==================== design 1
design_1/final_placement.png
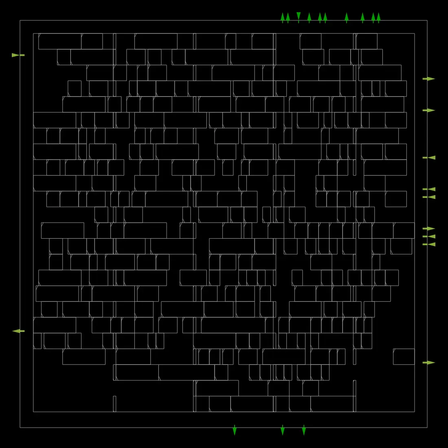
[config.mk]
export PLATFORM = sky130hd
export DESIGN_NAME = pwr_seq_ctrl_flat
export DESIGN_NICKNAME = d
export VERILOG_FILES = /design/src/rtl/pwr_seq_pkg.sv /design/src/rtl/pwr_seq_ctrl_if.sv /design/src/rtl/pwr_seq_timer.sv /design/src/rtl/pwr_seq_ctrl.sv /design/src/flat_wrapper.sv
export SDC_FILE = /design/constraint.sdc
export NUM_CORES = 1
export LEC_CHECK = 0
export CAP_MARGIN = 25
export CORE_MARGIN = 2
export CORE_UTILIZATION = 55
export CTS_CLUSTER_DIAMETER = 100
export DETAILED_ROUTE_END_ITERATION = 10
export PLACE_DENSITY_LB_ADDON = 0.1
export SLEW_MARGIN = 10
export SYNTH_ARGS = -nofsm -noshare
export SYNTH_HDL_FRONTEND = slang
export SYNTH_SLANG_ARGS = --single-unit
[constraint.sdc]
create_clock -name clk -period 6.1 [get_ports clk]
set_input_delay 1.22 -clock clk [delete_from_list [all_inputs] [get_ports clk]]
set_output_delay 1.22 -clock clk [all_outputs]
set_load 0.1 [all_outputs]
[src/rtl/pwr_seq_pkg.sv]
// Shared constants for the board power/reset sequencer: state encodings,
// latched fault causes and small state-class helpers.
package pwr_seq_pkg;

   // State encodings are visible on the state output and must stay fixed.
   localparam logic [3:0] ST_OFF     = 4'd0;
   localparam logic [3:0] ST_WAIT_ATX = 4'd1;
   localparam logic [3:0] ST_EN_1V5  = 4'd2;
   localparam logic [3:0] ST_EN_1V8  = 4'd3;
   localparam logic [3:0] ST_EN_0V95 = 4'd4;
   localparam logic [3:0] ST_WAIT_PG = 4'd5;
   localparam logic [3:0] ST_CLK_ON  = 4'd6;
   localparam logic [3:0] ST_RST1    = 4'd7;
   localparam logic [3:0] ST_ON      = 4'd8;
   localparam logic [3:0] ST_SD_RST  = 4'd9;
   localparam logic [3:0] ST_SD_0V95 = 4'd10;
   localparam logic [3:0] ST_SD_1V8  = 4'd11;
   localparam logic [3:0] ST_SD_1V5  = 4'd12;
   localparam logic [3:0] ST_FAULT   = 4'd15;

   // Latched fault causes.
   localparam logic [2:0] FC_NONE     = 3'd0;
   localparam logic [2:0] FC_ATX_LOST = 3'd1;
   localparam logic [2:0] FC_PG_TMO   = 3'd2;
   localparam logic [2:0] FC_PG_LOST  = 3'd3;

   // States in which ATX loss and shutdown requests are supervised.
   function automatic logic in_run(input logic [3:0] st);
      return (st >= ST_EN_1V5) && (st <= ST_ON);
   endfunction

   // States in which PMIC/PEX power-good must stay asserted.
   function automatic logic in_clk_phase(input logic [3:0] st);
      return (st >= ST_CLK_ON) && (st <= ST_ON);
   endfunction

endpackage

[src/rtl/pwr_seq_ctrl_if.sv]
// Board-side signal bundle of the power sequencer. The slave modport is the
// sequencer itself; the master modport is whatever drives the request and
// power-good inputs (board top level or a testbench).
interface pwr_seq_ctrl_if;
   logic       pwr_req;
   logic       fault_clr;
   logic       atx_pgood;
   logic       pmic_pgood;
   logic       pex_pgood;
   logic       en_1v5;
   logic       en_1v8;
   logic       en_0v95;
   logic       clk_pwrgd;
   logic       refclk_oe;
   logic       cpu_reset_n;
   logic       pex_perst_n;
   logic       sys_reset_n;
   logic       slot_perst_n;
   logic [3:0] state;
   logic       fault;
   logic [2:0] fault_code;

   modport master (
      output pwr_req, fault_clr, atx_pgood, pmic_pgood, pex_pgood,
      input  en_1v5, en_1v8, en_0v95, clk_pwrgd, refclk_oe,
             cpu_reset_n, pex_perst_n, sys_reset_n, slot_perst_n,
             state, fault, fault_code
   );

   modport slave (
      input  pwr_req, fault_clr, atx_pgood, pmic_pgood, pex_pgood,
      output en_1v5, en_1v8, en_0v95, clk_pwrgd, refclk_oe,
             cpu_reset_n, pex_perst_n, sys_reset_n, slot_perst_n,
             state, fault, fault_code
   );
endinterface

[src/rtl/pwr_seq_timer.sv]
// Dwell/timeout timer: a TICK_DIV prescaler feeding a tick counter. Both are
// zeroed by clr, so a target of N ticks completes exactly N*TICK_DIV clocks
// after the clr cycle.
module pwr_seq_timer #(
   parameter int TICK_DIV = 100,
   parameter int CNT_W    = 16
) (
   input  logic             clk,
   input  logic             rst,
   input  logic             clr,
   input  logic [CNT_W-1:0] target,
   output logic             done
);
   localparam int PRE_W = (TICK_DIV > 1) ? $clog2(TICK_DIV) : 1;

   logic [PRE_W-1:0] pre_q;
   logic [CNT_W-1:0] tick_q;
   logic             tick_end;

   assign tick_end = (pre_q == PRE_W'(TICK_DIV - 1));

   // done is raised in the last clock of the target-th tick so that the FSM
   // leaves the state on the edge that completes the dwell.
   assign done = tick_end && (tick_q == (target - CNT_W'(1)));

   // Prescaler and saturating tick counter, restarted on every state entry.
   always_ff @(posedge clk) begin
      if (rst || clr) begin
         pre_q  <= '0;
         tick_q <= '0;
      end else if (tick_end) begin
         pre_q <= '0;
         if (tick_q != {CNT_W{1'b1}}) begin
            tick_q <= tick_q + CNT_W'(1);
         end
      end else begin
         pre_q <= pre_q + PRE_W'(1);
      end
   end

endmodule

[src/rtl/pwr_seq_ctrl.sv]
// Board power and reset sequencer: rails 1V5 -> 1V8 -> 0V95, power-good
// check, clocks, then staged reset release; reverse-order shutdown and a
// latched fault on supervision failure.
module pwr_seq_ctrl
   import pwr_seq_pkg::*;
#(
   parameter int TICK_DIV  = 100,
   parameter int RAIL_DLY  = 1000,
   parameter int PGOOD_TMO = 50000,
   parameter int RST_DLY   = 2000,
   parameter int CNT_W     = 16
) (
   input logic           clk,
   input logic           rst,
   pwr_seq_ctrl_if.slave bus
);

   logic [3:0]       state_q, state_d;
   logic             fault_q, fault_d;
   logic [2:0]       code_q, code_d;
   logic             tmr_clr, tmr_done;
   logic [CNT_W-1:0] tmr_target;
   logic             pg_both;

   logic en_1v5_q, en_1v5_d;
   logic en_1v8_q, en_1v8_d;
   logic en_0v95_q, en_0v95_d;
   logic clk_on_d, rst1_d, on_d;
   logic clk_pwrgd_q, refclk_oe_q;
   logic cpu_reset_n_q, pex_perst_n_q, sys_reset_n_q, slot_perst_n_q;

   assign pg_both = bus.pmic_pgood & bus.pex_pgood;

   // Dwell length (or timeout) that applies to the current state.
   always_comb begin
      tmr_target = CNT_W'(RAIL_DLY);
      case (state_q)
         ST_WAIT_PG:                      tmr_target = CNT_W'(PGOOD_TMO);
         ST_CLK_ON, ST_RST1, ST_SD_RST:   tmr_target = CNT_W'(RST_DLY);
         default:                         tmr_target = CNT_W'(RAIL_DLY);
      endcase
   end

   // Timer restarts whenever the FSM is about to change state.
   assign tmr_clr = (state_d != state_q);

   pwr_seq_timer #(
      .TICK_DIV (TICK_DIV),
      .CNT_W    (CNT_W)
   ) u_timer (
      .clk    (clk),
      .rst    (rst),
      .clr    (tmr_clr),
      .target (tmr_target),
      .done   (tmr_done)
   );

   // Next-state logic. Within the supervised states, faults outrank a
   // shutdown request, which outranks normal progression; in WAIT_PG a
   // simultaneous power-good beats the timeout.
   always_comb begin
      state_d = state_q;
      fault_d = fault_q;
      code_d  = code_q;
      if (in_run(state_q)) begin
         if (!bus.atx_pgood) begin
            state_d = ST_FAULT;
            fault_d = 1'b1;
            code_d  = FC_ATX_LOST;
         end else if (in_clk_phase(state_q) && !pg_both) begin
            state_d = ST_FAULT;
            fault_d = 1'b1;
            code_d  = FC_PG_LOST;
         end else if ((state_q == ST_WAIT_PG) && tmr_done && !pg_both) begin
            state_d = ST_FAULT;
            fault_d = 1'b1;
            code_d  = FC_PG_TMO;
         end else if (!bus.pwr_req) begin
            state_d = ST_SD_RST;
         end else begin
            case (state_q)
               ST_EN_1V5:  if (tmr_done) state_d = ST_EN_1V8;
               ST_EN_1V8:  if (tmr_done) state_d = ST_EN_0V95;
               ST_EN_0V95: if (tmr_done) state_d = ST_WAIT_PG;
               ST_WAIT_PG: if (pg_both)  state_d = ST_CLK_ON;
               ST_CLK_ON:  if (tmr_done) state_d = ST_RST1;
               ST_RST1:    if (tmr_done) state_d = ST_ON;
               default:    state_d = state_q;
            endcase
         end
      end else begin
         case (state_q)
            ST_OFF: begin
               if (bus.pwr_req) state_d = ST_WAIT_ATX;
            end
            ST_WAIT_ATX: begin
               if (!bus.pwr_req)       state_d = ST_OFF;
               else if (bus.atx_pgood) state_d = ST_EN_1V5;
            end
            ST_SD_RST:  if (tmr_done) state_d = ST_SD_0V95;
            ST_SD_0V95: if (tmr_done) state_d = ST_SD_1V8;
            ST_SD_1V8:  if (tmr_done) state_d = ST_SD_1V5;
            ST_SD_1V5:  if (tmr_done) state_d = ST_OFF;
            ST_FAULT: begin
               if (bus.fault_clr && !bus.pwr_req) begin
                  state_d = ST_OFF;
                  fault_d = 1'b0;
                  code_d  = FC_NONE;
               end
            end
            default: state_d = ST_OFF;
         endcase
      end
   end

   // State and latched fault registers.
   always_ff @(posedge clk) begin
      if (rst) begin
         state_q <= ST_OFF;
         fault_q <= 1'b0;
         code_q  <= FC_NONE;
      end else begin
         state_q <= state_d;
         fault_q <= fault_d;
         code_q  <= code_d;
      end
   end

   // Output decode from the state register. During shutdown the rails hold
   // whatever they were, except the one being dropped in that step.
   always_comb begin
      en_1v5_d  = 1'b0;
      en_1v8_d  = 1'b0;
      en_0v95_d = 1'b0;
      clk_on_d  = 1'b0;
      rst1_d    = 1'b0;
      on_d      = 1'b0;
      case (state_q)
         ST_EN_1V5: en_1v5_d = 1'b1;
         ST_EN_1V8: begin
            en_1v5_d = 1'b1;
            en_1v8_d = 1'b1;
         end
         ST_EN_0V95, ST_WAIT_PG, ST_CLK_ON, ST_RST1, ST_ON: begin
            en_1v5_d  = 1'b1;
            en_1v8_d  = 1'b1;
            en_0v95_d = 1'b1;
            clk_on_d  = (state_q == ST_CLK_ON) || (state_q == ST_RST1) ||
                        (state_q == ST_ON);
            rst1_d    = (state_q == ST_RST1) || (state_q == ST_ON);
            on_d      = (state_q == ST_ON);
         end
         ST_SD_RST: begin
            en_1v5_d  = en_1v5_q;
            en_1v8_d  = en_1v8_q;
            en_0v95_d = en_0v95_q;
         end
         ST_SD_0V95: begin
            en_1v5_d = en_1v5_q;
            en_1v8_d = en_1v8_q;
         end
         ST_SD_1V8: en_1v5_d = en_1v5_q;
         default: en_1v5_d = 1'b0;
      endcase
   end

   // Output registers; everything lands one clock after the state change.
   always_ff @(posedge clk) begin
      if (rst) begin
         en_1v5_q       <= 1'b0;
         en_1v8_q       <= 1'b0;
         en_0v95_q      <= 1'b0;
         clk_pwrgd_q    <= 1'b0;
         refclk_oe_q    <= 1'b0;
         cpu_reset_n_q  <= 1'b0;
         pex_perst_n_q  <= 1'b0;
         sys_reset_n_q  <= 1'b0;
         slot_perst_n_q <= 1'b0;
      end else begin
         en_1v5_q       <= en_1v5_d;
         en_1v8_q       <= en_1v8_d;
         en_0v95_q      <= en_0v95_d;
         clk_pwrgd_q    <= clk_on_d;
         refclk_oe_q    <= clk_on_d;
         cpu_reset_n_q  <= rst1_d;
         pex_perst_n_q  <= rst1_d;
         sys_reset_n_q  <= on_d;
         slot_perst_n_q <= on_d;
      end
   end

   assign bus.en_1v5       = en_1v5_q;
   assign bus.en_1v8       = en_1v8_q;
   assign bus.en_0v95      = en_0v95_q;
   assign bus.clk_pwrgd    = clk_pwrgd_q;
   assign bus.refclk_oe    = refclk_oe_q;
   assign bus.cpu_reset_n  = cpu_reset_n_q;
   assign bus.pex_perst_n  = pex_perst_n_q;
   assign bus.sys_reset_n  = sys_reset_n_q;
   assign bus.slot_perst_n = slot_perst_n_q;
   assign bus.state        = state_q;
   assign bus.fault        = fault_q;
   assign bus.fault_code   = code_q;

endmodule

[src/flat_wrapper.sv]
// flat-port wrapper written by rule: the top's interface ports become plain ports
module pwr_seq_ctrl_flat import pwr_seq_pkg::*;
#(
   parameter int TICK_DIV  = 100,
   parameter int RAIL_DLY  = 1000,
   parameter int PGOOD_TMO = 50000,
   parameter int RST_DLY   = 2000,
   parameter int CNT_W     = 16
)
  (clk, rst, bus_pwr_req, bus_fault_clr, bus_atx_pgood, bus_pmic_pgood, bus_pex_pgood, bus_en_1v5, bus_en_1v8, bus_en_0v95, bus_clk_pwrgd, bus_refclk_oe, bus_cpu_reset_n, bus_pex_perst_n, bus_sys_reset_n, bus_slot_perst_n, bus_state, bus_fault, bus_fault_code);
  pwr_seq_ctrl_if bus_i ();
  input logic clk;
  input logic rst;
  input wire logic [$bits(bus_i.pwr_req)-1:0] bus_pwr_req;
  input wire logic [$bits(bus_i.fault_clr)-1:0] bus_fault_clr;
  input wire logic [$bits(bus_i.atx_pgood)-1:0] bus_atx_pgood;
  input wire logic [$bits(bus_i.pmic_pgood)-1:0] bus_pmic_pgood;
  input wire logic [$bits(bus_i.pex_pgood)-1:0] bus_pex_pgood;
  output wire logic [$bits(bus_i.en_1v5)-1:0] bus_en_1v5;
  output wire logic [$bits(bus_i.en_1v8)-1:0] bus_en_1v8;
  output wire logic [$bits(bus_i.en_0v95)-1:0] bus_en_0v95;
  output wire logic [$bits(bus_i.clk_pwrgd)-1:0] bus_clk_pwrgd;
  output wire logic [$bits(bus_i.refclk_oe)-1:0] bus_refclk_oe;
  output wire logic [$bits(bus_i.cpu_reset_n)-1:0] bus_cpu_reset_n;
  output wire logic [$bits(bus_i.pex_perst_n)-1:0] bus_pex_perst_n;
  output wire logic [$bits(bus_i.sys_reset_n)-1:0] bus_sys_reset_n;
  output wire logic [$bits(bus_i.slot_perst_n)-1:0] bus_slot_perst_n;
  output wire logic [$bits(bus_i.state)-1:0] bus_state;
  output wire logic [$bits(bus_i.fault)-1:0] bus_fault;
  output wire logic [$bits(bus_i.fault_code)-1:0] bus_fault_code;
  assign bus_i.pwr_req = bus_pwr_req;
  assign bus_i.fault_clr = bus_fault_clr;
  assign bus_i.atx_pgood = bus_atx_pgood;
  assign bus_i.pmic_pgood = bus_pmic_pgood;
  assign bus_i.pex_pgood = bus_pex_pgood;
  assign bus_en_1v5 = bus_i.en_1v5;
  assign bus_en_1v8 = bus_i.en_1v8;
  assign bus_en_0v95 = bus_i.en_0v95;
  assign bus_clk_pwrgd = bus_i.clk_pwrgd;
  assign bus_refclk_oe = bus_i.refclk_oe;
  assign bus_cpu_reset_n = bus_i.cpu_reset_n;
  assign bus_pex_perst_n = bus_i.pex_perst_n;
  assign bus_sys_reset_n = bus_i.sys_reset_n;
  assign bus_slot_perst_n = bus_i.slot_perst_n;
  assign bus_state = bus_i.state;
  assign bus_fault = bus_i.fault;
  assign bus_fault_code = bus_i.fault_code;
  pwr_seq_ctrl #(.TICK_DIV(TICK_DIV), .RAIL_DLY(RAIL_DLY), .PGOOD_TMO(PGOOD_TMO), .RST_DLY(RST_DLY), .CNT_W(CNT_W)) u_core (.clk(clk), .rst(rst), .bus(bus_i));
endmodule
==> flow_summary.toml <==
# generated from flow reports
[synth]
largest_area_cell = "dfxtp_1"
ys_area_um2 = 2410
top_logic_kind = "simple AND/OR/NAND/NOR gates"
common_cells = "36 x dfxtp_1, 26 x nand2_1, 18 x nor2_2"

[run_status]
outcome = "finished clean"

[routing]
via_per_inst = 6.10
wl_um = 5360

[pwr]
p_comb_mw = 0.751
power_leader = "combinational cells"

[clocking]
clock_sinks = 36
numCtsBuffers = 5
cts_root_buf = "clkbuf_8"

[die]
rows = 24

[final_timing]
period_minus_slack_ps = 3880

[worst_setup_path]
cp.buffers_inverters = 1
cp-end-kind = "flip-flop"
crit_path_cell_trace = "clkdlybuf4s50_1 -> or4b_1 -> o21ai_1 -> a211oi_1 -> a221o_1 -> a221oi_2 -> o2111ai_4 -> nor3_1"

[layout]
clk_share = 0.0477
ff_latch_area_um2 = 721

[global_route]
antenna_found_initial = 0
About design_1/final_placement.png:
# Taps: 52
Post-Route Utilization: 0.617
Fill cells: 409

## flip-flops by register name, summed over array words and instances, names as in the netlist
register                flops
u_core.bus.en_0v95          1
u_core.bus.fault            1
u_core.bus.en_1v5           1
u_core.u_timer.tick_q      16
u_core.bus.clk_pwrgd        1
u_core.bus.en_1v8           1
u_core.u_timer.pre_q        7
u_core.bus.state            4
u_core.bus.cpu_reset_n      1
u_core.bus.fault_code       2
u_core.bus.sys_reset_n      1
## kinds of logic after synthesis
| logic type | count (synthesis) |
|---|---|
| AOI/OAI and AO/OA | 67 |
| xor gates and xnor gates | 21 |
| adders and majority gates | 2 |
| buffers and inverters | 28 |
| DFF | 36 |
| muxes | 3 |
| other | 1 |
| and+or+nand+nor | 127 |
## final timing paths
path / startpoint / end / slack, ps
worst max-delay path: bus_pwr_req / u_core.u_timer.pre_q[2] / 2220
worst min-delay path: u_core.bus.fault / u_core.bus.fault / 460
worst max register to register: u_core.bus.state[3] / u_core.u_timer.pre_q[2] / 2820
worst min register to register: u_core.bus.fault / u_core.bus.fault / 460
## metal layers
layer  up-vias  routed length, um  GRT usage
met4         0                 70     0.0769
met1      1008               2500      0.309
met3         7                197     0.0361
li1       1045                  -          -
met2        55               2580      0.365
met5         -                  0          0

==================== design 2
design_2/density.png
Scale bar: 20 um. 11 x 11 tiles, from white (low) to dark blue (high), 0 to 100% covered.
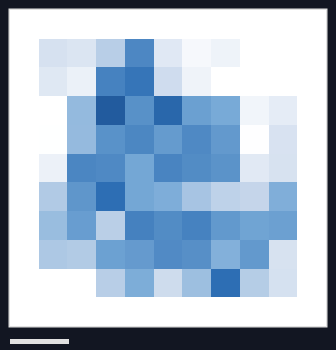
design_2/final_placement.png
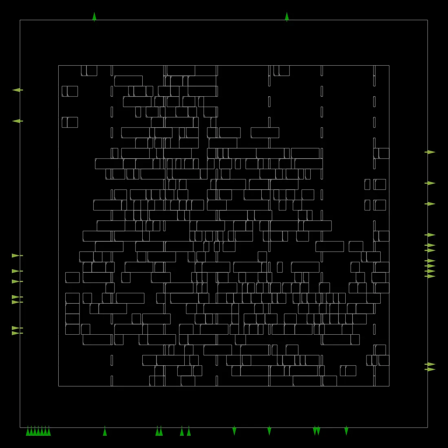
[src/rtl/decoder_index_sequencer.sv]
// Switch/pushbutton front end for the 4x16 LED decoder: manual, step and run (wrap or ping-pong) index modes.
// Build option: define DEBOUNCE_EN for the full DB_CYCLES button debounce; otherwise the synced button is used directly.
module decoder_index_sequencer #(
  parameter int TICK_DIV  = 50_000_000,
  parameter int DB_CYCLES = 1_000_000
) (
  input  logic        clk,
  input  logic        rst,
  input  logic [15:0] SW,
  input  logic        BTN_STEP,
  output logic [15:0] dec_sw,
  output logic [3:0]  idx,
  output logic        wrap
);

  localparam int              PW        = $clog2(TICK_DIV);
  localparam logic [PW-1:0]   PRESC_MAX = PW'(TICK_DIV - 1);

  typedef enum logic [1:0] {ST_OFF, ST_MANUAL, ST_STEP, ST_RUN} state_t;

  logic [15:0] sw_s1_q, sw_s2_q;
  logic        btn_s1_q, btn_s2_q;

  // NOTE: clocked blocks use non-blocking (<=) so every register samples pre-edge values.
  always_ff @(posedge clk) begin
    if (rst) begin
      sw_s1_q  <= '0;
      sw_s2_q  <= '0;
      btn_s1_q <= 1'b0;
      btn_s2_q <= 1'b0;
    end else begin
      sw_s1_q  <= SW;
      sw_s2_q  <= sw_s1_q;
      btn_s1_q <= BTN_STEP;
      btn_s2_q <= btn_s1_q;
    end
  end

  logic db_level;
  logic unused_ok;

`ifdef DEBOUNCE_EN
  localparam int DW = $clog2(DB_CYCLES);

  logic [DW-1:0] db_cnt_q;
  logic          db_q;

  // The level flips only after DB_CYCLES consecutive cycles of disagreement.
  always_ff @(posedge clk) begin
    if (rst) begin
      db_cnt_q <= '0;
      db_q     <= 1'b0;
    end else if (btn_s2_q == db_q) begin
      db_cnt_q <= '0;
    end else if (db_cnt_q == DW'(DB_CYCLES - 1)) begin
      db_cnt_q <= '0;
      db_q     <= ~db_q;
    end else begin
      db_cnt_q <= db_cnt_q + 1'b1;
    end
  end

  assign db_level  = db_q;
  assign unused_ok = ^sw_s2_q[14:8];
`else
  assign db_level  = btn_s2_q;
  assign unused_ok = ^{sw_s2_q[14:8], (DB_CYCLES < 2)};
`endif

  state_t         state_q, state_d;
  logic [3:0]     idx_q, idx_d;
  logic           dir_q, dir_d;
  logic [PW-1:0]  presc_q, presc_d;
  logic           wrap_q, wrap_d;
  logic           db_prev_q;

  logic           db_rise;
  logic           run_entry;
  logic           advance;
  logic           dir_cur;
  logic           pingpong;

  assign db_rise   = db_level & ~db_prev_q;
  assign run_entry = (state_q != ST_RUN);

  always_comb begin
    state_d = ST_OFF;
    if (!sw_s2_q[15])    state_d = ST_OFF;
    else if (sw_s2_q[4]) state_d = ST_RUN;
    else if (sw_s2_q[5]) state_d = ST_STEP;
    else                 state_d = ST_MANUAL;
  end

  // NOTE: every always_comb output gets a default first, so no path can infer a latch.
  always_comb begin
    idx_d    = idx_q;
    dir_d    = dir_q;
    presc_d  = presc_q;
    wrap_d   = 1'b0;
    advance  = 1'b0;
    dir_cur  = sw_s2_q[6];
    pingpong = 1'b0;

    unique case (state_d)
      ST_OFF:    ;
      ST_MANUAL: idx_d = sw_s2_q[3:0];
      ST_STEP:   advance = db_rise;
      ST_RUN: begin
        pingpong = sw_s2_q[7];
        // Once running in ping-pong, the block owns the direction.
        if (pingpong && !run_entry) dir_cur = dir_q;
        if (run_entry) begin
          presc_d = '0;
        end else if (presc_q == PRESC_MAX) begin
          presc_d = '0;
          advance = 1'b1;
        end else begin
          presc_d = presc_q + 1'b1;
        end
      end
      default:   ;
    endcase

    if (state_d != ST_OFF) dir_d = dir_cur;

    if (advance) begin
      if (!dir_cur && idx_q == 4'd15) begin
        wrap_d = 1'b1;
        if (pingpong) begin
          dir_d = 1'b1;
          idx_d = 4'd14;
        end else begin
          idx_d = 4'd0;
        end
      end else if (dir_cur && idx_q == 4'd0) begin
        wrap_d = 1'b1;
        if (pingpong) begin
          dir_d = 1'b0;
          idx_d = 4'd1;
        end else begin
          idx_d = 4'd15;
        end
      end else begin
        idx_d = dir_cur ? idx_q - 1'b1 : idx_q + 1'b1;
      end
    end
  end

  always_ff @(posedge clk) begin
    if (rst) begin
      state_q   <= ST_OFF;
      idx_q     <= 4'd0;
      dir_q     <= 1'b0;
      presc_q   <= '0;
      wrap_q    <= 1'b0;
      db_prev_q <= 1'b0;
    end else begin
      state_q   <= state_d;
      idx_q     <= idx_d;
      dir_q     <= dir_d;
      presc_q   <= presc_d;
      wrap_q    <= wrap_d;
      db_prev_q <= db_level;
    end
  end

  assign dec_sw = (state_q == ST_OFF) ? 16'h0000 : {1'b1, 11'b0, idx_q};
  assign idx    = idx_q;
  assign wrap   = wrap_q;

endmodule

[config.mk]
export PLATFORM = sky130hd
export DESIGN_NAME = decoder_index_sequencer
export DESIGN_NICKNAME = d
export VERILOG_FILES = /design/src/rtl/decoder_index_sequencer.sv
export SDC_FILE = /design/constraint.sdc
export NUM_CORES = 1
export LEC_CHECK = 0
export ABC_AREA = 0
export CORE_MARGIN = 10
export CORE_UTILIZATION = 34
export CTS_CLUSTER_SIZE = 25
export DETAILED_ROUTE_END_ITERATION = 6
export GPL_TIMING_DRIVEN = 0
export SYNTH_ARGS = -nofsm -noshare
export SYNTH_HDL_FRONTEND = slang
export SYNTH_SLANG_ARGS = --single-unit
export TNS_END_PERCENT = 100
[constraint.sdc]
create_clock -name clk -period 3.4 [get_ports clk]
set_clock_uncertainty 0.2 [all_clocks]
set_input_delay 0.68 -clock clk [delete_from_list [all_inputs] [get_ports clk]]
set_output_delay 0.68 -clock clk [all_outputs]
set_load 0.005 [all_outputs]
==> flow_summary.toml <==
# generated from flow reports
[routing]
via_per_inst = 4.69
wl_um = 5250

[worst_setup_path]
start_kind = "flip-flop"
cp.depth = 10
cp-startpoint = "sw_s2_q[15]"
worst-r2r-setup-slack_ps = 520

[final_timing]
setup_viol = 0
period_minus_slack_ps = 2880
max_freq_ghz = 0.347

[layout]
drive_gt1_frac = 0.101
logic_area_um2 = 1380
fin_cells = 435
nClkBuffers = 5
ff_latch_area_um2 = 1100

[synth]
synth-seq-cells = 55
largest_area_cell = "dfxtp_1"
syn_avg_cell_area_um2 = 8.67

[pwr]
powerSeq_mw = 0.665
combPwrFrac = 0.071

[die]
die_w_um = 107
ios = 40
fp_util = 0.352

[clocking]
postCtsSetupRepairBufs = 0

[run_status]
outcome = "finished clean"
About design_2/density.png:
densest ninth of the die	center
emptiest ninth of the die	upper right
fullest tile	83%

About design_2/final_placement.png:
Fill cells: 739
# Taps: 99
Post-Route Utilization: 0.415
# rows: 31
core area: 7330 um2

cells by family after synthesis:
kind of cell	synth area share
AND/OR/NAND/NOR	0.319
flip-flops	0.426
AND-OR/OR-AND	0.111
buffers and inverters	0.0557
XOR/XNOR	0.0678
adder cells (fa/ha/maj)	0.0145
other	0.00145
multiplexers	0.00388
cells in the mapped netlist (3+ instances only):
master	instances
xnor2_1	7
and3_1	6
o31ai_1	3
nand3_1	11
dfxtp_1	55
inv_1	4
clkbuf_1	7
buf_2	4
xor2_1	13
o21ai_0	8
buf_4	11
nor2b_1	29
a31oi_1	7
nor3_1	7
nand4_1	6
a21boi_0	3
ha_1	3
nand2_1	25
a21oi_1	14
and2_1	6
nor2_1	34
metrics by stage:
step / instance area [um2] / setup slack (ps) / hold WS [ps]
final: 3040 / 517 / 243
after global routing: 3040 / 214 / 264
after CTS: 3040 / 541 / 253
after detailed placement: 2940 / 554 / 226
after global placement: 2940 / 577 / 217
after floorplan: 2620 / 1000 / 214
sequential cells by signal (all words and copies together) (netlist names), 2 cells and up:
signal   count
sw_s1_q      9
idx          4
state_q      2
sw_s2_q      9
presc_q     26

==================== design 3
design_3/port_nets.png
Scale bar: 10 um.
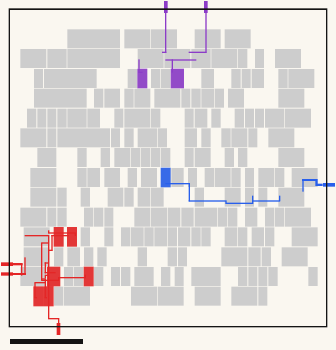
design_3/density.png
Scale bar: 10 um. 9 x 9 tiles, from white (low) to dark blue (high), 0 to 100% covered.
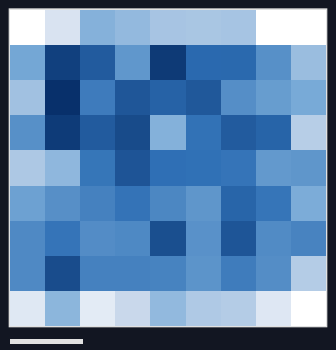
$ cat config.mk
export PLATFORM = sky130hd
export DESIGN_NAME = cpu_control_br
export DESIGN_NICKNAME = d
export VERILOG_FILES = /design/src/rtl/cpu_pkg.sv /design/src/rtl/branch_cond.sv /design/src/rtl/cpu_control_br.sv
export SDC_FILE = /design/constraint.sdc
export NUM_CORES = 1
export LEC_CHECK = 0
export ABC_AREA = 1
export CORE_UTILIZATION = 43
export DETAILED_ROUTE_END_ITERATION = 10
export HOLD_SLACK_MARGIN = 0.08
export PLACE_DENSITY_LB_ADDON = 0.08
export SYNTH_ARGS = -nofsm -noshare
export SYNTH_HDL_FRONTEND = slang
export SYNTH_SLANG_ARGS = --single-unit
$ cat constraint.sdc
create_clock -name clk -period 2.91 [get_ports clk]
set_clock_uncertainty 0.2 [all_clocks]
set_input_delay 0.291 -clock clk [delete_from_list [all_inputs] [get_ports clk]]
set_output_delay 0.291 -clock clk [all_outputs]
set_load 0.02 [all_outputs]
$ cat src/rtl/cpu_pkg.sv
// Shared encodings for the Simple RISC Machine control path: FSM states,
// instruction fields, memory commands and datapath mux selects.
package cpu_pkg;

   typedef enum logic [4:0] {
      S_RESET,
      S_IF1,
      S_IF2,
      S_UPDATE_PC,
      S_DECODE,
      S_GET_A,
      S_GET_B,
      S_ALU,
      S_WRITE_REG,
      S_MOV_IM,
      S_MEM_ADDR,
      S_LOAD_ADDR,
      S_MEM_RD,
      S_LDR_WR,
      S_STR_B,
      S_STR_C,
      S_STR_WR,
      S_BRANCH,
      S_LINK,
      S_BX,
      S_BXC,
      S_BXPC,
      S_HALT
   } state_t;

   localparam logic [2:0] OPC_BRANCH = 3'b001;
   localparam logic [2:0] OPC_BL     = 3'b010;
   localparam logic [2:0] OPC_LDR    = 3'b011;
   localparam logic [2:0] OPC_STR    = 3'b100;
   localparam logic [2:0] OPC_ALU    = 3'b101;
   localparam logic [2:0] OPC_MOV    = 3'b110;
   localparam logic [2:0] OPC_HALT   = 3'b111;

   localparam logic [1:0] OP_ADD     = 2'b00;
   localparam logic [1:0] OP_CMP     = 2'b01;
   localparam logic [1:0] OP_AND     = 2'b10;
   localparam logic [1:0] OP_MVN     = 2'b11;
   localparam logic [1:0] OP_MOV_REG = 2'b00;
   localparam logic [1:0] OP_MOV_IMM = 2'b10;
   localparam logic [1:0] OP_BX      = 2'b00;
   localparam logic [1:0] OP_BLX     = 2'b10;
   localparam logic [1:0] OP_BL      = 2'b11;

   localparam logic [2:0] COND_AL = 3'b000;
   localparam logic [2:0] COND_EQ = 3'b001;
   localparam logic [2:0] COND_NE = 3'b010;
   localparam logic [2:0] COND_LT = 3'b011;
   localparam logic [2:0] COND_LE = 3'b100;

   localparam logic [1:0] MNONE  = 2'b00;
   localparam logic [1:0] MREAD  = 2'b01;
   localparam logic [1:0] MWRITE = 2'b10;

   localparam logic [1:0] VSEL_MDATA  = 2'b00;
   localparam logic [1:0] VSEL_SXIMM8 = 2'b01;
   localparam logic [1:0] VSEL_PC     = 2'b10;
   localparam logic [1:0] VSEL_C      = 2'b11;

   localparam logic [1:0] PC_SEL_INC  = 2'b00;
   localparam logic [1:0] PC_SEL_REL  = 2'b01;
   localparam logic [1:0] PC_SEL_DOUT = 2'b10;

   localparam logic [2:0] NSEL_NONE = 3'b000;
   localparam logic [2:0] NSEL_RN   = 3'b100;
   localparam logic [2:0] NSEL_RD   = 3'b010;
   localparam logic [2:0] NSEL_RM   = 3'b001;

endpackage

$ cat src/rtl/branch_cond.sv
// Branch condition evaluator: maps the cond field and N/V/Z flags to taken.
module branch_cond
   import cpu_pkg::*;
(
   input  logic [2:0] cond_i,
   input  logic       n_i,
   input  logic       v_i,
   input  logic       z_i,
   output logic       taken_o
);

   always_comb begin
      taken_o = 1'b0;
      case (cond_i)
         COND_AL: taken_o = 1'b1;
         COND_EQ: taken_o = z_i;
         COND_NE: taken_o = ~z_i;
         COND_LT: taken_o = n_i ^ v_i;
         COND_LE: taken_o = (n_i ^ v_i) | z_i;
         default: taken_o = 1'b0;
      endcase
   end

endmodule

$ cat src/rtl/cpu_control_br.sv
// Multicycle Moore control FSM with branches, LDR/STR memory waits and HALT.
// Define CTRL_BRANCH_LINK_EN to enable BL/BX/BLX on opcode 010.
module cpu_control_br
   import cpu_pkg::*;
#(
   parameter int MEM_RD_WAIT = 1,
   parameter int MEM_WR_WAIT = 1
) (
   input  logic       clk,
   input  logic       reset,
   input  logic [2:0] opcode,
   input  logic [1:0] op,
   input  logic [2:0] cond,
   input  logic       N,
   input  logic       V,
   input  logic       Z,
   output logic       load_ir,
   output logic       load_addr,
   output logic       load_pc,
   output logic       reset_pc,
   output logic       addr_sel,
   output logic [1:0] pc_sel,
   output logic [1:0] mem_cmd,
   output logic [1:0] vsel,
   output logic       write,
   output logic       loada,
   output logic       loadb,
   output logic       asel,
   output logic       bsel,
   output logic       loadc,
   output logic       loads,
   output logic [2:0] nsel,
   output logic       halted
);

   localparam int WAIT_MAX = (MEM_RD_WAIT > MEM_WR_WAIT) ? MEM_RD_WAIT : MEM_WR_WAIT;
   localparam int WAIT_W   = $clog2(WAIT_MAX + 1);
   localparam logic [WAIT_W-1:0] RD_LOAD  = WAIT_W'(MEM_RD_WAIT);
   localparam logic [WAIT_W-1:0] WR_LOAD  = WAIT_W'(MEM_WR_WAIT);
   localparam logic [WAIT_W-1:0] WAIT_ONE = WAIT_W'(1);

   state_t            state_q, state_d;
   logic [WAIT_W-1:0] wait_q, wait_d;
   logic              wait_done;
   logic              taken;

   branch_cond u_branch_cond (
      .cond_i  (cond),
      .n_i     (N),
      .v_i     (V),
      .z_i     (Z),
      .taken_o (taken)
   );

   assign wait_done = (wait_q <= WAIT_ONE);

   always_ff @(posedge clk) begin
      if (reset) begin
         state_q <= S_RESET;
         wait_q  <= '0;
      end else begin
         state_q <= state_d;
         wait_q  <= wait_d;
      end
   end

   always_comb begin
      state_d = state_q;
      case (state_q)
         S_RESET:     state_d = S_IF1;
         S_IF1:       if (wait_done) state_d = S_IF2;
         S_IF2:       state_d = S_UPDATE_PC;
         S_UPDATE_PC: state_d = S_DECODE;
         S_DECODE: begin
            case (opcode)
               OPC_ALU:          state_d = (op == OP_MVN) ? S_GET_B : S_GET_A;
               OPC_MOV: begin
                  if (op == OP_MOV_IMM)      state_d = S_MOV_IM;
                  else if (op == OP_MOV_REG) state_d = S_GET_B;
                  else                       state_d = S_HALT;
               end
               OPC_LDR, OPC_STR: state_d = S_GET_A;
               OPC_BRANCH:       state_d = taken ? S_BRANCH : S_IF1;
`ifdef CTRL_BRANCH_LINK_EN
               OPC_BL: begin
                  case (op)
                     OP_BL, OP_BLX: state_d = S_LINK;
                     OP_BX:         state_d = S_BX;
                     default:       state_d = S_HALT;
                  endcase
               end
`endif
               default:          state_d = S_HALT;
            endcase
         end
         S_GET_A:     state_d = (opcode == OPC_ALU) ? S_GET_B : S_MEM_ADDR;
         S_GET_B:     state_d = S_ALU;
         S_ALU:       state_d = (opcode == OPC_ALU && op == OP_CMP) ? S_IF1 : S_WRITE_REG;
         S_WRITE_REG: state_d = S_IF1;
         S_MOV_IM:    state_d = S_IF1;
         S_MEM_ADDR:  state_d = S_LOAD_ADDR;
         S_LOAD_ADDR: state_d = (opcode == OPC_LDR) ? S_MEM_RD : S_STR_B;
         S_MEM_RD:    if (wait_done) state_d = S_LDR_WR;
         S_LDR_WR:    state_d = S_IF1;
         S_STR_B:     state_d = S_STR_C;
         S_STR_C:     state_d = S_STR_WR;
         S_STR_WR:    if (wait_done) state_d = S_IF1;
         S_BRANCH:    state_d = S_IF1;
`ifdef CTRL_BRANCH_LINK_EN
         S_LINK:      state_d = (op == OP_BL) ? S_BRANCH : S_BX;
         S_BX:        state_d = S_BXC;
         S_BXC:       state_d = S_BXPC;
         S_BXPC:      state_d = S_IF1;
`endif
         S_HALT:      state_d = S_HALT;
         default:     state_d = S_RESET;
      endcase

      // The wait counter reloads whenever a new state is entered, so a wait
      // state reached from another wait state still gets its full count.
      wait_d = wait_q;
      if (state_d != state_q) begin
         case (state_d)
            S_IF1, S_MEM_RD: wait_d = RD_LOAD;
            S_STR_WR:        wait_d = WR_LOAD;
            default:         wait_d = '0;
         endcase
      end else if (wait_q > WAIT_ONE) begin
         wait_d = wait_q - WAIT_ONE;
      end
   end

   always_comb begin
      load_ir   = 1'b0;
      load_addr = 1'b0;
      load_pc   = 1'b0;
      reset_pc  = 1'b0;
      addr_sel  = 1'b0;
      pc_sel    = PC_SEL_INC;
      mem_cmd   = MNONE;
      vsel      = VSEL_MDATA;
      write     = 1'b0;
      loada     = 1'b0;
      loadb     = 1'b0;
      asel      = 1'b0;
      bsel      = 1'b0;
      loadc     = 1'b0;
      loads     = 1'b0;
      nsel      = NSEL_NONE;
      halted    = 1'b0;
      case (state_q)
         S_RESET: begin
            reset_pc = 1'b1;
            load_pc  = 1'b1;
         end
         S_IF1: begin
            addr_sel = 1'b1;
            mem_cmd  = MREAD;
         end
         S_IF2: begin
            addr_sel = 1'b1;
            mem_cmd  = MREAD;
            load_ir  = 1'b1;
         end
         S_UPDATE_PC: begin
            load_pc = 1'b1;
            pc_sel  = PC_SEL_INC;
         end
         S_GET_A: begin
            loada = 1'b1;
            nsel  = NSEL_RN;
         end
         S_GET_B: begin
            loadb = 1'b1;
            nsel  = NSEL_RM;
         end
         S_ALU: begin
            loadc = 1'b1;
            asel  = (opcode == OPC_MOV) || (opcode == OPC_ALU && op == OP_MVN);
            loads = (opcode == OPC_ALU && op == OP_CMP);
         end
         S_WRITE_REG: begin
            write = 1'b1;
            vsel  = VSEL_C;
            nsel  = NSEL_RD;
         end
         S_MOV_IM: begin
            write = 1'b1;
            vsel  = VSEL_SXIMM8;
            nsel  = NSEL_RN;
         end
         S_MEM_ADDR: begin
            bsel  = 1'b1;
            loadc = 1'b1;
         end
         S_LOAD_ADDR: load_addr = 1'b1;
         S_MEM_RD:    mem_cmd = MREAD;
         S_LDR_WR: begin
            write   = 1'b1;
            vsel    = VSEL_MDATA;
            nsel    = NSEL_RD;
            mem_cmd = MREAD;
         end
         S_STR_B: begin
            loadb = 1'b1;
            nsel  = NSEL_RD;
         end
         S_STR_C: begin
            asel  = 1'b1;
            loadc = 1'b1;
         end
         S_STR_WR: mem_cmd = MWRITE;
         S_BRANCH: begin
            load_pc = 1'b1;
            pc_sel  = PC_SEL_REL;
         end
`ifdef CTRL_BRANCH_LINK_EN
         S_LINK: begin
            write = 1'b1;
            vsel  = VSEL_PC;
            nsel  = NSEL_RN;
         end
         S_BX: begin
            loadb = 1'b1;
            nsel  = NSEL_RD;
         end
         S_BXC: begin
            asel  = 1'b1;
            loadc = 1'b1;
         end
         S_BXPC: begin
            load_pc = 1'b1;
            pc_sel  = PC_SEL_DOUT;
         end
`endif
         S_HALT:  halted = 1'b1;
         default: ;
      endcase
   end

endmodule

==> flow_summary.toml <==
# generated from flow reports
[clocking]
cts_resized = 0
tritoncts = "yes"
hold_buffers = 0

[synth]
synth-seq-cells = 5
ys_cells = 148
syn_inst = 148

[die]
fp_util = 0.473

[routing]
drc_errors = 6

[run_status]
outcome = "complete, but fails checks"
violations = "design-rule violations"

[worst_setup_path]
arrival_ps = 2020
cp-end-kind = "primary output"

[layout]
drive_gt1_frac = 0.103

[pwr]
power_leader = "combinational cells"
power.share.sequential = 0.170
About design_3/port_nets.png:
port	color	direction	edge	end cells	wire
load_addr	blue	output	right	1	24.8 um
cond	red	input	2 left, 1 bottom	6	55.8 um
vsel	purple	output	top	2	22.0 um

About design_3/density.png:
nearly empty tiles	4.9%
densest ninth of the die	center
mean over tiles	58%
fullest tile	100%

[path summary, 6_finish.rpt]
check                           slack, ps          to  cells after the start        from
worst max-delay path                  400       loads                      6   opcode[2]
worst min-delay path                  500  state_q[4]                      2       reset
worst max register to register       1330  state_q[2]                      9  state_q[3]
worst min register to register        550  state_q[3]                      4  state_q[3]
[cells by family (layout without fill, tap and decap cells)]
group           after synthesis  count (layout)  synth area share
buf+inv                      35              71             0.183
flops                         5               5             0.136
other cells                   1               1           0.00509
compound gates               10              10            0.0815
simple gates                 97              97             0.594
[worst max-delay path, cell delays in order]
cell	delay, ps
clkdlybuf4s50_1	560
nand3_1	150
inv_1	150
nand3_1	120
nor2_2	130
clkdlybuf4s50_1	610
[per-layer routing]
metal / share of wire / vias up / GRT usage
li1: - / 528 / -
met1: 0.45 / 424 / 0.303
met2: 0.48 / 42 / 0.400
met3: 0.065 / 0 / 0.0167
met4: 0 / 0 / 0.0563
met5: 0 / - / 0
[stage by stage]
step                setup WS [ps]   util  instance area (um2)
detailed placement            397  0.693                 1080
global placement              449  0.693                 1080
global route                  259  0.709                 1110
floorplan                     997      -                  737
finish                        396  0.709                 1110
CTS                           390  0.709                 1110

==================== design 4
==> src/rtl/multdiv_pkg.sv <==
// Shared definitions for the iterative multiply/divide datapath:
// register sequencing states and shift-mode encodings.
package multdiv_pkg;

    typedef enum logic [1:0] {
        IDLE = 2'b00,
        RUN  = 2'b01,
        DONE = 2'b10
    } state_t;

    localparam logic MODE_LOGICAL = 1'b0;
    localparam logic MODE_ARITH   = 1'b1;

endpackage

==> src/rtl/dffe_ref.sv <==
// Reference storage cell: W-bit flop with enable and asynchronous active-low reset to zero.
module dffe_ref #(
    parameter int W = 1
) (
    input  logic         clk,
    input  logic         reset_n,
    input  logic         en,
    input  logic [W-1:0] d,
    output logic [W-1:0] q
);

    // Enabled capture with asynchronous clear
    always_ff @(posedge clk or negedge reset_n) begin
        if (!reset_n) begin
            q <= '0;
        end else if (en) begin
            q <= d;
        end else begin
            q <= q;
        end
    end

endmodule

==> src/rtl/step_counter.sv <==
// Saturating step counter with synchronous clear; terminal is high once STEPS steps are counted.
module step_counter #(
    parameter int STEPS = 16,
    parameter int CW    = $clog2(STEPS + 1)
) (
    input  logic          clk,
    input  logic          reset_n,
    input  logic          clear,
    input  logic          enable,
    output logic [CW-1:0] count,
    output logic          terminal
);

    assign terminal = (count == CW'(STEPS));

    // Count enabled steps, holding at STEPS instead of wrapping
    always_ff @(posedge clk or negedge reset_n) begin
        if (!reset_n) begin
            count <= '0;
        end else if (clear) begin
            count <= '0;
        end else if (enable && !terminal) begin
            count <= count + CW'(1);
        end else begin
            count <= count;
        end
    end

endmodule

==> src/rtl/shift_step_register.sv <==
// Load/shift register running STEPS right-shifts of SHIFT bits per run, with
// its own step counter and busy/done handshake (multdiv product/remainder register).
module shift_step_register
    import multdiv_pkg::*;
#(
    parameter int WIDTH = 66,
    parameter int SHIFT = 2,
    parameter int STEPS = 16,
    localparam int CW   = $clog2(STEPS + 1)
) (
    input  logic             clk,
    input  logic             reset_n,
    input  logic             clear,
    input  logic             writeEnable,
    input  logic             start,
    input  logic             arith,
    input  logic [WIDTH-1:0] dataIn,
    output logic [WIDTH-1:0] dataOut,
    output logic [CW-1:0]    count,
    output logic             busy,
    output logic             done
);

    state_t           stateR;
    logic             busyR;
    logic             doneR;
    logic             modeR;
    logic [WIDTH-1:0] dataR;
    logic [WIDTH-1:0] dataNextS;
    logic [WIDTH-1:0] shiftedS;
    logic [CW-1:0]    countS;
    logic             terminalS;
    logic             idleOrDoneS;
    logic             runStartS;
    logic             loadS;
    logic             shiftS;
    logic             lastStepS;
    logic             dataEnS;

    assign idleOrDoneS = (stateR != RUN);
    assign runStartS   = idleOrDoneS && !clear && start;
    assign loadS       = idleOrDoneS && !clear && (start || writeEnable);
    assign shiftS      = (stateR == RUN) && !clear && !terminalS;
    assign lastStepS   = (countS == CW'(STEPS - 1));
    assign dataEnS     = clear || loadS || shiftS;

    // One step of right shift, sign- or zero-filled by the mode latched at start
    always_comb begin
        shiftedS = dataR >> SHIFT;
        if (modeR == MODE_ARITH) begin
            shiftedS = WIDTH'($signed(dataR) >>> SHIFT);
        end else begin
            shiftedS = dataR >> SHIFT;
        end
    end

    // Next register value: abort beats load beats shift
    always_comb begin
        dataNextS = dataR;
        if (clear) begin
            dataNextS = '0;
        end else if (loadS) begin
            dataNextS = dataIn;
        end else if (shiftS) begin
            dataNextS = shiftedS;
        end else begin
            dataNextS = dataR;
        end
    end

    dffe_ref #(.W(WIDTH)) dataReg (
        .clk     (clk),
        .reset_n (reset_n),
        .en      (dataEnS),
        .d       (dataNextS),
        .q       (dataR)
    );

    dffe_ref #(.W(1)) modeReg (
        .clk     (clk),
        .reset_n (reset_n),
        .en      (runStartS),
        .d       (arith),
        .q       (modeR)
    );

    step_counter #(.STEPS(STEPS), .CW(CW)) stepCount (
        .clk      (clk),
        .reset_n  (reset_n),
        .clear    (clear || runStartS),
        .enable   (shiftS),
        .count    (countS),
        .terminal (terminalS)
    );

    // Sequencing FSM; busy/done are registered alongside the state
    always_ff @(posedge clk or negedge reset_n) begin
        if (!reset_n) begin
            stateR <= IDLE;
            busyR  <= 1'b0;
            doneR  <= 1'b0;
        end else if (clear) begin
            stateR <= IDLE;
            busyR  <= 1'b0;
            doneR  <= 1'b0;
        end else begin
            case (stateR)
                IDLE, DONE: begin
                    if (start) begin
                        stateR <= RUN;
                        busyR  <= 1'b1;
                        doneR  <= 1'b0;
                    end else begin
                        stateR <= IDLE;
                        busyR  <= 1'b0;
                        doneR  <= 1'b0;
                    end
                end
                RUN: begin
                    if (lastStepS) begin
                        stateR <= DONE;
                        busyR  <= 1'b0;
                        doneR  <= 1'b1;
                    end else begin
                        stateR <= RUN;
                        busyR  <= 1'b1;
                        doneR  <= 1'b0;
                    end
                end
                default: begin
                    stateR <= IDLE;
                    busyR  <= 1'b0;
                    doneR  <= 1'b0;
                end
            endcase
        end
    end

    assign dataOut = dataR;
    assign count   = countS;
    assign busy    = busyR;
    assign done    = doneR;

endmodule

==> config.mk <==
export PLATFORM = sky130hd
export DESIGN_NAME = shift_step_register
export DESIGN_NICKNAME = d
export VERILOG_FILES = /design/src/rtl/multdiv_pkg.sv /design/src/rtl/dffe_ref.sv /design/src/rtl/step_counter.sv /design/src/rtl/shift_step_register.sv
export SDC_FILE = /design/constraint.sdc
export NUM_CORES = 1
export LEC_CHECK = 0
export ABC_AREA = 1
export CAP_MARGIN = 10
export CORE_UTILIZATION = 51
export CTS_BUF_LIST = sky130_fd_sc_hd__clkbuf_8
export DETAILED_ROUTE_END_ITERATION = 6
export MAX_ROUTING_LAYER = met4
export PLACE_DENSITY = 0.95
export SYNTH_ARGS = -nofsm -noshare
export SYNTH_HDL_FRONTEND = slang
export SYNTH_SLANG_ARGS = --single-unit
==> constraint.sdc <==
create_clock -name clk -period 3.3 [get_ports clk]
set_clock_uncertainty 0.1 [all_clocks]
set_input_delay 0.66 -clock clk [delete_from_list [all_inputs] [get_ports clk]]
set_output_delay 0.66 -clock clk [all_outputs]
set_load 0.01 [all_outputs]
design_4/pdn.png
Scale bar: 20 um. Pins as bars on the die edge. Tap cells in gray.
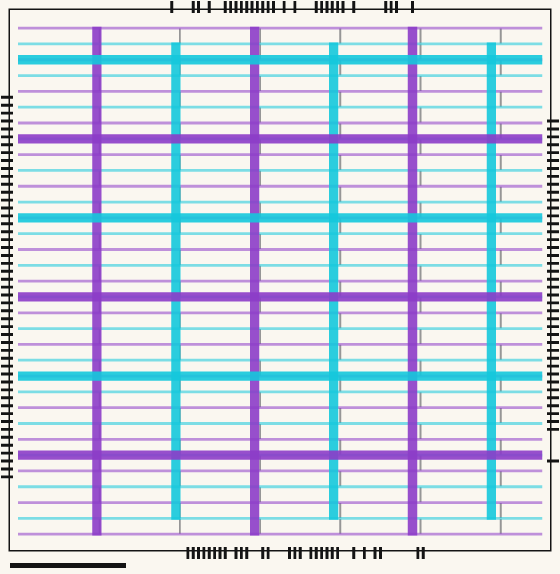
net	color
VSS	purple
VDD	cyan
rows	32
met4 straps	6
tap cells	102
met1 rails	33

design_4/port_nets.png
Scale bar: 20 um.
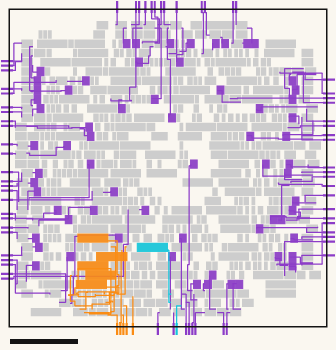
port	color	direction	edge	end cells	wire
done	cyan	output	bottom	1	23.8 um
count	orange	output	bottom	5	224 um
dataIn	purple	input	25 left, 20 right, 13 top, 8 bottom	66	1370 um

worst max-delay path, cell delays in order:
cell             delay (ps)
clkdlybuf4s50_1         650
nor2_2                  100
nand2_2                 110
buf_4                   540
nand2_1                 280
inv_1                   170
nand2_1                  70
nand2_1                  70
path summary, 6_finish.rpt:
path	start	depth (start not counted)	end	slack, ps
min reg2reg	modeReg.q	2	modeReg.q	420
max in group asynchronous	reset_n	1	dataReg.q[65]	2120
min in group clk	modeReg.q	2	modeReg.q	420
min	reset_n	1	dataReg.q[11]	320
max reg2reg	stateR[0]	8	stepCount.count[0]	770
max	clear	8	stepCount.count[0]	730
through the flow:
| step | setup WS, ps | utilization |
|---|---|---|
| 6_report | 732 | 0.733 |
| 5_1_grt | 567 | 0.733 |
| 4_1_cts | 799 | 0.733 |
| 3_5_place_dp | 448 | 0.713 |
| 3_3_place_gp | 566 | 0.713 |
| 2_1_floorplan | 1630 | - |
flip-flops by register name, summed over array words and instances (netlist names):
| name | cells |
|---|---|
| dataReg.q | 66 |
| done | 1 |
| stateR | 1 |
| modeReg.q | 1 |
| stepCount.count | 5 |
==> flow_summary.toml <==
# generated from flow reports
[pwr]
switchingPower_mw = 0.723
switching_share = 0.318
p_comb_mw = 0.634
peakVddDrop_v = 0.000196

[die]
die_h_um = 92.9
core-area_um2 = 7850
chipArea_um2 = 8630

[global_route]
busiest_layer = "met2"

[synth]
ys_sh_adder = 0.00891
common_cells = "207 x nand2_1, 138 x nand3_1, 74 x dfrtp_1"
ys_types = 24
syn_avg_cell_area_um2 = 7.35
topCellsByArea = "dfrtp_1 44%, nand2_1 18%, nand3_1 16%"

[layout]
nets = 754
drive_gt1_frac = 0.0439

[routing]
firstDrtPassIters = 7
via_count = 4595
drt-wirelength-per-cell_um = 15.5

[run_status]
outcome = "finished clean"

[final_timing]
slew_viol_final = 0
hold_violations = 0

[clocking]
clock_sinks = 74

[hold_path]
hold_class = "in2async"

==================== design 5
**config.mk**
```make
export PLATFORM = sky130hd
export DESIGN_NAME = sequence_stepper
export DESIGN_NICKNAME = d
export VERILOG_FILES = /design/src/rtl/seq_pkg.sv /design/src/rtl/sequence_stepper.sv
export SDC_FILE = /design/constraint.sdc
export NUM_CORES = 1
export LEC_CHECK = 0
export ABC_AREA = 0
export CAP_MARGIN = 20
export CELL_PAD_IN_SITES_DETAIL_PLACEMENT = 1
export CELL_PAD_IN_SITES_GLOBAL_PLACEMENT = 1
export CORE_MARGIN = 5
export CORE_UTILIZATION = 25
export DETAILED_ROUTE_END_ITERATION = 8
export GPL_TIMING_DRIVEN = 0
export PLACE_DENSITY_LB_ADDON = 0.1
export SYNTH_ARGS = -nofsm -noshare
export SYNTH_HDL_FRONTEND = slang
export SYNTH_SLANG_ARGS = --single-unit
export TNS_END_PERCENT = 20
```
**constraint.sdc**
```tcl
create_clock -name clk_i -period 4 [get_ports clk_i]
set_input_delay 0.8 -clock clk_i [delete_from_list [all_inputs] [get_ports clk_i]]
set_output_delay 0.8 -clock clk_i [all_outputs]
set_load 0.02 [all_outputs]
```
**src/rtl/seq_pkg.sv**
```systemverilog
// Shared encodings for the note-sequence stepper: play modes and FSM states.
package seq_pkg;

  localparam logic [1:0] MODE_LOOP     = 2'd0;
  localparam logic [1:0] MODE_ONESHOT  = 2'd1;
  localparam logic [1:0] MODE_PINGPONG = 2'd2;
  localparam logic [1:0] MODE_REVLOOP  = 2'd3;

  typedef enum logic [1:0] {
    ST_IDLE     = 2'd0,
    ST_PLAY_FWD = 2'd1,
    ST_PLAY_REV = 2'd2,
    ST_DONE     = 2'd3
  } state_t;

endpackage

```
**src/rtl/sequence_stepper.sv**
```systemverilog
// Note-index generator for the tone synthesiser: steps a ROM address on each tempo
// strobe in loop, one-shot, ping-pong or reverse-loop order, with status pulses.
module sequence_stepper
  import seq_pkg::*;
#(
  parameter int unsigned BW      = 8,
  parameter int unsigned MAX_LEN = 8
) (
  input  logic          clk_i,
  input  logic          rst_i,
  input  logic          strb_i,
  input  logic          start_i,
  input  logic          stop_i,
  input  logic [1:0]    mode_i,
  input  logic [BW-1:0] lastIdx_i,
  output logic [BW-1:0] noteIndex_o,
  output logic          playing_o,
  output logic          done_o,
  output logic          wrap_o,
  output logic [1:0]    dbg_state
);

  localparam logic [BW-1:0] LAST_MAX = BW'(MAX_LEN - 1);

  state_t        state, nxt_state;
  logic [BW-1:0] idx, nxt_idx;
  logic [BW-1:0] last, nxt_last;
  logic [1:0]    mode, nxt_mode;
  logic          nxt_done, nxt_wrap, nxt_playing;
  logic [BW-1:0] start_last;

  // Sequence length is clamped once, at start, so every later compare uses the latched bound.
  assign start_last = (lastIdx_i > LAST_MAX) ? LAST_MAX : lastIdx_i;

  always_comb begin
    nxt_state = state;
    nxt_idx   = idx;
    nxt_last  = last;
    nxt_mode  = mode;
    nxt_done  = 1'b0;
    nxt_wrap  = 1'b0;
    if (stop_i) begin
      nxt_state = ST_IDLE;
      nxt_idx   = '0;
    end else if (start_i) begin
      nxt_mode = mode_i;
      nxt_last = start_last;
      if (mode_i == MODE_REVLOOP) begin
        nxt_state = ST_PLAY_REV;
        nxt_idx   = start_last;
      end else begin
        nxt_state = ST_PLAY_FWD;
        nxt_idx   = '0;
      end
    end else begin
      case (state)
        ST_IDLE: nxt_idx = '0;
        ST_PLAY_FWD: begin
          if (strb_i) begin
            if (idx < last) begin
              nxt_idx = idx + 1'b1;
            end else if (mode == MODE_ONESHOT) begin
              nxt_state = ST_DONE;
              nxt_done  = 1'b1;
            end else if (mode == MODE_PINGPONG) begin
              nxt_wrap = 1'b1;
              if (last != '0) begin
                nxt_idx   = last - 1'b1;
                nxt_state = ST_PLAY_REV;
              end
            end else begin
              nxt_idx  = '0;
              nxt_wrap = 1'b1;
            end
          end
        end
        ST_PLAY_REV: begin
          if (strb_i) begin
            if (idx != '0) begin
              nxt_idx = idx - 1'b1;
            end else if (mode == MODE_PINGPONG) begin
              nxt_wrap = 1'b1;
              if (last != '0) begin
                nxt_idx   = {{(BW-1){1'b0}}, 1'b1};
                nxt_state = ST_PLAY_FWD;
              end
            end else begin
              nxt_idx  = last;
              nxt_wrap = 1'b1;
            end
          end
        end
        ST_DONE: ;
        default: begin
          nxt_state = ST_IDLE;
          nxt_idx   = '0;
        end
      endcase
    end
    nxt_playing = (nxt_state == ST_PLAY_FWD) || (nxt_state == ST_PLAY_REV);
  end

  always_ff @(posedge clk_i) begin
    if (rst_i) begin
      state     <= ST_IDLE;
      idx       <= '0;
      last      <= '0;
      mode      <= MODE_LOOP;
      playing_o <= 1'b0;
      done_o    <= 1'b0;
      wrap_o    <= 1'b0;
    end else begin
      state     <= nxt_state;
      idx       <= nxt_idx;
      last      <= nxt_last;
      mode      <= nxt_mode;
      playing_o <= nxt_playing;
      done_o    <= nxt_done;
      wrap_o    <= nxt_wrap;
    end
  end

  assign noteIndex_o = idx;
  assign dbg_state   = state;

endmodule

```
design_5/density.png
Scale bar: 20 um. 10 x 10 tiles, from white (low) to dark blue (high), 0 to 100% covered.
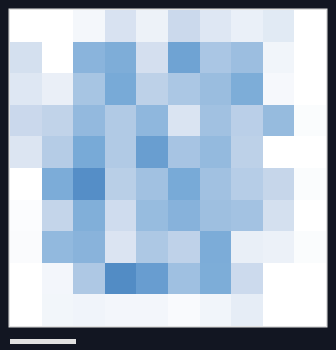
densest ninth of the die	center
mean over tiles	24%
emptiest ninth of the die	lower right

final cells by class:
cell class              count  area (um2)
plain buffers              10        65.1
repair buffers             27         270
flip-flops and latches     23         460
clock buffers               3        41.3
fillers                   906        4930
clock inverters             1        5.00
inverters                  16        60.1
well taps                  99         124
multi-input cells         186        1260
cells by family (layout without fill, tap and decap cells):
group | Yosys count | in the layout | share of synthesized area
muxes | 3 | 3 | 0.0163
DFF | 23 | 23 | 0.250
buffers and inverters | 26 | 57 | 0.0679
and+or+nand+nor | 94 | 94 | 0.271
xor gates and xnor gates | 15 | 15 | 0.0713
adders and majority gates | 14 | 14 | 0.0951
AOI/OAI and AO/OA | 60 | 60 | 0.228
critical path: stages (launching register included):
cell	delay, ps
dfxtp_1	560
ha_1	320
a211oi_1	230
nor2_1	120
a211oi_2	450
clkbuf_1	430
nor3_1	120
a21oi_1	140
o22ai_1	90
a32o_1	220
sequential cells by signal (all words and copies together) (netlist names):
name         cells
mode             2
playing_o        1
done_o           1
last             8
dbg_state        2
noteIndex_o      8
wrap_o           1
stage by stage:
step	std cells	instance area (um2)
floorplan	235	1840
global placement	361	2240
detailed placement	361	2240
CTS	365	2280
global route	365	2280
finish	365	2280
==> flow_summary.toml <==
# generated from flow reports
[global_route]
grtUsageTotal = 0.139
overflow = 0
grt_pass1_vias = 1813
gr-usage-met2 = 0.208

[placement]
place_ws_ps = 1260
portBuffers = 27

[routing]
firstDrtPassIters = 4
drt-wirelength-per-cell_um = 16.6
via_count = 1829

[final_timing]
clock_skew_ps = 1.19
rsz0062_at_grt = "no"

[pwr]
clockPowerShare = 0.286
power.share.sequential = 0.437
p_clk_mw = 0.159
combPwrFrac = 0.277

[die]
die_w_um = 95.8
chipArea_um2 = 9180
core-area_um2 = 7210

[hold_path]
worstHoldStart = "mode[1]"

[layout]
final_util = 0.316
final_common_cell = "nor2_1"

[clocking]
clk_pin_slew_worst_paths_ps = 90
clkLatencyLatePin_ps = 270

[synth]
synthArstFlopShare = 0

[worst_setup_path]
cp_data_required_time_ps = 4180
critical_path.endpoint = "noteIndex_o[6]"

[run_status]
outcome = "finished clean"

==================== design 6
design_6/registers.png
Scale bar: 50 um. Other sequential cells in the stronger gray, the rest of the logic in the fainter gray.
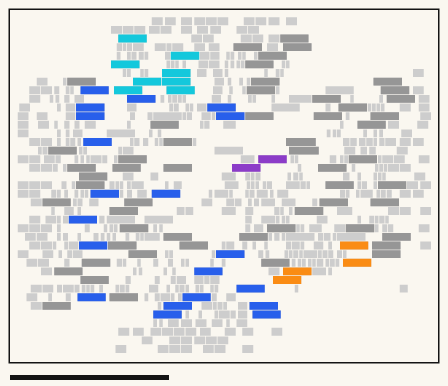
File: src/rtl/coco_mem_pkg.sv
// Shared types and widths for the Dragon/CoCo external memory path.
// Grant and FSM encodings are common to the arbiter and its download buffer.
package coco_mem_pkg;

  localparam int MEM_AW = 20;
  localparam int MEM_DW = 8;

  typedef enum logic [1:0] {GNT_NONE, GNT_DL, GNT_RAM, GNT_ROM} gnt_t;

  typedef enum logic [1:0] {ST_IDLE, ST_ACCESS, ST_DONE} state_t;

endpackage

File: src/rtl/dl_latch.sv
// Single-entry buffer for data_io download bytes, relocated by ROM_BASE.
// Tracks overflow when a strobe lands on a full buffer that is not being released.
module dl_latch
  import coco_mem_pkg::*;
#(
  parameter logic [MEM_AW-1:0] ROM_BASE = 20'h80000
) (
  input  logic              clk,
  input  logic              reset_n,
  input  logic              ioctl_download,
  input  logic              ioctl_wr,
  input  logic [MEM_AW-1:0] ioctl_addr,
  input  logic [MEM_DW-1:0] ioctl_dout,
  input  logic              dl_release,
  output logic              dl_pend,
  output logic [MEM_AW-1:0] dl_addr,
  output logic [MEM_DW-1:0] dl_data,
  output logic              dl_ovf
);

  logic download_q;
  logic dl_accept;
  logic dl_drop;
  logic dl_rise;

  // A strobe coinciding with the release refills the slot instead of dropping.
  assign dl_accept = ioctl_wr && (!dl_pend || dl_release);
  assign dl_drop   = ioctl_wr && dl_pend && !dl_release;
  assign dl_rise   = ioctl_download && !download_q;

  always_ff @(posedge clk or negedge reset_n) begin
    if (!reset_n) begin
      download_q <= 1'b0;
      dl_pend    <= 1'b0;
      dl_addr    <= '0;
      dl_data    <= '0;
      dl_ovf     <= 1'b0;
    end else begin
      download_q <= ioctl_download;
      if (dl_accept) begin
        dl_pend <= 1'b1;
        dl_addr <= ROM_BASE + ioctl_addr;
        dl_data <= ioctl_dout;
      end else if (dl_release) begin
        dl_pend <= 1'b0;
      end
      dl_ovf <= (dl_ovf && !dl_rise) || dl_drop;
    end
  end

endmodule

File: src/rtl/sdram_port_arbiter.sv
// Shares one SDRAM controller port between download writes, CPU RAM and ROM fetch.
// Download wins outright; RAM and ROM alternate on contention.
module sdram_port_arbiter
  import coco_mem_pkg::*;
#(
  parameter int                ACC_CYCLES = 4,
  parameter logic [MEM_AW-1:0] ROM_BASE   = 20'h80000
) (
  input  logic              clk,
  input  logic              reset_n,
  input  logic              ioctl_download,
  input  logic              ioctl_wr,
  input  logic [MEM_AW-1:0] ioctl_addr,
  input  logic [MEM_DW-1:0] ioctl_dout,
  output logic              dl_ovf,
  input  logic              ram_req,
  input  logic              ram_we,
  input  logic [MEM_AW-1:0] ram_addr,
  input  logic [MEM_DW-1:0] ram_wdata,
  output logic              ram_ack,
  output logic [MEM_DW-1:0] ram_rdata,
  input  logic              rom_req,
  input  logic [MEM_AW-1:0] rom_addr,
  output logic              rom_ack,
  output logic [MEM_DW-1:0] rom_rdata,
  output logic [MEM_AW-1:0] mem_addr,
  output logic [MEM_DW-1:0] mem_din,
  output logic              mem_oe,
  output logic              mem_we,
  input  logic [MEM_DW-1:0] mem_dout,
  output logic              busy,
  output state_t            dbg_state
);

  localparam logic [3:0] CNT_LOAD = 4'(ACC_CYCLES - 1);

  // Handshake: ram_req/rom_req are levels held until the matching one-cycle
  // ack; the access is committed once granted, so dropping req early never aborts it.

  state_t            state;
  state_t            state_d;
  gnt_t              gnt;
  gnt_t              pick;
  gnt_t              last_rr;
  logic [3:0]        cnt;
  logic [MEM_AW-1:0] sel_addr;
  logic [MEM_DW-1:0] sel_din;
  logic              sel_we;
  logic              dl_pend;
  logic              dl_release;
  logic [MEM_AW-1:0] dl_addr;
  logic [MEM_DW-1:0] dl_data;

  assign dl_release = (state == ST_DONE) && (gnt == GNT_DL);
  assign busy       = (state != ST_IDLE);
  assign dbg_state  = state;

  dl_latch #(
    .ROM_BASE(ROM_BASE)
  ) u_dl_latch (
    .clk           (clk),
    .reset_n       (reset_n),
    .ioctl_download(ioctl_download),
    .ioctl_wr      (ioctl_wr),
    .ioctl_addr    (ioctl_addr),
    .ioctl_dout    (ioctl_dout),
    .dl_release    (dl_release),
    .dl_pend       (dl_pend),
    .dl_addr       (dl_addr),
    .dl_data       (dl_data),
    .dl_ovf        (dl_ovf)
  );

  always_comb begin
    state_d = state;
    pick    = GNT_NONE;
    case (state)
      ST_IDLE: begin
        if (dl_pend) begin
          pick = GNT_DL;
        end else if (ram_req && rom_req) begin
          pick = (last_rr == GNT_ROM) ? GNT_RAM : GNT_ROM;
        end else if (ram_req) begin
          pick = GNT_RAM;
        end else if (rom_req) begin
          pick = GNT_ROM;
        end
        if (pick != GNT_NONE) state_d = ST_ACCESS;
      end
      ST_ACCESS: if (cnt == 4'd0) state_d = ST_DONE;
      ST_DONE:   state_d = ST_IDLE;
      default:   state_d = ST_IDLE;
    endcase
  end

  always_comb begin
    sel_addr = '0;
    sel_din  = '0;
    sel_we   = 1'b0;
    case (pick)
      GNT_DL: begin
        sel_addr = dl_addr;
        sel_din  = dl_data;
        sel_we   = 1'b1;
      end
      GNT_RAM: begin
        sel_addr = ram_addr;
        sel_din  = ram_wdata;
        sel_we   = ram_we;
      end
      GNT_ROM: sel_addr = rom_addr;
      default: sel_addr = '0;
    endcase
  end

  always_ff @(posedge clk or negedge reset_n) begin
    if (!reset_n) state <= ST_IDLE;
    else          state <= state_d;
  end

  // mem_* are loaded on the grant edge so the enables appear for exactly ACC_CYCLES clocks.
  always_ff @(posedge clk or negedge reset_n) begin
    if (!reset_n) begin
      gnt       <= GNT_NONE;
      last_rr   <= GNT_ROM;
      cnt       <= 4'd0;
      mem_addr  <= '0;
      mem_din   <= '0;
      mem_oe    <= 1'b0;
      mem_we    <= 1'b0;
      ram_ack   <= 1'b0;
      rom_ack   <= 1'b0;
      ram_rdata <= '0;
      rom_rdata <= '0;
    end else begin
      ram_ack <= 1'b0;
      rom_ack <= 1'b0;
      case (state)
        ST_IDLE: begin
          if (pick != GNT_NONE) begin
            gnt      <= pick;
            cnt      <= CNT_LOAD;
            mem_addr <= sel_addr;
            mem_din  <= sel_din;
            mem_we   <= sel_we;
            mem_oe   <= !sel_we;
          end
        end
        ST_ACCESS: begin
          if (cnt == 4'd0) begin
            mem_oe <= 1'b0;
            mem_we <= 1'b0;
            if (gnt == GNT_RAM) begin
              ram_ack <= 1'b1;
              if (!mem_we) ram_rdata <= mem_dout;
            end
            if (gnt == GNT_ROM) begin
              rom_ack   <= 1'b1;
              rom_rdata <= mem_dout;
            end
          end else begin
            cnt <= cnt - 4'd1;
          end
        end
        ST_DONE: begin
          if (gnt == GNT_RAM || gnt == GNT_ROM) last_rr <= gnt;
        end
        default: gnt <= GNT_NONE;
      endcase
    end
  end

endmodule
File: config.mk
export PLATFORM = sky130hd
export DESIGN_NAME = sdram_port_arbiter
export DESIGN_NICKNAME = d
export VERILOG_FILES = /design/src/rtl/coco_mem_pkg.sv /design/src/rtl/dl_latch.sv /design/src/rtl/sdram_port_arbiter.sv
export SDC_FILE = /design/constraint.sdc
export NUM_CORES = 1
export LEC_CHECK = 0
export ABC_AREA = 1
export CAP_MARGIN = 25
export CORE_AREA = 2 2 133 109
export DETAILED_ROUTE_END_ITERATION = 8
export DIE_AREA = 0 0 135 111
export GPL_ROUTABILITY_DRIVEN = 0
export MAX_ROUTING_LAYER = met4
export SLEW_MARGIN = 25
export SYNTH_ARGS = -nofsm -noshare
export SYNTH_HDL_FRONTEND = slang
export SYNTH_SLANG_ARGS = --single-unit
File: constraint.sdc
create_clock -name clk -period 3.08 [get_ports clk]
set_input_delay 0.616 -clock clk [delete_from_list [all_inputs] [get_ports clk]]
set_output_delay 0.616 -clock clk [all_outputs]
set_load 0.03 [all_outputs]
==> flow_summary.toml <==
# generated from flow reports
[run_status]
outcome = "finished clean"

[final_timing]
slew_headroom = 0.480

[synth]
ys_sh_aoi = 0.0894
ys_types = 26
common_cells = "202 x nand2_1, 87 x dfrtp_1, 57 x nand3_1"
synth_warnings = 0

[worst_setup_path]
regToRegEndpoint = "mem_din[4]"
r2r-start = "dbg_state[0]"

[pwr]
power.share.sequential = 0.349
clockPowerShare = 0.178

[clocking]
hold_buffers = 0
clock_sinks = 89

[layout]
final_common_cell = "nand2_1"
final_area_um2 = 6010
final_util = 0.434

[placement]
hpwl_um = 8770

[global_route]
overflow = 0
antenna_found_initial = 0

[routing]
drt-wirelength-per-cell_um = 14.9

[run]
maxCapViolations = 0

[die]
core-area_um2 = 13900
## Picture notes: design_6/registers.png
signal	color	placed flops
u_dl_latch.dl_data	cyan	8
cnt	orange	4
mem_addr	blue	20
gnt	purple	2
not colored	55

[critical path, stage by stage (launching register included)]
cell and delay, ps:
dfrtp_1 390, inv_1 100, ha_1 310, inv_1 120, clkdlybuf4s50_1 730
[area by class of cell]
cell class | count | area [um2] | area share
clock buffers | 13 | 260 | 0.0433
clock inverters | 3 | 15.0 | 0.00250
inverters | 20 | 75.1 | 0.0125
multi-input cells | 343 | 1700 | 0.284
flip-flops and latches | 89 | 2230 | 0.371
well taps | 184 | 230 | 0.0383
repair buffers | 150 | 1500 | 0.249
[registers in the layout, indices dropped and copies added, names as in the netlist]
| name | flops |
|---|---|
| cnt | 4 |
| dbg_state | 2 |
| gnt | 2 |
| last_rr | 2 |
| mem_addr | 20 |
| mem_din | 8 |
| mem_oe | 1 |
| mem_we | 1 |
| ram_ack | 1 |
| ram_rdata | 8 |
| rom_ack | 1 |
| rom_rdata | 8 |
| u_dl_latch.dl_addr | 20 |
| u_dl_latch.dl_data | 8 |
| u_dl_latch.dl_ovf | 1 |
| u_dl_latch.dl_pend | 1 |
| u_dl_latch.download_q | 1 |

==================== design 7
design_7/port_nets.png
Scale bar: 20 um.
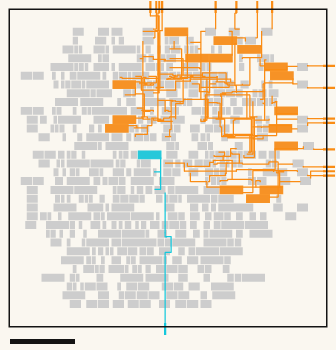
design_7/pdn.png
Scale bar: 20 um. Pins as bars on the die edge. Tap cells in gray.
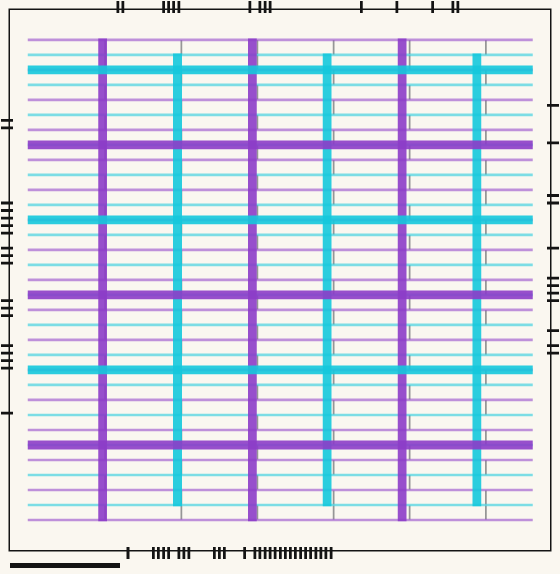
design_7/final_placement.png
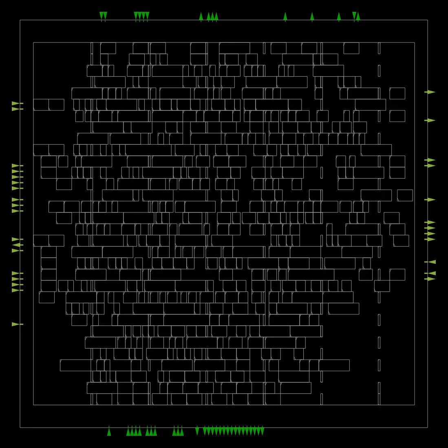
--- config.mk ---
export PLATFORM = sky130hd
export DESIGN_NAME = sisr_response_compactor
export DESIGN_NICKNAME = d
export VERILOG_FILES = /design/src/rtl/sisr_response_compactor.sv
export SDC_FILE = /design/constraint.sdc
export NUM_CORES = 1
export LEC_CHECK = 0
export ABC_CLOCK_PERIOD_IN_PS = 3400
export CELL_PAD_IN_SITES_DETAIL_PLACEMENT = 0
export CELL_PAD_IN_SITES_GLOBAL_PLACEMENT = 1
export CORE_MARGIN = 3
export CORE_UTILIZATION = 42
export CTS_BUF_LIST = sky130_fd_sc_hd__clkbuf_2 sky130_fd_sc_hd__clkbuf_4 sky130_fd_sc_hd__clkbuf_8
export DETAILED_ROUTE_END_ITERATION = 10
export PLACE_DENSITY = 0.95
export SLEW_MARGIN = 10
export SYNTH_ARGS = -nofsm -noshare
export SYNTH_HDL_FRONTEND = slang
export SYNTH_SLANG_ARGS = --single-unit
--- constraint.sdc ---
create_clock -name clk -period 3.4 [get_ports clk]
set_input_delay 0.68 -clock clk [delete_from_list [all_inputs] [get_ports clk]]
set_output_delay 0.68 -clock clk [all_outputs]
set_load 0.005 [all_outputs]
--- src/rtl/sisr_response_compactor.sv ---
// Serial-input signature register (SISR) response compactor.
// Folds one response bit per accepted pattern into a signature.
// After a programmed number of patterns it compares the signature
// against a golden value that was latched at start.
module sisr_response_compactor #(
    parameter int               SIG_W = 16,
    parameter logic [SIG_W-1:0] POLY  = 16'h1021,
    parameter logic [SIG_W-1:0] SEED  = 16'hFFFF,
    parameter int               CNT_W = 16
) (
    input  logic             clk,
    input  logic             rst,
    input  logic             start,
    input  logic [CNT_W-1:0] num_pat,
    input  logic [SIG_W-1:0] golden,
    input  logic             resp_valid,
    input  logic             resp_bit,
    output logic             resp_ready,
    output logic             busy,
    output logic             done,
    output logic             pass,
    output logic [SIG_W-1:0] signature,
    output logic [CNT_W-1:0] pat_count
);

    typedef enum logic [1:0] {
        ST_IDLE = 2'd0,
        ST_RUN  = 2'd1,
        ST_DONE = 2'd2
    } state_e;

    state_e           state_q, state_d;
    logic [SIG_W-1:0] sig_q, sig_d;
    logic [CNT_W-1:0] cnt_q, cnt_d;
    logic [CNT_W-1:0] num_q, num_d;
    logic [SIG_W-1:0] gold_q, gold_d;
    logic             pass_q, pass_d;
    logic             accept_s;
    logic [CNT_W-1:0] cnt_inc_s;
    logic [SIG_W-1:0] sig_next_s;

    // One SISR step: shift left (MSB dropped, LSB zero-filled), XOR POLY when feedback is set.
    function automatic logic [SIG_W-1:0] sisr_step(input logic [SIG_W-1:0] sig_in,
                                                   input logic             bit_in);
        logic fb;
        fb = sig_in[SIG_W-1] ^ bit_in;
        return {sig_in[SIG_W-2:0], 1'b0} ^ (fb ? POLY : {SIG_W{1'b0}});
    endfunction

    // Accept is gated only by registered state, so resp_ready never depends on resp_valid.
    assign accept_s   = resp_valid & (state_q == ST_RUN);
    assign cnt_inc_s  = cnt_q + CNT_W'(1'b1);
    assign sig_next_s = sisr_step(sig_q, resp_bit);

    // Next-state and datapath decision for the IDLE/RUN/DONE controller.
    always_comb begin
        state_d = state_q;
        sig_d   = sig_q;
        cnt_d   = cnt_q;
        num_d   = num_q;
        gold_d  = gold_q;
        pass_d  = pass_q;
        case (state_q)
            ST_IDLE, ST_DONE: begin
                if (start) begin
                    num_d  = num_pat;
                    gold_d = golden;
                    sig_d  = SEED;
                    cnt_d  = {CNT_W{1'b0}};
                    if (num_pat == {CNT_W{1'b0}}) begin
                        state_d = ST_DONE;
                        pass_d  = (SEED == golden);
                    end else begin
                        state_d = ST_RUN;
                        pass_d  = 1'b0;
                    end
                end else begin
                    state_d = state_q;
                end
            end
            ST_RUN: begin
                if (accept_s) begin
                    sig_d = sig_next_s;
                    cnt_d = cnt_inc_s;
                    if (cnt_inc_s == num_q) begin
                        state_d = ST_DONE;
                        pass_d  = (sig_next_s == gold_q);
                    end else begin
                        state_d = ST_RUN;
                    end
                end else begin
                    state_d = ST_RUN;
                end
            end
            default: begin
                state_d = ST_IDLE;
                sig_d   = SEED;
                cnt_d   = {CNT_W{1'b0}};
                pass_d  = 1'b0;
            end
        endcase
    end

    // State and datapath registers with synchronous reset.
    always_ff @(posedge clk) begin
        if (rst) begin
            state_q <= ST_IDLE;
            sig_q   <= SEED;
            cnt_q   <= {CNT_W{1'b0}};
            num_q   <= {CNT_W{1'b0}};
            gold_q  <= {SIG_W{1'b0}};
            pass_q  <= 1'b0;
        end else begin
            state_q <= state_d;
            sig_q   <= sig_d;
            cnt_q   <= cnt_d;
            num_q   <= num_d;
            gold_q  <= gold_d;
            pass_q  <= pass_d;
        end
    end

    assign resp_ready = (state_q == ST_RUN);
    assign busy       = (state_q == ST_RUN);
    assign done       = (state_q == ST_DONE);
    assign pass       = pass_q;
    assign signature  = sig_q;
    assign pat_count  = cnt_q;

endmodule

==> flow_summary.toml <==
# generated from flow reports
[run_status]
outcome = "finished clean"

[clocking]
numCtsBuffers = 9
clock_sinks = 67

[synth]
syn-cell-area_um2 = 3550
common_cells = "81 x nand2_1, 67 x dfxtp_1, 46 x a21oi_1"
synth-seq-cells = 67
ys_cells = 447
ys_sh_mux = 0.00282
ys_types = 54

[final_timing]
tns_ps = 0
slew_headroom = 0.498

[layout]
seq_area_frac = 0.299
final_common_cell = "nand2_1"
clk_share = 0.0554
num-multi-input-gates = 338

[routing]
drt-initial-drc-count = 300
via_count = 3430

[global_route]
grt_pass1_wl_um = 15800

[placement]
gp_congestion = 0.888
About design_7/port_nets.png:
port	color	direction	edge	end cells	wire
pat_count	orange	output	8 top, 8 right	16	1210 um
pass	cyan	output	bottom	1	58.6 um

About design_7/pdn.png:
net	color
VDD	cyan
VSS	purple
signal pins	73
rows	32
met5 straps	6

About design_7/final_placement.png:
Post-Route Utilization: 0.564
Fill cells: 742

-- where the power goes --
group / internal [mW] / leakage [nW] / switching, mW / total (mW)
registers: 0.812 / 0.546 / 0.0287 / 0.841
logic: 0.108 / 0.880 / 0.122 / 0.230
clock network: 0.509 / 0.123 / 0.321 / 0.830
-- layer usage --
metal	track usage	part of all wire	up-vias
li1	-	-	1678
met4	0.0767	0.021	0
met2	0.309	0.46	145
met5	0	0	-
met1	0.289	0.46	1586
met3	0.0379	0.065	21
-- worst min-delay path, cell delays in order, from the launching register on --
cell     delay (ps)
dfxtp_1         320
nand2_1          50
a21oi_1          50
-- metrics by stage --
stage          hold WS (ps)  cells  instance area, um2
2_1_floorplan           436    447                3550
3_3_place_gp            448    590                4240
3_5_place_dp            451    590                4240
4_1_cts                 461    606                4490
5_1_grt                 481    606                4490
6_report                461    606                4490
-- state kept, by name, summed over array words and instances, names as in the netlist --
signal	count
gold_q	16
num_q	16
pat_count	16
signature	16
state_q	2
pass	1
-- worst paths after layout --
kind                                    from          to  cells past startpoint
worst max-delay path              state_q[0]  resp_ready                      3
worst min-delay path               gold_q[0]   gold_q[0]                      2
worst max register to register  pat_count[0]        pass                      8
worst min register to register     gold_q[0]   gold_q[0]                      2

==================== design 8
<file path="src/rtl/tmds_channel_rx.sv">
// TMDS receive lane: word alignment from control-token runs, then 10b->8b decode.
// Stage 1 registers the aligned word and its token match. Stage 2 registers the gated outputs.
module tmds_channel_rx #(
    parameter int unsigned CTRL_RUN   = 8,
    parameter int unsigned SEARCH_LEN = 1024
) (
    input  logic       clk_i,
    input  logic       rst_i,
    input  logic [9:0] tmds_i,
    output logic [7:0] data_o,
    output logic       de_o,
    output logic [1:0] ctrl_o,
    output logic       locked_o,
    output logic [3:0] offset_o
);

    localparam int unsigned RUN_W = $clog2(CTRL_RUN + 1);
    localparam int unsigned WIN_W = (SEARCH_LEN > 2) ? $clog2(SEARCH_LEN) : 1;
    localparam logic [RUN_W-1:0] RUN_MAX = RUN_W'(CTRL_RUN);
    localparam logic [WIN_W-1:0] WIN_MAX = WIN_W'(SEARCH_LEN - 1);

    typedef enum logic {SEARCH, LOCKED} state_t;

    state_t           state, state_next;
    logic [9:0]       prev;
    logic [9:0]       aw;
    logic             is_ctrl;
    logic [1:0]       pair;
    logic [9:0]       s1_aw;
    logic             s1_ctrl;
    logic [1:0]       s1_pair;
    logic [7:0]       q, d;
    logic [RUN_W-1:0] run_cnt, run_next, run_inc;
    logic [WIN_W-1:0] win_cnt, win_next;
    logic [3:0]       offset_next;
    logic             run_hit, timeout, advance, settle;
    logic [7:0]       data_n;
    logic             de_n;
    logic [1:0]       ctrl_n;

    // Bit 0 is the oldest bit, so the previous word sits below the current one.
    always_comb begin
        aw      = 10'({tmds_i, prev} >> offset_o);
        is_ctrl = 1'b1;
        pair    = 2'b00;
        case (aw)
            10'b1101010100: pair = 2'b00;
            10'b0010101011: pair = 2'b01;
            10'b0101010100: pair = 2'b10;
            10'b1010101011: pair = 2'b11;
            default:        is_ctrl = 1'b0;
        endcase
    end

    always_comb begin
        q    = s1_aw[9] ? ~s1_aw[7:0] : s1_aw[7:0];
        d    = '0;
        d[0] = q[0];
        for (int unsigned i = 1; i < 8; i++)
            d[i] = s1_aw[8] ? (q[i] ^ q[i-1]) : ~(q[i] ^ q[i-1]);
    end

    // A completed run takes priority over a window timeout in either state.
    always_comb begin
        run_inc     = (run_cnt == RUN_MAX) ? run_cnt : run_cnt + 1'b1;
        run_hit     = s1_ctrl && (run_inc == RUN_MAX);
        timeout     = (win_cnt == WIN_MAX);
        state_next  = state;
        run_next    = s1_ctrl ? run_inc : '0;
        win_next    = win_cnt + 1'b1;
        offset_next = offset_o;
        advance     = 1'b0;
        if (settle) begin
            run_next = '0;
            win_next = '0;
        end else begin
            case (state)
                SEARCH: begin
                    if (run_hit) begin
                        state_next = LOCKED;
                        win_next   = '0;
                    end else if (timeout) begin
                        advance = 1'b1;
                    end
                end
                LOCKED: begin
                    if (run_hit) begin
                        win_next = '0;
                    end else if (timeout) begin
                        state_next = SEARCH;
                        advance    = 1'b1;
                    end
                end
                default: state_next = SEARCH;
            endcase
        end
        if (advance) begin
            offset_next = (offset_o == 4'd9) ? 4'd0 : offset_o + 4'd1;
            run_next    = '0;
            win_next    = '0;
        end
    end

    // Gated on the next state so outputs drop on the same edge as locked_o.
    always_comb begin
        data_n = '0;
        de_n   = 1'b0;
        ctrl_n = '0;
        if (state_next == LOCKED) begin
            if (s1_ctrl) begin
                ctrl_n = s1_pair;
            end else begin
                de_n   = 1'b1;
                data_n = d;
                ctrl_n = ctrl_o;
            end
        end
    end

    always_ff @(posedge clk_i or posedge rst_i) begin
        if (rst_i) begin
            prev     <= '0;
            s1_aw    <= '0;
            s1_ctrl  <= 1'b0;
            s1_pair  <= '0;
            state    <= SEARCH;
            run_cnt  <= '0;
            win_cnt  <= '0;
            settle   <= 1'b0;
            offset_o <= '0;
            data_o   <= '0;
            de_o     <= 1'b0;
            ctrl_o   <= '0;
        end else begin
            prev     <= tmds_i;
            s1_aw    <= aw;
            s1_ctrl  <= is_ctrl;
            s1_pair  <= pair;
            state    <= state_next;
            run_cnt  <= run_next;
            win_cnt  <= win_next;
            settle   <= advance;
            offset_o <= offset_next;
            data_o   <= data_n;
            de_o     <= de_n;
            ctrl_o   <= ctrl_n;
        end
    end

    assign locked_o = (state == LOCKED);

endmodule

</file>
<file path="config.mk">
export PLATFORM = sky130hd
export DESIGN_NAME = tmds_channel_rx
export DESIGN_NICKNAME = d
export VERILOG_FILES = /design/src/rtl/tmds_channel_rx.sv
export SDC_FILE = /design/constraint.sdc
export NUM_CORES = 1
export LEC_CHECK = 0
export ABC_AREA = 1
export CAP_MARGIN = 10
export CORE_ASPECT_RATIO = 1.25
export CORE_MARGIN = 2
export CORE_UTILIZATION = 62
export DETAILED_ROUTE_END_ITERATION = 10
export PLACE_DENSITY = 0.85
export SLEW_MARGIN = 30
export SYNTH_ARGS = -nofsm -noshare
export SYNTH_HDL_FRONTEND = slang
export SYNTH_SLANG_ARGS = --single-unit
</file>
<file path="constraint.sdc">
create_clock -name clk_i -period 3.3 [get_ports clk_i]
set_input_delay 0.66 -clock clk_i [delete_from_list [all_inputs] [get_ports clk_i]]
set_output_delay 0.66 -clock clk_i [all_outputs]
set_load 0.005 [all_outputs]
</file>
design_8/density.png
Scale bar: 20 um. 7 x 8 tiles, from white (low) to dark blue (high), 0 to 100% covered.
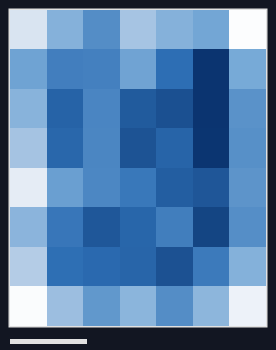
nearly empty tiles	1.8%
tiles over 75% full	32%
fullest tile	98%
mean over tiles	61%

design_8/registers.png
Scale bar: 20 um. Other sequential cells in the stronger gray, the rest of the logic in the fainter gray.
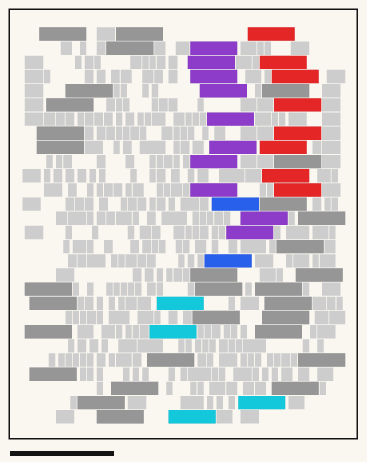
signal	color	placed flops
s1_pair	blue	2
data_o	red	8
s1_aw	purple	10
run_cnt	cyan	4
not colored	30

==> flow_summary.toml <==
# generated from flow reports
[run_status]
outcome = "finished clean"

[global_route]
antenna_found_initial = 0
busiest_layer = "met2"
overflow = 0

[synth]
ys_cells = 384
yosys.stat.seqShare = 0.446
ys_sh_aoi = 0.0202
syn_avg_cell_area_um2 = 7.89
syn_inst = 384

[hold_path]
hold_depth = 1
worstHoldStart = "win_cnt[0]"

[clocking]
cts_resized = 0
hold_buffers = 0

[placement]
dp_cells = 462
hpwl_um = 5160

[worst_setup_path]
arrival_ps = 1720
cp.buffers_inverters = 2
r2r-start = "offset_o[0]"
critical_path.endpoint = "offset_o[0]"

[layout]
synthToLayoutAreaGrowth_pct = 11.8
ff_latch_area_um2 = 1350
n_antenna_cell = 0
final_area_um2 = 3380
fin_cells = 470

[pwr]
clockPowerShare = 0.317

[final_timing]
setup_viol = 0

[routing]
postRouteAntennaNets = 0

[die]
chipArea_um2 = 5460
-- cell usage after synthesis --
master / number / area [um2]
a21oi_1: 5 / 25.0
buf_2: 4 / 20.0
buf_4: 2 / 15.0
buf_6: 5 / 56.3
clkbuf_1: 1 / 3.75
clkbuf_8: 1 / 13.8
clkinv_1: 1 / 3.75
dfrtp_1: 54 / 1350
ha_1: 3 / 37.5
inv_1: 37 / 139
inv_2: 5 / 18.8
mux2i_1: 2 / 20.0
nand2_1: 105 / 394
nand2_2: 15 / 93.8
nand3_1: 67 / 335
nand3_2: 4 / 40.0
nand3b_1: 2 / 15.0
nand4_1: 7 / 43.8
nor2_1: 28 / 105
nor2_2: 3 / 18.8
nor2_4: 1 / 11.3
nor3_1: 2 / 10.0
nor3_2: 2 / 20.0
nor3b_1: 1 / 7.51
o211ai_2: 1 / 12.5
o21ai_0: 1 / 5.00
o21ai_1: 2 / 10.0
o21ai_2: 1 / 8.76
xnor2_1: 5 / 43.8
xor2_1: 17 / 149

==================== design 9
design_9/final_placement.png
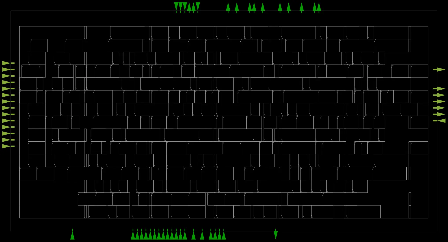
design_9/port_nets.png
Scale bar: 20 um.
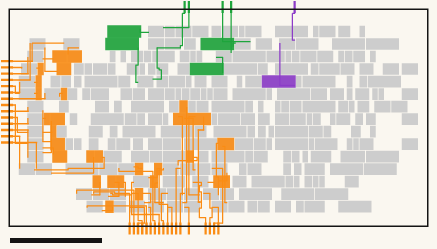
File: src/rtl/det_sched.sv
// Round-robin scheduler sharing one serial sequence detector among NREQ requesters.
// Each granted frame is shifted MSB-first into the detector and reported as hit/miss.
module det_sched #(
    parameter int unsigned NREQ  = 4,
    parameter int unsigned FRAME = 8,
    parameter int unsigned IDW   = $clog2(NREQ)
) (
    input  logic                  clk_i,
    input  logic                  rst_i,
    input  logic [NREQ-1:0]       req_i,
    input  logic [NREQ*FRAME-1:0] data_i,
    output logic [NREQ-1:0]       gnt_o,
    output logic                  busy_o,
    output logic                  det_rst_n_o,
    output logic                  det_w_o,
    input  logic                  det_out_i,
    output logic                  done_o,
    output logic [IDW-1:0]        done_id_o,
    output logic                  hit_o,
    output logic [7:0]            hit_cnt_o
);

    localparam int unsigned CW   = $clog2(FRAME);
    localparam int unsigned CNTW = 8;

    typedef enum logic [2:0] {
        S_IDLE,
        S_CLR,
        S_SHIFT,
        S_DRAIN,
        S_REPORT
    } state_e;

    state_e            state_q, state_d;
    logic [IDW-1:0]    last_id_q, last_id_d;
    logic [FRAME-1:0]  sr_q, sr_d;
    logic [CW-1:0]     bitcnt_q, bitcnt_d;
    logic              sticky_q, sticky_d;

    logic [NREQ-1:0]   gnt_q, gnt_d;
    logic              busy_q, busy_d;
    logic              det_rst_n_q, det_rst_n_d;
    logic              det_w_q, det_w_d;
    logic              done_q, done_d;
    logic [IDW-1:0]    done_id_q, done_id_d;
    logic              hit_q, hit_d;
    logic [CNTW-1:0]   hit_cnt_q, hit_cnt_d;

    logic [FRAME-1:0]  words [NREQ];
    logic              pick_vld;
    logic [IDW-1:0]    pick_id;
    logic [IDW-1:0]    cand;
    logic              hit_now;

    // Split the flat data bus into per-requester words.
    always_comb begin
        for (int unsigned i = 0; i < NREQ; i++) begin
            words[i] = data_i[i*FRAME +: FRAME];
        end
    end

    // Cyclic scan starting just after the last served requester.
    always_comb begin
        pick_vld = 1'b0;
        pick_id  = '0;
        cand     = '0;
        for (int unsigned k = 1; k <= NREQ; k++) begin
            cand = IDW'((32'(last_id_q) + k) % NREQ);
            if (!pick_vld && req_i[cand]) begin
                pick_vld = 1'b1;
                pick_id  = cand;
            end
        end
    end

    assign hit_now = sticky_q | det_out_i;

    // Next-state and next-output logic; outputs are computed for the state being entered.
    always_comb begin
        state_d     = state_q;
        last_id_d   = last_id_q;
        sr_d        = sr_q;
        bitcnt_d    = bitcnt_q;
        sticky_d    = sticky_q;
        gnt_d       = '0;
        busy_d      = 1'b0;
        det_rst_n_d = 1'b1;
        det_w_d     = 1'b0;
        done_d      = 1'b0;
        done_id_d   = done_id_q;
        hit_d       = hit_q;
        hit_cnt_d   = hit_cnt_q;

        unique case (state_q)
            S_IDLE: begin
                if (pick_vld) begin
                    state_d     = S_CLR;
                    last_id_d   = pick_id;
                    sr_d        = words[pick_id];
                    sticky_d    = 1'b0;
                    gnt_d       = NREQ'(1) << pick_id;
                    det_rst_n_d = 1'b0;
                end
            end
            S_CLR: begin
                state_d  = S_SHIFT;
                bitcnt_d = '0;
                det_w_d  = sr_q[FRAME-1];
                sr_d     = sr_q << 1;
            end
            S_SHIFT: begin
                // The first shift cycle still sees the detector coming out of clear.
                if (bitcnt_q != '0) begin
                    sticky_d = hit_now;
                end
                if (bitcnt_q == CW'(FRAME-1)) begin
                    state_d = S_DRAIN;
                end else begin
                    bitcnt_d = bitcnt_q + CW'(1);
                    det_w_d  = sr_q[FRAME-1];
                    sr_d     = sr_q << 1;
                end
            end
            S_DRAIN: begin
                state_d   = S_REPORT;
                sticky_d  = hit_now;
                done_d    = 1'b1;
                done_id_d = last_id_q;
                hit_d     = hit_now;
                if (hit_now && (hit_cnt_q != {CNTW{1'b1}})) begin
                    hit_cnt_d = hit_cnt_q + CNTW'(1);
                end
            end
            S_REPORT: begin
                state_d = S_IDLE;
            end
            default: begin
                state_d = S_IDLE;
            end
        endcase

        busy_d = (state_d != S_IDLE);
    end

    always_ff @(posedge clk_i) begin
        if (rst_i) begin
            state_q     <= S_IDLE;
            last_id_q   <= IDW'(NREQ-1);
            sr_q        <= '0;
            bitcnt_q    <= '0;
            sticky_q    <= 1'b0;
            gnt_q       <= '0;
            busy_q      <= 1'b0;
            det_rst_n_q <= 1'b0;
            det_w_q     <= 1'b0;
            done_q      <= 1'b0;
            done_id_q   <= '0;
            hit_q       <= 1'b0;
            hit_cnt_q   <= '0;
        end else begin
            state_q     <= state_d;
            last_id_q   <= last_id_d;
            sr_q        <= sr_d;
            bitcnt_q    <= bitcnt_d;
            sticky_q    <= sticky_d;
            gnt_q       <= gnt_d;
            busy_q      <= busy_d;
            det_rst_n_q <= det_rst_n_d;
            det_w_q     <= det_w_d;
            done_q      <= done_d;
            done_id_q   <= done_id_d;
            hit_q       <= hit_d;
            hit_cnt_q   <= hit_cnt_d;
        end
    end

    assign gnt_o       = gnt_q;
    assign busy_o      = busy_q;
    assign det_rst_n_o = det_rst_n_q;
    assign det_w_o     = det_w_q;
    assign done_o      = done_q;
    assign done_id_o   = done_id_q;
    assign hit_o       = hit_q;
    assign hit_cnt_o   = hit_cnt_q;

endmodule

File: config.mk
export PLATFORM = sky130hd
export DESIGN_NAME = det_sched
export DESIGN_NICKNAME = d
export VERILOG_FILES = /design/src/rtl/det_sched.sv
export SDC_FILE = /design/constraint.sdc
export NUM_CORES = 1
export LEC_CHECK = 0
export CORE_ASPECT_RATIO = 0.5
export CORE_MARGIN = 1.5
export CORE_UTILIZATION = 51
export CTS_CLUSTER_SIZE = 12
export DETAILED_ROUTE_END_ITERATION = 16
export PLACE_DENSITY = 0.94
export SETUP_SLACK_MARGIN = 0.5
export SYNTH_ARGS = -nofsm -noshare
export SYNTH_HDL_FRONTEND = slang
export SYNTH_SLANG_ARGS = --single-unit
File: constraint.sdc
create_clock -name clk_i -period 4.9 [get_ports clk_i]
set_input_delay 0.98 -clock clk_i [delete_from_list [all_inputs] [get_ports clk_i]]
set_output_delay 0.98 -clock clk_i [all_outputs]
set_load 0.03 [all_outputs]
==> flow_summary.toml <==
# generated from flow reports
[placement]
gp_congestion = 0.794
place_ws_ps = 1650
placedInstanceArea_um2 = 2530
hpwl_um = 3710

[synth]
synth-edff-count = 0
topCellsByArea = "dfxtp_1 37%, nand3_1 4.6%, nor2_1 4.4%"
syn_inst = 230

[hold_path]
worstHoldStart = "hit_o"
hold_class = "reg2reg"

[pwr]
p_comb_mw = 0.369
switching_share = 0.367
power_leader = "registers"

[worst_setup_path]
cp.depth = 5
cp_data_required_time_ps = 5100
cp_top_family = "AND-OR/OR-AND gates"
crit_path_cell_trace = "clkdlybuf4s50_1 -> nor3b_1 -> a311o_1 -> mux4_2 -> a31o_1"
cp_max_fo = 18

[final_timing]
clock_skew_ps = 6.91
setup_viol = 0

[clocking]
cts_resized = 0
postCtsSetupRepairBufs = 0

[die]
fp_util = 0.552
die_h_um = 46.8

[global_route]
grt_max_degree = 25
busiest_layer = "met2"

[run_status]
outcome = "finished clean"

[layout]
final_area_um2 = 2630
Notes on design_9/final_placement.png above:
sequential share of cell area: 0.275
# Taps: 51
core area: 3550 um2
Post-Route Utilization: 0.740
# rows: 15

Notes on design_9/port_nets.png above:
port	color	direction	edge	end cells	wire
data_i	orange	input	18 bottom, 14 left	27	558 um
det_rst_n_o	purple	output	top	1	19.6 um
gnt_o	green	output	top	4	71.1 um

-- through the flow --
stage / hold slack, ps / utilization / power (mW)
final: 469 / 0.740 / 0.978
after global routing: 501 / 0.740 / 1.03
after CTS: 467 / 0.740 / 0.973
after detailed placement: 458 / 0.714 / 0.750
after global placement: 449 / 0.714 / 0.728
after floorplan: 466 / - / 0.651
-- state kept, by name, summed over array words and instances (netlist names), 2 cells and up --
| register | flops |
|---|---|
| sr_q | 8 |
| bitcnt_q | 3 |
| state_q | 3 |
| hit_cnt_o | 8 |
| gnt_o | 4 |
| last_id_q | 2 |
| done_id_o | 2 |
-- cell type report --
class                   count  share of cell area
repair buffers             58               0.220
clock buffers               7              0.0329
flip-flops and latches     36               0.275
well taps                  51              0.0243
clock inverters             1             0.00286
multi-input cells         166               0.425
inverters                  14              0.0200
-- cells in the mapped netlist (5+ instances only) --
cell type	count
nand2_1	7
o21bai_1	7
a41oi_1	7
o21ai_0	14
a31oi_1	6
and4_1	6
dfxtp_1	36
mux2i_1	5
nor2_1	23
a21oi_1	7
inv_1	13
mux2_1	6
buf_2	5
nand3_1	18
clkbuf_1	7
xnor2_1	6

==================== design 10
design_10/density.png
Scale bar: 50 um. 17 x 17 tiles, from white (low) to dark blue (high), 0 to 100% covered.
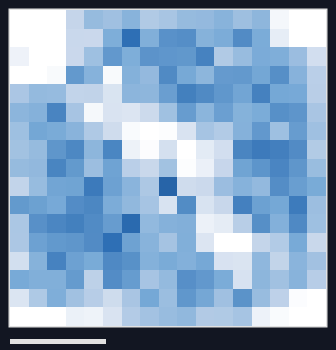
design_10/final_placement.png
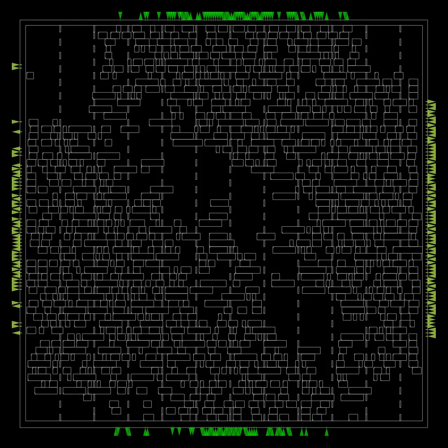
`src/rtl/bank_shift_refresher_pkg.sv`:
```
// rtl/bank_shift_refresher_pkg.sv - shared types and default sizes for the shift-refresh responder
package gc_ref_pkg;

  localparam int DEF_ROWS = 128;
  localparam int DEF_AW   = 7;
  localparam int DEF_DW   = 64;

  typedef enum logic [1:0] {
    IDLE  = 2'd0,
    COPY  = 2'd1,
    FLUSH = 2'd2,
    DONE  = 2'd3
  } ref_state_e;

endpackage

```
`src/rtl/bank_shift_refresher_hold_buf.sv`:
```
// rtl/bank_shift_refresher_hold_buf.sv - one-entry row buffer between source read and destination write
module ref_hold_buf
  import gc_ref_pkg::*;
#(
  parameter int AW = DEF_AW,
  parameter int DW = DEF_DW
) (
  input  logic          clk,
  input  logic          rst_n,
  input  logic          ld_en,
  input  logic [AW-1:0] ld_tag,
  input  logic [DW-1:0] src_rd,
  input  logic          fwd_we,
  input  logic [AW-1:0] fwd_addr,
  input  logic [DW-1:0] fwd_data,
  input  logic          stall,
  output logic          valid,
  output logic          ready,
  output logic          wb_we,
  output logic [AW-1:0] wb_tag,
  output logic [DW-1:0] wb_data
);

  logic          valid_q, valid_d;
  logic          live_q, live_d;
  logic [AW-1:0] tag_q, tag_d;
  logic [DW-1:0] data_q, data_d;
  logic          hit, ld_hit;
  logic [DW-1:0] cur_data;

  always_ff @(posedge clk or negedge rst_n) begin
    if (!rst_n) begin
      valid_q <= 1'b0;
      live_q  <= 1'b0;
      tag_q   <= '0;
      data_q  <= '0;
    end else begin
      valid_q <= valid_d;
      live_q  <= live_d;
      tag_q   <= tag_d;
      data_q  <= data_d;
    end
  end

  // live: the entry's data is still arriving on src_rd and has not been latched yet
  always_comb begin
    hit      = valid_q && fwd_we && (fwd_addr == tag_q);
    ld_hit   = ld_en && fwd_we && (fwd_addr == ld_tag);
    cur_data = hit ? fwd_data : (live_q ? src_rd : data_q);
    valid    = valid_q;
    wb_we    = valid_q && !stall;
    ready    = !valid_q || !stall;
    wb_tag   = valid_q ? tag_q : '0;
    wb_data  = valid_q ? cur_data : '0;
    valid_d  = valid_q;
    live_d   = live_q;
    tag_d    = tag_q;
    data_d   = data_q;
    if (ld_en) begin
      valid_d = 1'b1;
      tag_d   = ld_tag;
      live_d  = !ld_hit;
      data_d  = fwd_data;
    end else if (wb_we) begin
      valid_d = 1'b0;
      live_d  = 1'b0;
    end else if (valid_q) begin
      data_d  = cur_data;
      live_d  = 1'b0;
    end
  end

endmodule

```
`src/rtl/bank_shift_refresher.sv`:
```
// rtl/bank_shift_refresher.sv - copies the source bank into the spare bank on start_sr, keeping user traffic coherent
module bank_shift_refresher
  import gc_ref_pkg::*;
#(
  parameter int ROWS = DEF_ROWS,
  parameter int AW   = DEF_AW,
  parameter int DW   = DEF_DW
) (
  input  logic          clk,
  input  logic          rst,
  input  logic          start_sr,
  input  logic          usr_we,
  input  logic          usr_re,
  input  logic [AW-1:0] usr_waddr,
  input  logic [AW-1:0] usr_raddr,
  input  logic [DW-1:0] usr_wdata,
  input  logic [DW-1:0] src_rd,
  output logic          src_re,
  output logic [AW-1:0] src_raddr,
  output logic          dst_we,
  output logic [AW-1:0] dst_waddr,
  output logic [DW-1:0] dst_wdata,
  output logic          busy,
  output logic          ref_done,
  output logic          offs_ref_re
);

  ref_state_e    state_q, state_d;
  logic [AW:0]   rd_ptr_q, rd_ptr_d;
  logic [AW:0]   cmt_q, cmt_d;
  logic          mirror, eng_re;
  logic          buf_valid, buf_ready, buf_we;
  logic [AW-1:0] buf_tag;
  logic [DW-1:0] buf_data;

  always_ff @(posedge clk or negedge rst) begin
    if (!rst) begin
      state_q  <= IDLE;
      rd_ptr_q <= '0;
      cmt_q    <= '0;
    end else begin
      state_q  <= state_d;
      rd_ptr_q <= rd_ptr_d;
      cmt_q    <= cmt_d;
    end
  end

  ref_hold_buf #(.AW(AW), .DW(DW)) u_hold (
    .clk      (clk),
    .rst_n    (rst),
    .ld_en    (eng_re),
    .ld_tag   (rd_ptr_q[AW-1:0]),
    .src_rd   (src_rd),
    .fwd_we   (usr_we && busy),
    .fwd_addr (usr_waddr),
    .fwd_data (usr_wdata),
    .stall    (mirror),
    .valid    (buf_valid),
    .ready    (buf_ready),
    .wb_we    (buf_we),
    .wb_tag   (buf_tag),
    .wb_data  (buf_data)
  );

  // rows below cmt already live in dst, so user writes there must be mirrored
  always_comb begin
    busy     = (state_q == COPY) || (state_q == FLUSH);
    ref_done = (state_q == DONE) && !start_sr;
    mirror   = busy && usr_we && ({1'b0, usr_waddr} < cmt_q);
    eng_re   = (state_q == COPY) && !usr_re && buf_ready;

    src_re      = rst && (eng_re || usr_re);
    src_raddr   = !rst ? '0 : (eng_re ? rd_ptr_q[AW-1:0] : usr_raddr);
    dst_we      = mirror || buf_we;
    dst_waddr   = mirror ? usr_waddr : buf_tag;
    dst_wdata   = mirror ? usr_wdata : buf_data;
    offs_ref_re = usr_re && (busy || ref_done) && (ref_done || ({1'b0, usr_raddr} < cmt_q));

    state_d  = state_q;
    rd_ptr_d = rd_ptr_q + (AW+1)'(eng_re);
    cmt_d    = cmt_q + (AW+1)'(buf_we);
    case (state_q)
      IDLE, DONE: begin
        if (start_sr) begin
          state_d  = COPY;
          rd_ptr_d = '0;
          cmt_d    = '0;
        end
      end
      COPY: begin
        if (eng_re && (rd_ptr_q == (AW+1)'(ROWS - 1))) state_d = FLUSH;
      end
      FLUSH: begin
        if (!buf_valid || buf_we) state_d = DONE;
      end
      default: state_d = IDLE;
    endcase
  end

endmodule
```
`config.mk`:
```
export PLATFORM = sky130hd
export DESIGN_NAME = bank_shift_refresher
export DESIGN_NICKNAME = d
export VERILOG_FILES = /design/src/rtl/bank_shift_refresher_pkg.sv /design/src/rtl/bank_shift_refresher_hold_buf.sv /design/src/rtl/bank_shift_refresher.sv
export SDC_FILE = /design/constraint.sdc
export NUM_CORES = 1
export LEC_CHECK = 0
export CELL_PAD_IN_SITES_DETAIL_PLACEMENT = 1
export CELL_PAD_IN_SITES_GLOBAL_PLACEMENT = 2
export CORE_MARGIN = 2
export CORE_UTILIZATION = 29
export CTS_CLUSTER_SIZE = 40
export DETAILED_ROUTE_END_ITERATION = 12
export PLACE_DENSITY = 0.84
export SLEW_MARGIN = 30
export SYNTH_ARGS = -nofsm -noshare
export SYNTH_HDL_FRONTEND = slang
export SYNTH_HIERARCHICAL = 1
export SYNTH_SLANG_ARGS = --single-unit
```
`constraint.sdc`:
```
create_clock -name clk -period 4 [get_ports clk]
set_input_delay 0.8 -clock clk [delete_from_list [all_inputs] [get_ports clk]]
set_output_delay 0.8 -clock clk [all_outputs]
set_load 0.01 [all_outputs]
```
==> flow_summary.toml <==
# generated from flow reports
[synth]
topCellsByArea = "dfrtp_1 30%, mux2_4 9.9%, mux2i_1 9.3%"
synth-main-ff-cell = "dfrtp_1"
yosys.stat.seqShare = 0.301

[die]
chipArea_um2 = 27400
die_w_um = 165

[layout]
num-multi-input-gates = 545
dominant_cells = "multi-input combinational cells"
comb_area_frac = 0.437
final_common_cell = "clkdlybuf4s50_1"
regMostFlops = "u_hold/data_q"
buf_share = 0.262

[worst_setup_path]
cp.buffers_inverters = 3
arrival_ps = 3160

[routing]
via_count = 6936
route.met3.wl_um = 1060

[placement]
portBuffers = 229

[run_status]
outcome = "finished clean"

[final_timing]
slew_viol_final = 0
Notes on design_10/density.png above:
mean over tiles	39%
emptiest ninth of the die	upper left
nearly empty tiles	9.7%
tiles over 75% full	0.70%
fullest tile	79%

Notes on design_10/final_placement.png above:
# rows: 59
sequential share of cell area: 0.208
# Taps: 335
Post-Route Utilization: 0.425

worst min-delay path by stage:
stage	endpoint	cells after the start	startpoint
after global routing	cmt_q[1]	1	rst
after detailed placement	u_hold/data_q[16]	2	u_hold/data_q[16]
after CTS	cmt_q[1]	1	rst
after global placement	u_hold/data_q[50]	2	u_hold/data_q[50]
after floorplan	u_hold/data_q[10]	2	u_hold/data_q[10]
final	cmt_q[1]	1	rst
stage by stage:
step	setup TNS (ps)	cells	hold WS, ps	instance area [um2]	power [mW]
floorplan	0	783	455	7550	3.35
global placement	-29120	1320	468	10300	4.50
detailed placement	-29880	1320	477	10300	4.57
CTS	-112	1347	291	10900	5.46
global route	-55.9	1349	288	11000	5.80
finish	0	1349	301	11000	5.42
metal layers:
layer / up-vias / global-route usage
met1: 3427 / 0.267
met3: 16 / 0.0285
met5: - / 0
met4: 0 / 0.0353
li1: 3312 / -
met2: 181 / 0.341
cells by family (layout without fill, tap and decap cells):
logic type / count (synthesis) / count (layout)
AND-OR/OR-AND: 152 / 152
AND/OR/NAND/NOR: 200 / 200
adder cells (fa/ha/maj): 19 / 19
flip-flops: 91 / 91
multiplexers: 148 / 148
buffers and inverters: 147 / 378
XOR/XNOR: 26 / 26

==================== design 11
`src/rtl/gray_decoder_seq.sv`:
```
// Multi-cycle Gray-to-binary decoder: resolves BITS_PER_CYCLE bits per clock, MSB first,
// valid/ready on both sides. Optional step checker enabled by defining GRAY_DEC_STEP_CHECK_EN.
module gray_decoder_seq #(
   parameter int unsigned WIDTH          = 8,
   parameter int unsigned BITS_PER_CYCLE = 1
) (
   input  logic             clk,
   input  logic             rst_n,
   input  logic             in_valid,
   output logic             in_ready,
   input  logic [WIDTH-1:0] gray_in,
   output logic             out_valid,
   input  logic             out_ready,
   output logic [WIDTH-1:0] bin_out
`ifdef GRAY_DEC_STEP_CHECK_EN
   ,
   output logic             step_err
`endif
);

   localparam int unsigned STEPS = WIDTH / BITS_PER_CYCLE;
   localparam int unsigned CNT_W = (STEPS > 1) ? $clog2(STEPS) : 1;

   typedef enum logic [1:0] {
      IDLE   = 2'd0,
      DECODE = 2'd1,
      DONE   = 2'd2
   } state_t;

   state_t                    state, state_next;
   logic [WIDTH-1:0]          g_sr, g_sr_next;
   logic [WIDTH-1:0]          b_sr, b_sr_next;
   logic [WIDTH-1:0]          bin_next;
   logic                      r, r_next;
   logic [CNT_W-1:0]          cnt, cnt_next;
   logic                      last_step;
   logic [BITS_PER_CYCLE-1:0] chunk;

`ifdef GRAY_DEC_STEP_CHECK_EN
   logic [WIDTH-1:0] gray_word, gray_word_next;
   logic [WIDTH-1:0] hist, hist_next;
   logic             hist_vld, hist_vld_next;
   logic             step_err_next;
`endif

   assign last_step = (cnt == CNT_W'(STEPS - 1));

   // Chained XOR over the top BITS_PER_CYCLE Gray bits, seeded by the running bit.
   always_comb begin : decode_chunk
      logic run;
      run   = r;
      chunk = '0;
      for (int j = int'(BITS_PER_CYCLE) - 1; j >= 0; j--) begin
         run      = run ^ g_sr[int'(WIDTH - BITS_PER_CYCLE) + j];
         chunk[j] = run;
      end
   end

   always_comb begin : next_state_logic
      state_next = state;
      g_sr_next  = g_sr;
      b_sr_next  = b_sr;
      r_next     = r;
      cnt_next   = cnt;
      bin_next   = bin_out;
`ifdef GRAY_DEC_STEP_CHECK_EN
      gray_word_next = gray_word;
      hist_next      = hist;
      hist_vld_next  = hist_vld;
      step_err_next  = step_err;
`endif
      unique case (state)
         IDLE: begin
            if (in_valid) begin
               g_sr_next  = gray_in;
               b_sr_next  = '0;
               r_next     = 1'b0;
               cnt_next   = '0;
               state_next = DECODE;
`ifdef GRAY_DEC_STEP_CHECK_EN
               gray_word_next = gray_in;
`endif
            end
         end
         DECODE: begin
            g_sr_next = g_sr << BITS_PER_CYCLE;
            b_sr_next = (b_sr << BITS_PER_CYCLE) | WIDTH'(chunk);
            r_next    = chunk[0];
            cnt_next  = cnt + CNT_W'(1);
            if (last_step) begin
               state_next = DONE;
               bin_next   = b_sr_next;
`ifdef GRAY_DEC_STEP_CHECK_EN
               // A legal Gray sequence changes exactly one bit between consecutive words.
               step_err_next = hist_vld && ($countones(gray_word ^ hist) != 1);
               hist_next     = gray_word;
               hist_vld_next = 1'b1;
`endif
            end
         end
         DONE: begin
            if (out_ready) begin
               state_next = IDLE;
            end
         end
         default: state_next = IDLE;
      endcase
   end

   always_ff @(posedge clk or negedge rst_n) begin
      if (!rst_n) begin
         state     <= IDLE;
         g_sr      <= '0;
         b_sr      <= '0;
         r         <= 1'b0;
         cnt       <= '0;
         bin_out   <= '0;
         in_ready  <= 1'b1;
         out_valid <= 1'b0;
      end else begin
         state     <= state_next;
         g_sr      <= g_sr_next;
         b_sr      <= b_sr_next;
         r         <= r_next;
         cnt       <= cnt_next;
         bin_out   <= bin_next;
         in_ready  <= (state_next == IDLE);
         out_valid <= (state_next == DONE);
      end
   end

`ifdef GRAY_DEC_STEP_CHECK_EN
   always_ff @(posedge clk or negedge rst_n) begin
      if (!rst_n) begin
         gray_word <= '0;
         hist      <= '0;
         hist_vld  <= 1'b0;
         step_err  <= 1'b0;
      end else begin
         gray_word <= gray_word_next;
         hist      <= hist_next;
         hist_vld  <= hist_vld_next;
         step_err  <= step_err_next;
      end
   end
`endif

endmodule
```
`config.mk`:
```
export PLATFORM = sky130hd
export DESIGN_NAME = gray_decoder_seq
export DESIGN_NICKNAME = d
export VERILOG_FILES = /design/src/rtl/gray_decoder_seq.sv
export SDC_FILE = /design/constraint.sdc
export NUM_CORES = 1
export LEC_CHECK = 0
export CORE_MARGIN = 4
export CORE_UTILIZATION = 46
export DETAILED_ROUTE_END_ITERATION = 8
export HOLD_SLACK_MARGIN = 0.1
export PLACE_DENSITY = 0.69
export SYNTH_ARGS = -nofsm -noshare
export SYNTH_HDL_FRONTEND = slang
export SYNTH_SLANG_ARGS = --single-unit
export TNS_END_PERCENT = 10
```
`constraint.sdc`:
```
create_clock -name clk -period 1.3 [get_ports clk]
set_input_delay 0.26 -clock clk [delete_from_list [all_inputs] [get_ports clk]]
set_output_delay 0.26 -clock clk [all_outputs]
set_load 0.02 [all_outputs]
```
==> flow_summary.toml <==
# generated from flow reports
[run_status]
outcome = "complete, but fails checks"
violations = "negative setup slack"

[final_timing]
setup_viol = 6
layout_setup_ws_ps = -32.9

[pwr]
p_comb_mw = 1.70
leakage_nw = 0.820
powerSeq_mw = 1.66
power_leader = "combinational cells"

[layout]
final_util = 0.628
final_area_um2 = 1720
ff_latch_area_um2 = 753
nFillCells = 217
comb_area_frac = 0.343

[clocking]
clk_pin_slew_worst_paths_ps = 100

[synth]
fp_nets = 104
xor_area_frac = 0.00670
yosys.stat.seqShare = 0.576
ys_sh_adder = 0.0192

[die]
die_w_um = 61.3
core-area_um2 = 2730
ios = 22

[routing]
wl_met1_um = 1160
highest_layer = "met4"

[worst_setup_path]
cp_slowest_cell = "dfrtp_1"
start_kind = "flip-flop"
path_class = "reg2reg"
cp_data_required_time_ps = 1510

[global_route]
grt_pass1_vias = 837

[run]
warnings = 28

[hold_path]
hold_class = "in2async"
## sequential cells by signal, summed over array words and instances, names as in the netlist
| signal | cells |
|---|---|
| b_sr | 6 |
| bin_out | 8 |
| cnt | 3 |
| g_sr | 8 |
| in_ready | 1 |
| out_valid | 1 |
| r | 1 |
| state | 2 |
## cells in the mapped netlist, drive strengths merged
cell type	instances	share of area
dfrtp	29	0.56
a22o	8	0.054
mux2	8	0.069
o221a	7	0.060
or4b	7	0.054
buf	5	0.031
nand2b	4	0.019
clkbuf	2	0.0057
ha	2	0.019
nand2	2	0.0057
o21ai	2	0.0077
a21oi	1	0.0038
a221o	1	0.0077
and2b	1	0.0057
and3b	1	0.0067
dfstp	1	0.020
mux2i	1	0.0077
nand3b	1	0.015
nor2b	1	0.0048
o21a	1	0.0057
o21ba	1	0.0077
o21bai	1	0.014
o311ai	1	0.0067
or3b	1	0.0067
xor2	1	0.0067
## per-layer routing
layer	up-vias	GRT usage
met5	-	0
met4	0	0.0650
met3	6	0.0587
met2	17	0.231
met1	432	0.190
li1	418	-
## repair_timing
action | CTS | global route
pin swaps | 2 | 4
cloned | 0 | 1
endpoints found under the setup margin | 34 | 32
buffers inserted | 0 | 2
gates resized | 21 | 20
design_11/density.png
Scale bar: 20 um. 6 x 6 tiles, from white (low) to dark blue (high), 0 to 100% covered.
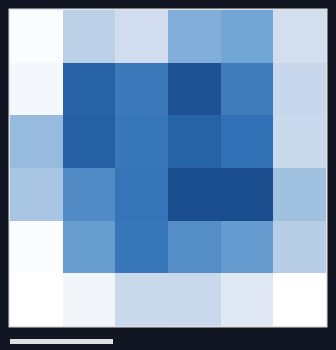
fullest tile	89%
emptiest ninth of the die	lower left
tiles over 75% full	17%
mean over tiles	45%
densest ninth of the die	center

design_11/pdn.png
Scale bar: 20 um. Pins as bars on the die edge. Tap cells in gray.
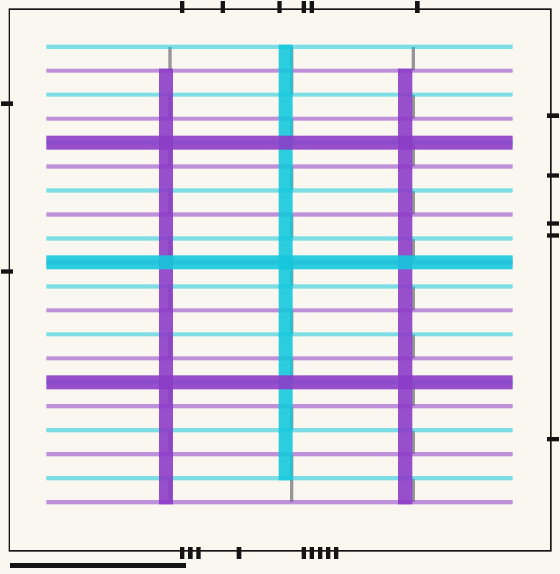
net	color
VDD	cyan
VSS	purple
met1 rails	20
rows	19


==================== design 12
design_12/density.png
Scale bar: 20 um. 6 x 12 tiles, from white (low) to dark blue (high), 0 to 100% covered.
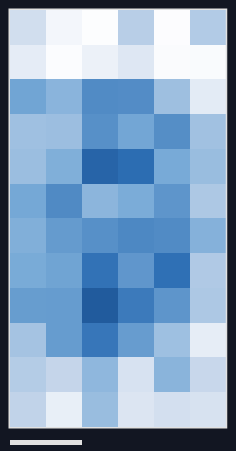
[src/rtl/rdport_mux.sv]
// rdport_mux: per-read-agent read port of the multi-write/multi-read RAM.
// Asks the write-ownership accounter which bank last wrote the requested row,
// reads only that bank, follows the selection through the bank read latency,
// and returns the data through a credit-protected, in-order response FIFO.
// Ports:
//   aclk, aresetn                    clock, asynchronous active-low reset
//   req_valid_i/req_ready_o/req_addr_i  read request handshake and row address
//   acc_rden_o/acc_rdaddr_o          accounter query strobe and address
//   acc_rdselect_i                   owning bank, combinational on acc_rdaddr_o
//   bank_rden_o/bank_rdaddr_o        one-hot bank read enable, shared address
//   bank_rddata_i                    all bank read data, bank i at [i*DATA_WIDTH +: DATA_WIDTH]
//   rsp_valid_o/rsp_ready_i/rsp_data_o  response handshake and data
module rdport_mux #(
  parameter int ADDR_WIDTH   = 8,
  parameter int DATA_WIDTH   = 8,
  parameter int NB_WRAGENT   = 2,
  parameter int SELECT_WIDTH = (NB_WRAGENT == 1) ? 1 : $clog2(NB_WRAGENT),
  parameter int RAM_LATENCY  = 1,
  parameter int FIFO_DEPTH   = 4
) (
  input  logic                             aclk,
  input  logic                             aresetn,
  input  logic                             req_valid_i,
  output logic                             req_ready_o,
  input  logic [ADDR_WIDTH-1:0]            req_addr_i,
  output logic                             acc_rden_o,
  output logic [ADDR_WIDTH-1:0]            acc_rdaddr_o,
  input  logic [SELECT_WIDTH-1:0]          acc_rdselect_i,
  output logic [NB_WRAGENT-1:0]            bank_rden_o,
  output logic [ADDR_WIDTH-1:0]            bank_rdaddr_o,
  input  logic [NB_WRAGENT*DATA_WIDTH-1:0] bank_rddata_i,
  output logic                             rsp_valid_o,
  input  logic                             rsp_ready_i,
  output logic [DATA_WIDTH-1:0]            rsp_data_o
);
  localparam int PW = $clog2(FIFO_DEPTH);
  localparam int CW = $clog2(FIFO_DEPTH + 1);

  if (RAM_LATENCY < 1 || RAM_LATENCY > 4) begin : g_bad_latency
    $error("rdport_mux: RAM_LATENCY must be within 1..4");
  end
  if (FIFO_DEPTH < RAM_LATENCY + 1 || (FIFO_DEPTH & (FIFO_DEPTH - 1)) != 0) begin : g_bad_depth
    $error("rdport_mux: FIFO_DEPTH must be a power of two and >= RAM_LATENCY+1");
  end

  logic                    accept, push, pop;
  logic [DATA_WIDTH-1:0]   push_data;
  logic [RAM_LATENCY-1:0]  vld_q;
  logic [SELECT_WIDTH-1:0] sel_q [RAM_LATENCY];
  logic [DATA_WIDTH-1:0]   mem_q [FIFO_DEPTH];
  logic [PW-1:0]           wptr_q, wptr_d, rptr_q, rptr_d;
  logic [CW-1:0]           fcnt_q, fcnt_d, cnt_q, cnt_d;

  // cnt_q covers in-flight plus buffered reads, so an accepted read always has a FIFO slot
  assign req_ready_o   = aresetn & (cnt_q < CW'(FIFO_DEPTH));
  assign accept        = req_valid_i & req_ready_o;
  assign acc_rden_o    = accept;
  assign acc_rdaddr_o  = req_addr_i;
  assign bank_rdaddr_o = req_addr_i;
  assign bank_rden_o   = accept ? NB_WRAGENT'(1) << acc_rdselect_i : '0;

  assign push        = vld_q[RAM_LATENCY-1];
  assign push_data   = bank_rddata_i[sel_q[RAM_LATENCY-1]*DATA_WIDTH +: DATA_WIDTH];
  assign rsp_valid_o = fcnt_q != '0;
  assign rsp_data_o  = mem_q[rptr_q];
  assign pop         = rsp_valid_o & rsp_ready_i;

  always_comb begin
    cnt_d  = cnt_q + CW'(accept) - CW'(pop);
    fcnt_d = fcnt_q + CW'(push) - CW'(pop);
    wptr_d = wptr_q + PW'(push);
    rptr_d = rptr_q + PW'(pop);
  end

  always_ff @(posedge aclk or negedge aresetn) begin
    if (!aresetn) begin
      vld_q  <= '0;
      cnt_q  <= '0;
      fcnt_q <= '0;
      wptr_q <= '0;
      rptr_q <= '0;
      for (int i = 0; i < RAM_LATENCY; i++) sel_q[i] <= '0;
      for (int i = 0; i < FIFO_DEPTH; i++) mem_q[i] <= '0;
    end else begin
      vld_q[0] <= accept;
      sel_q[0] <= acc_rdselect_i;
      for (int i = 1; i < RAM_LATENCY; i++) begin
        vld_q[i] <= vld_q[i-1];
        sel_q[i] <= sel_q[i-1];
      end
      // when full, a push only coincides with a pop, so the slot written is the one being freed
      if (push) mem_q[wptr_q] <= push_data;
      cnt_q  <= cnt_d;
      fcnt_q <= fcnt_d;
      wptr_q <= wptr_d;
      rptr_q <= rptr_d;
    end
  end

  assert property (@(posedge aclk) disable iff (!aresetn) push |-> (fcnt_q != CW'(FIFO_DEPTH) || pop));
endmodule

[config.mk]
export PLATFORM = sky130hd
export DESIGN_NAME = rdport_mux
export DESIGN_NICKNAME = d
export VERILOG_FILES = /design/src/rtl/rdport_mux.sv
export SDC_FILE = /design/constraint.sdc
export NUM_CORES = 1
export LEC_CHECK = 0
export CAP_MARGIN = 25
export CELL_PAD_IN_SITES_DETAIL_PLACEMENT = 1
export CELL_PAD_IN_SITES_GLOBAL_PLACEMENT = 1
export CORE_ASPECT_RATIO = 2
export CORE_MARGIN = 2
export CORE_UTILIZATION = 35
export DETAILED_ROUTE_END_ITERATION = 12
export GPL_TIMING_DRIVEN = 0
export PLACE_DENSITY = 0.81
export SLEW_MARGIN = 25
export SYNTH_ARGS = -nofsm -noshare
export SYNTH_HDL_FRONTEND = slang
export SYNTH_SLANG_ARGS = --single-unit
export TNS_END_PERCENT = 10
[constraint.sdc]
create_clock -name aclk -period 2.1 [get_ports aclk]
set_input_delay 0.42 -clock aclk [delete_from_list [all_inputs] [get_ports aclk]]
set_output_delay 0.42 -clock aclk [all_outputs]
set_load 0.05 [all_outputs]
==> flow_summary.toml <==
# generated from flow reports
[pwr]
power.share.sequential = 0.345
power_leader = "combinational cells"
powerDensity_nw_per_um2 = 1550

[layout]
num-multi-input-gates = 75
fin_cells = 287
logic_area_um2 = 947

[synth]
topCellsByArea = "dfrtp_1 50%, mux2_2 16%, mux4_2 8.1%"
syn-cell-area_um2 = 2210

[final_timing]
layout_setup_ws_ps = -3.83
setup_viol = 1
clock_skew_ps = 3.51

[global_route]
grt_max_degree = 26

[worst_setup_path]
cp_data_required_time_ps = 1680
cp_slowest_cell = "mux4_2"
cp.buffers_inverters = 2
cp_top_family = "buffers and inverters"
cp.depth = 3

[run_status]
outcome = "complete, but fails checks"
violations = "negative setup slack"

[clocking]
ctsLongestPathBuffers = 2
hold_buffers = 0
Notes on design_12/density.png above:
emptiest ninth of the die	upper right
densest ninth of the die	center
mean over tiles	41%
nearly empty tiles	4.2%
tiles over 75% full	4.2%

[sequential cells by signal, summed over array words and instances, names as in the netlist]
signal / flops
cnt_q: 3
fcnt_q: 3
mem_q: 32
push: 1
rptr_q: 2
sel_q: 1
wptr_q: 2
[path summary, 6_finish.rpt]
| kind | slack (ps) | from | to |
|---|---|---|---|
| setup / recovery | -4 | rptr_q[0] | rsp_data_o[6] |
| hold / removal | 20 | aresetn | sel_q |
| setup reg to reg | 120 | fcnt_q[2] | cnt_q[2] |
| hold reg to reg | 490 | cnt_q[2] | cnt_q[2] |
| max in group asynchronous | 1650 | aresetn | mem_q[27] |
| min in group aclk | 490 | cnt_q[2] | cnt_q[2] |
[per-stage QoR]
stage	total power [mW]	hold slack, ps	worst slack [ps]	area (um2)
3_3_place_gp	3.71	481	-2120	2810
4_1_cts	4.72	26.4	-154	3010
6_report	4.62	20.2	-3.83	2980
2_1_floorplan	3.17	124	131	2220
3_5_place_dp	3.82	418	-526	2830
5_1_grt	4.87	31.7	-57.7	2980
[per-layer routing]
layer	vias up	global-route usage	wire length, um
met5	-	0	0
met4	0	0.0578	83
met3	4	0.0354	165
met2	30	0.269	2780
met1	712	0.182	1850
li1	605	-	-


## Gallery

Cell placement.
image #1
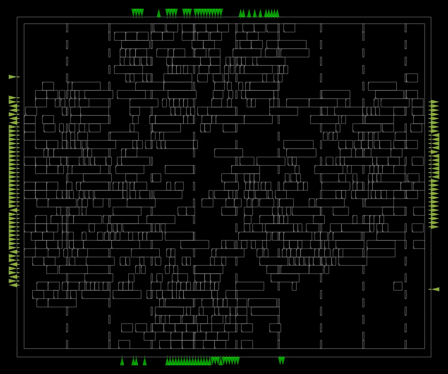
image #2
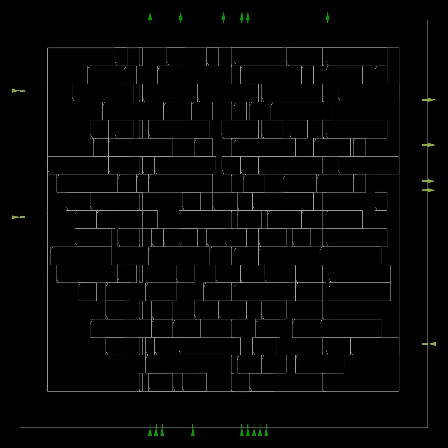
image #3
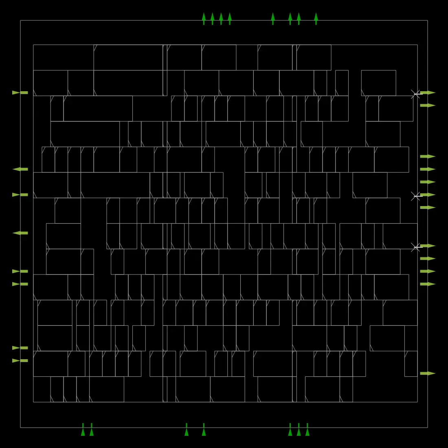
image #4
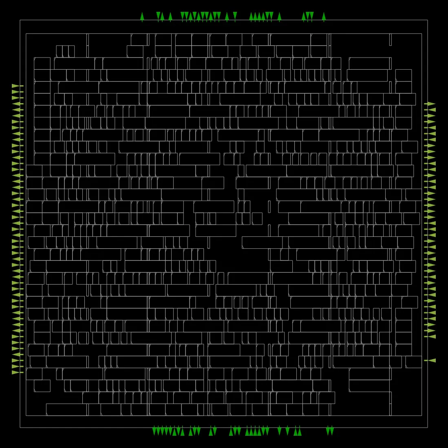
image #5
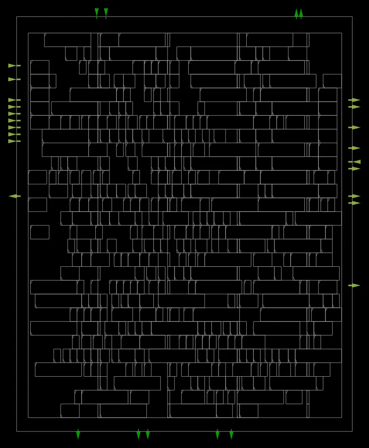
image #6
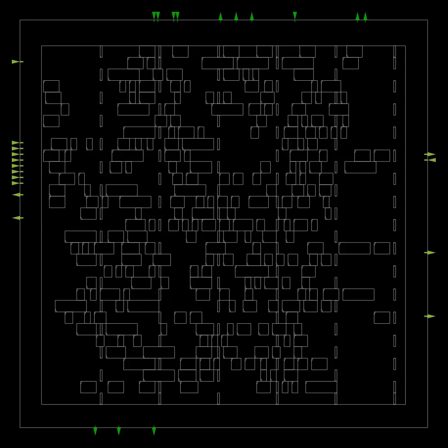
image #1: design 6
image #4: design 4
image #5: design 8
image #3: design 3
image #6: design 5
image #2: design 11


==> screenshots <==
Power grid.
shot_01.png
Scale bar: 20 um. Pins as bars on the die edge. Tap cells in gray.
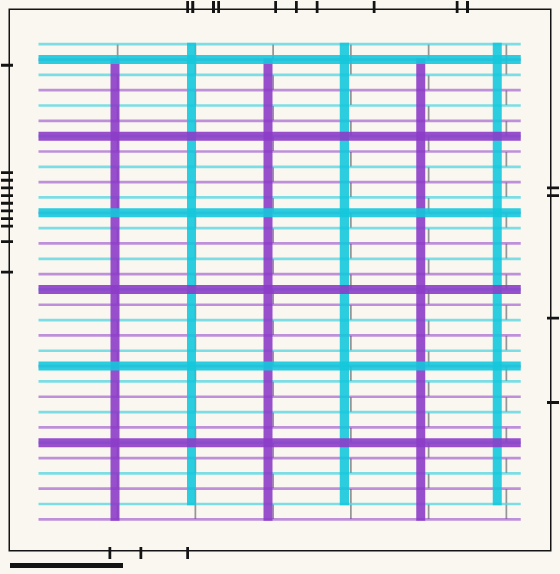
shot_02.png
Scale bar: 20 um. Pins as bars on the die edge. Tap cells in gray.
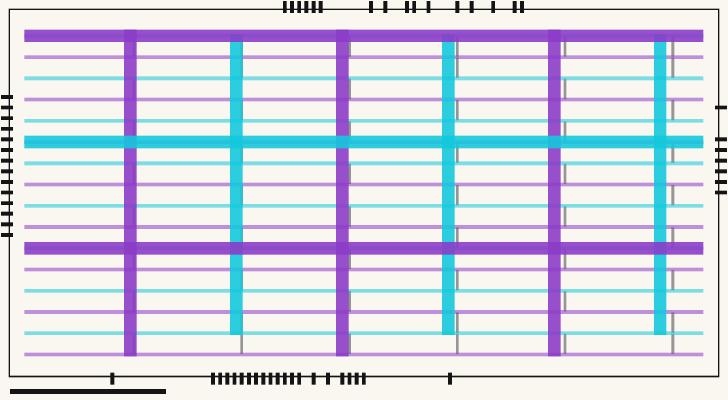
shot_03.png
Scale bar: 20 um. Pins as bars on the die edge. Tap cells in gray.
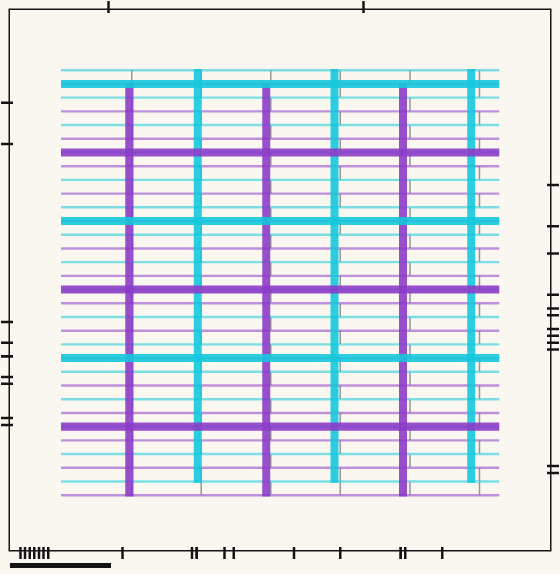
shot_04.png
Scale bar: 10 um. Pins as bars on the die edge. Tap cells in gray.
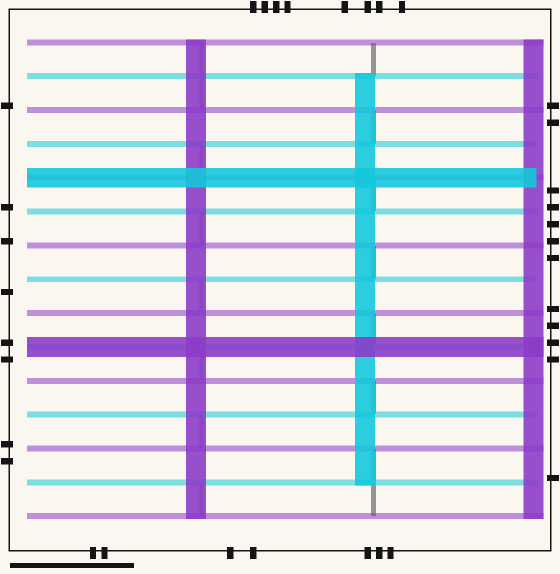
shot_05.png
Scale bar: 50 um. Pins as bars on the die edge. Tap cells in gray.
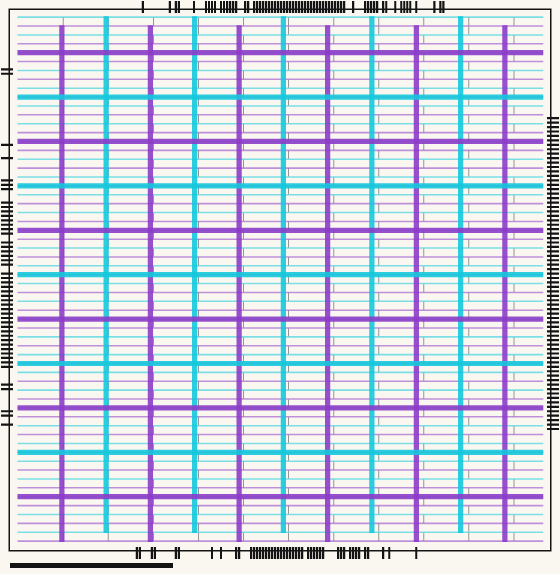
shot_06.png
Scale bar: 20 um. Pins as bars on the die edge. Tap cells in gray.
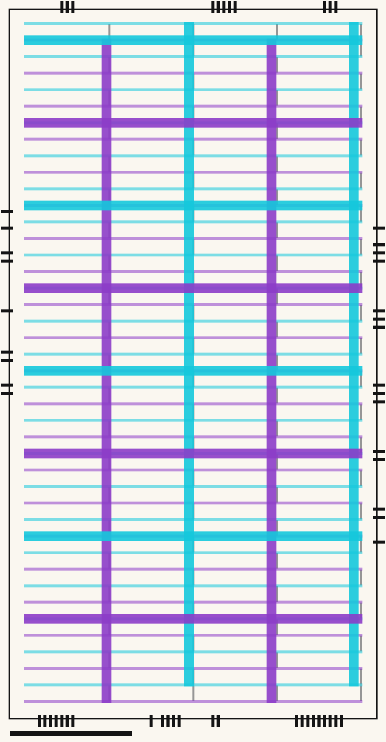
| picture | from |
|---|---|
| shot_02.png | design 9 |
| shot_05.png | design 10 |
| shot_01.png | design 5 |
| shot_04.png | design 3 |
| shot_03.png | design 2 |
| shot_06.png | design 12 |

Key to shot_05.png:
net	color
VSS	purple
VDD	cyan
rows	59
met4 straps	11
met5 straps	11
tap cells	335
met1 rails	60

Power figures rest on the tool's default switching activity, not on a simulated workload.
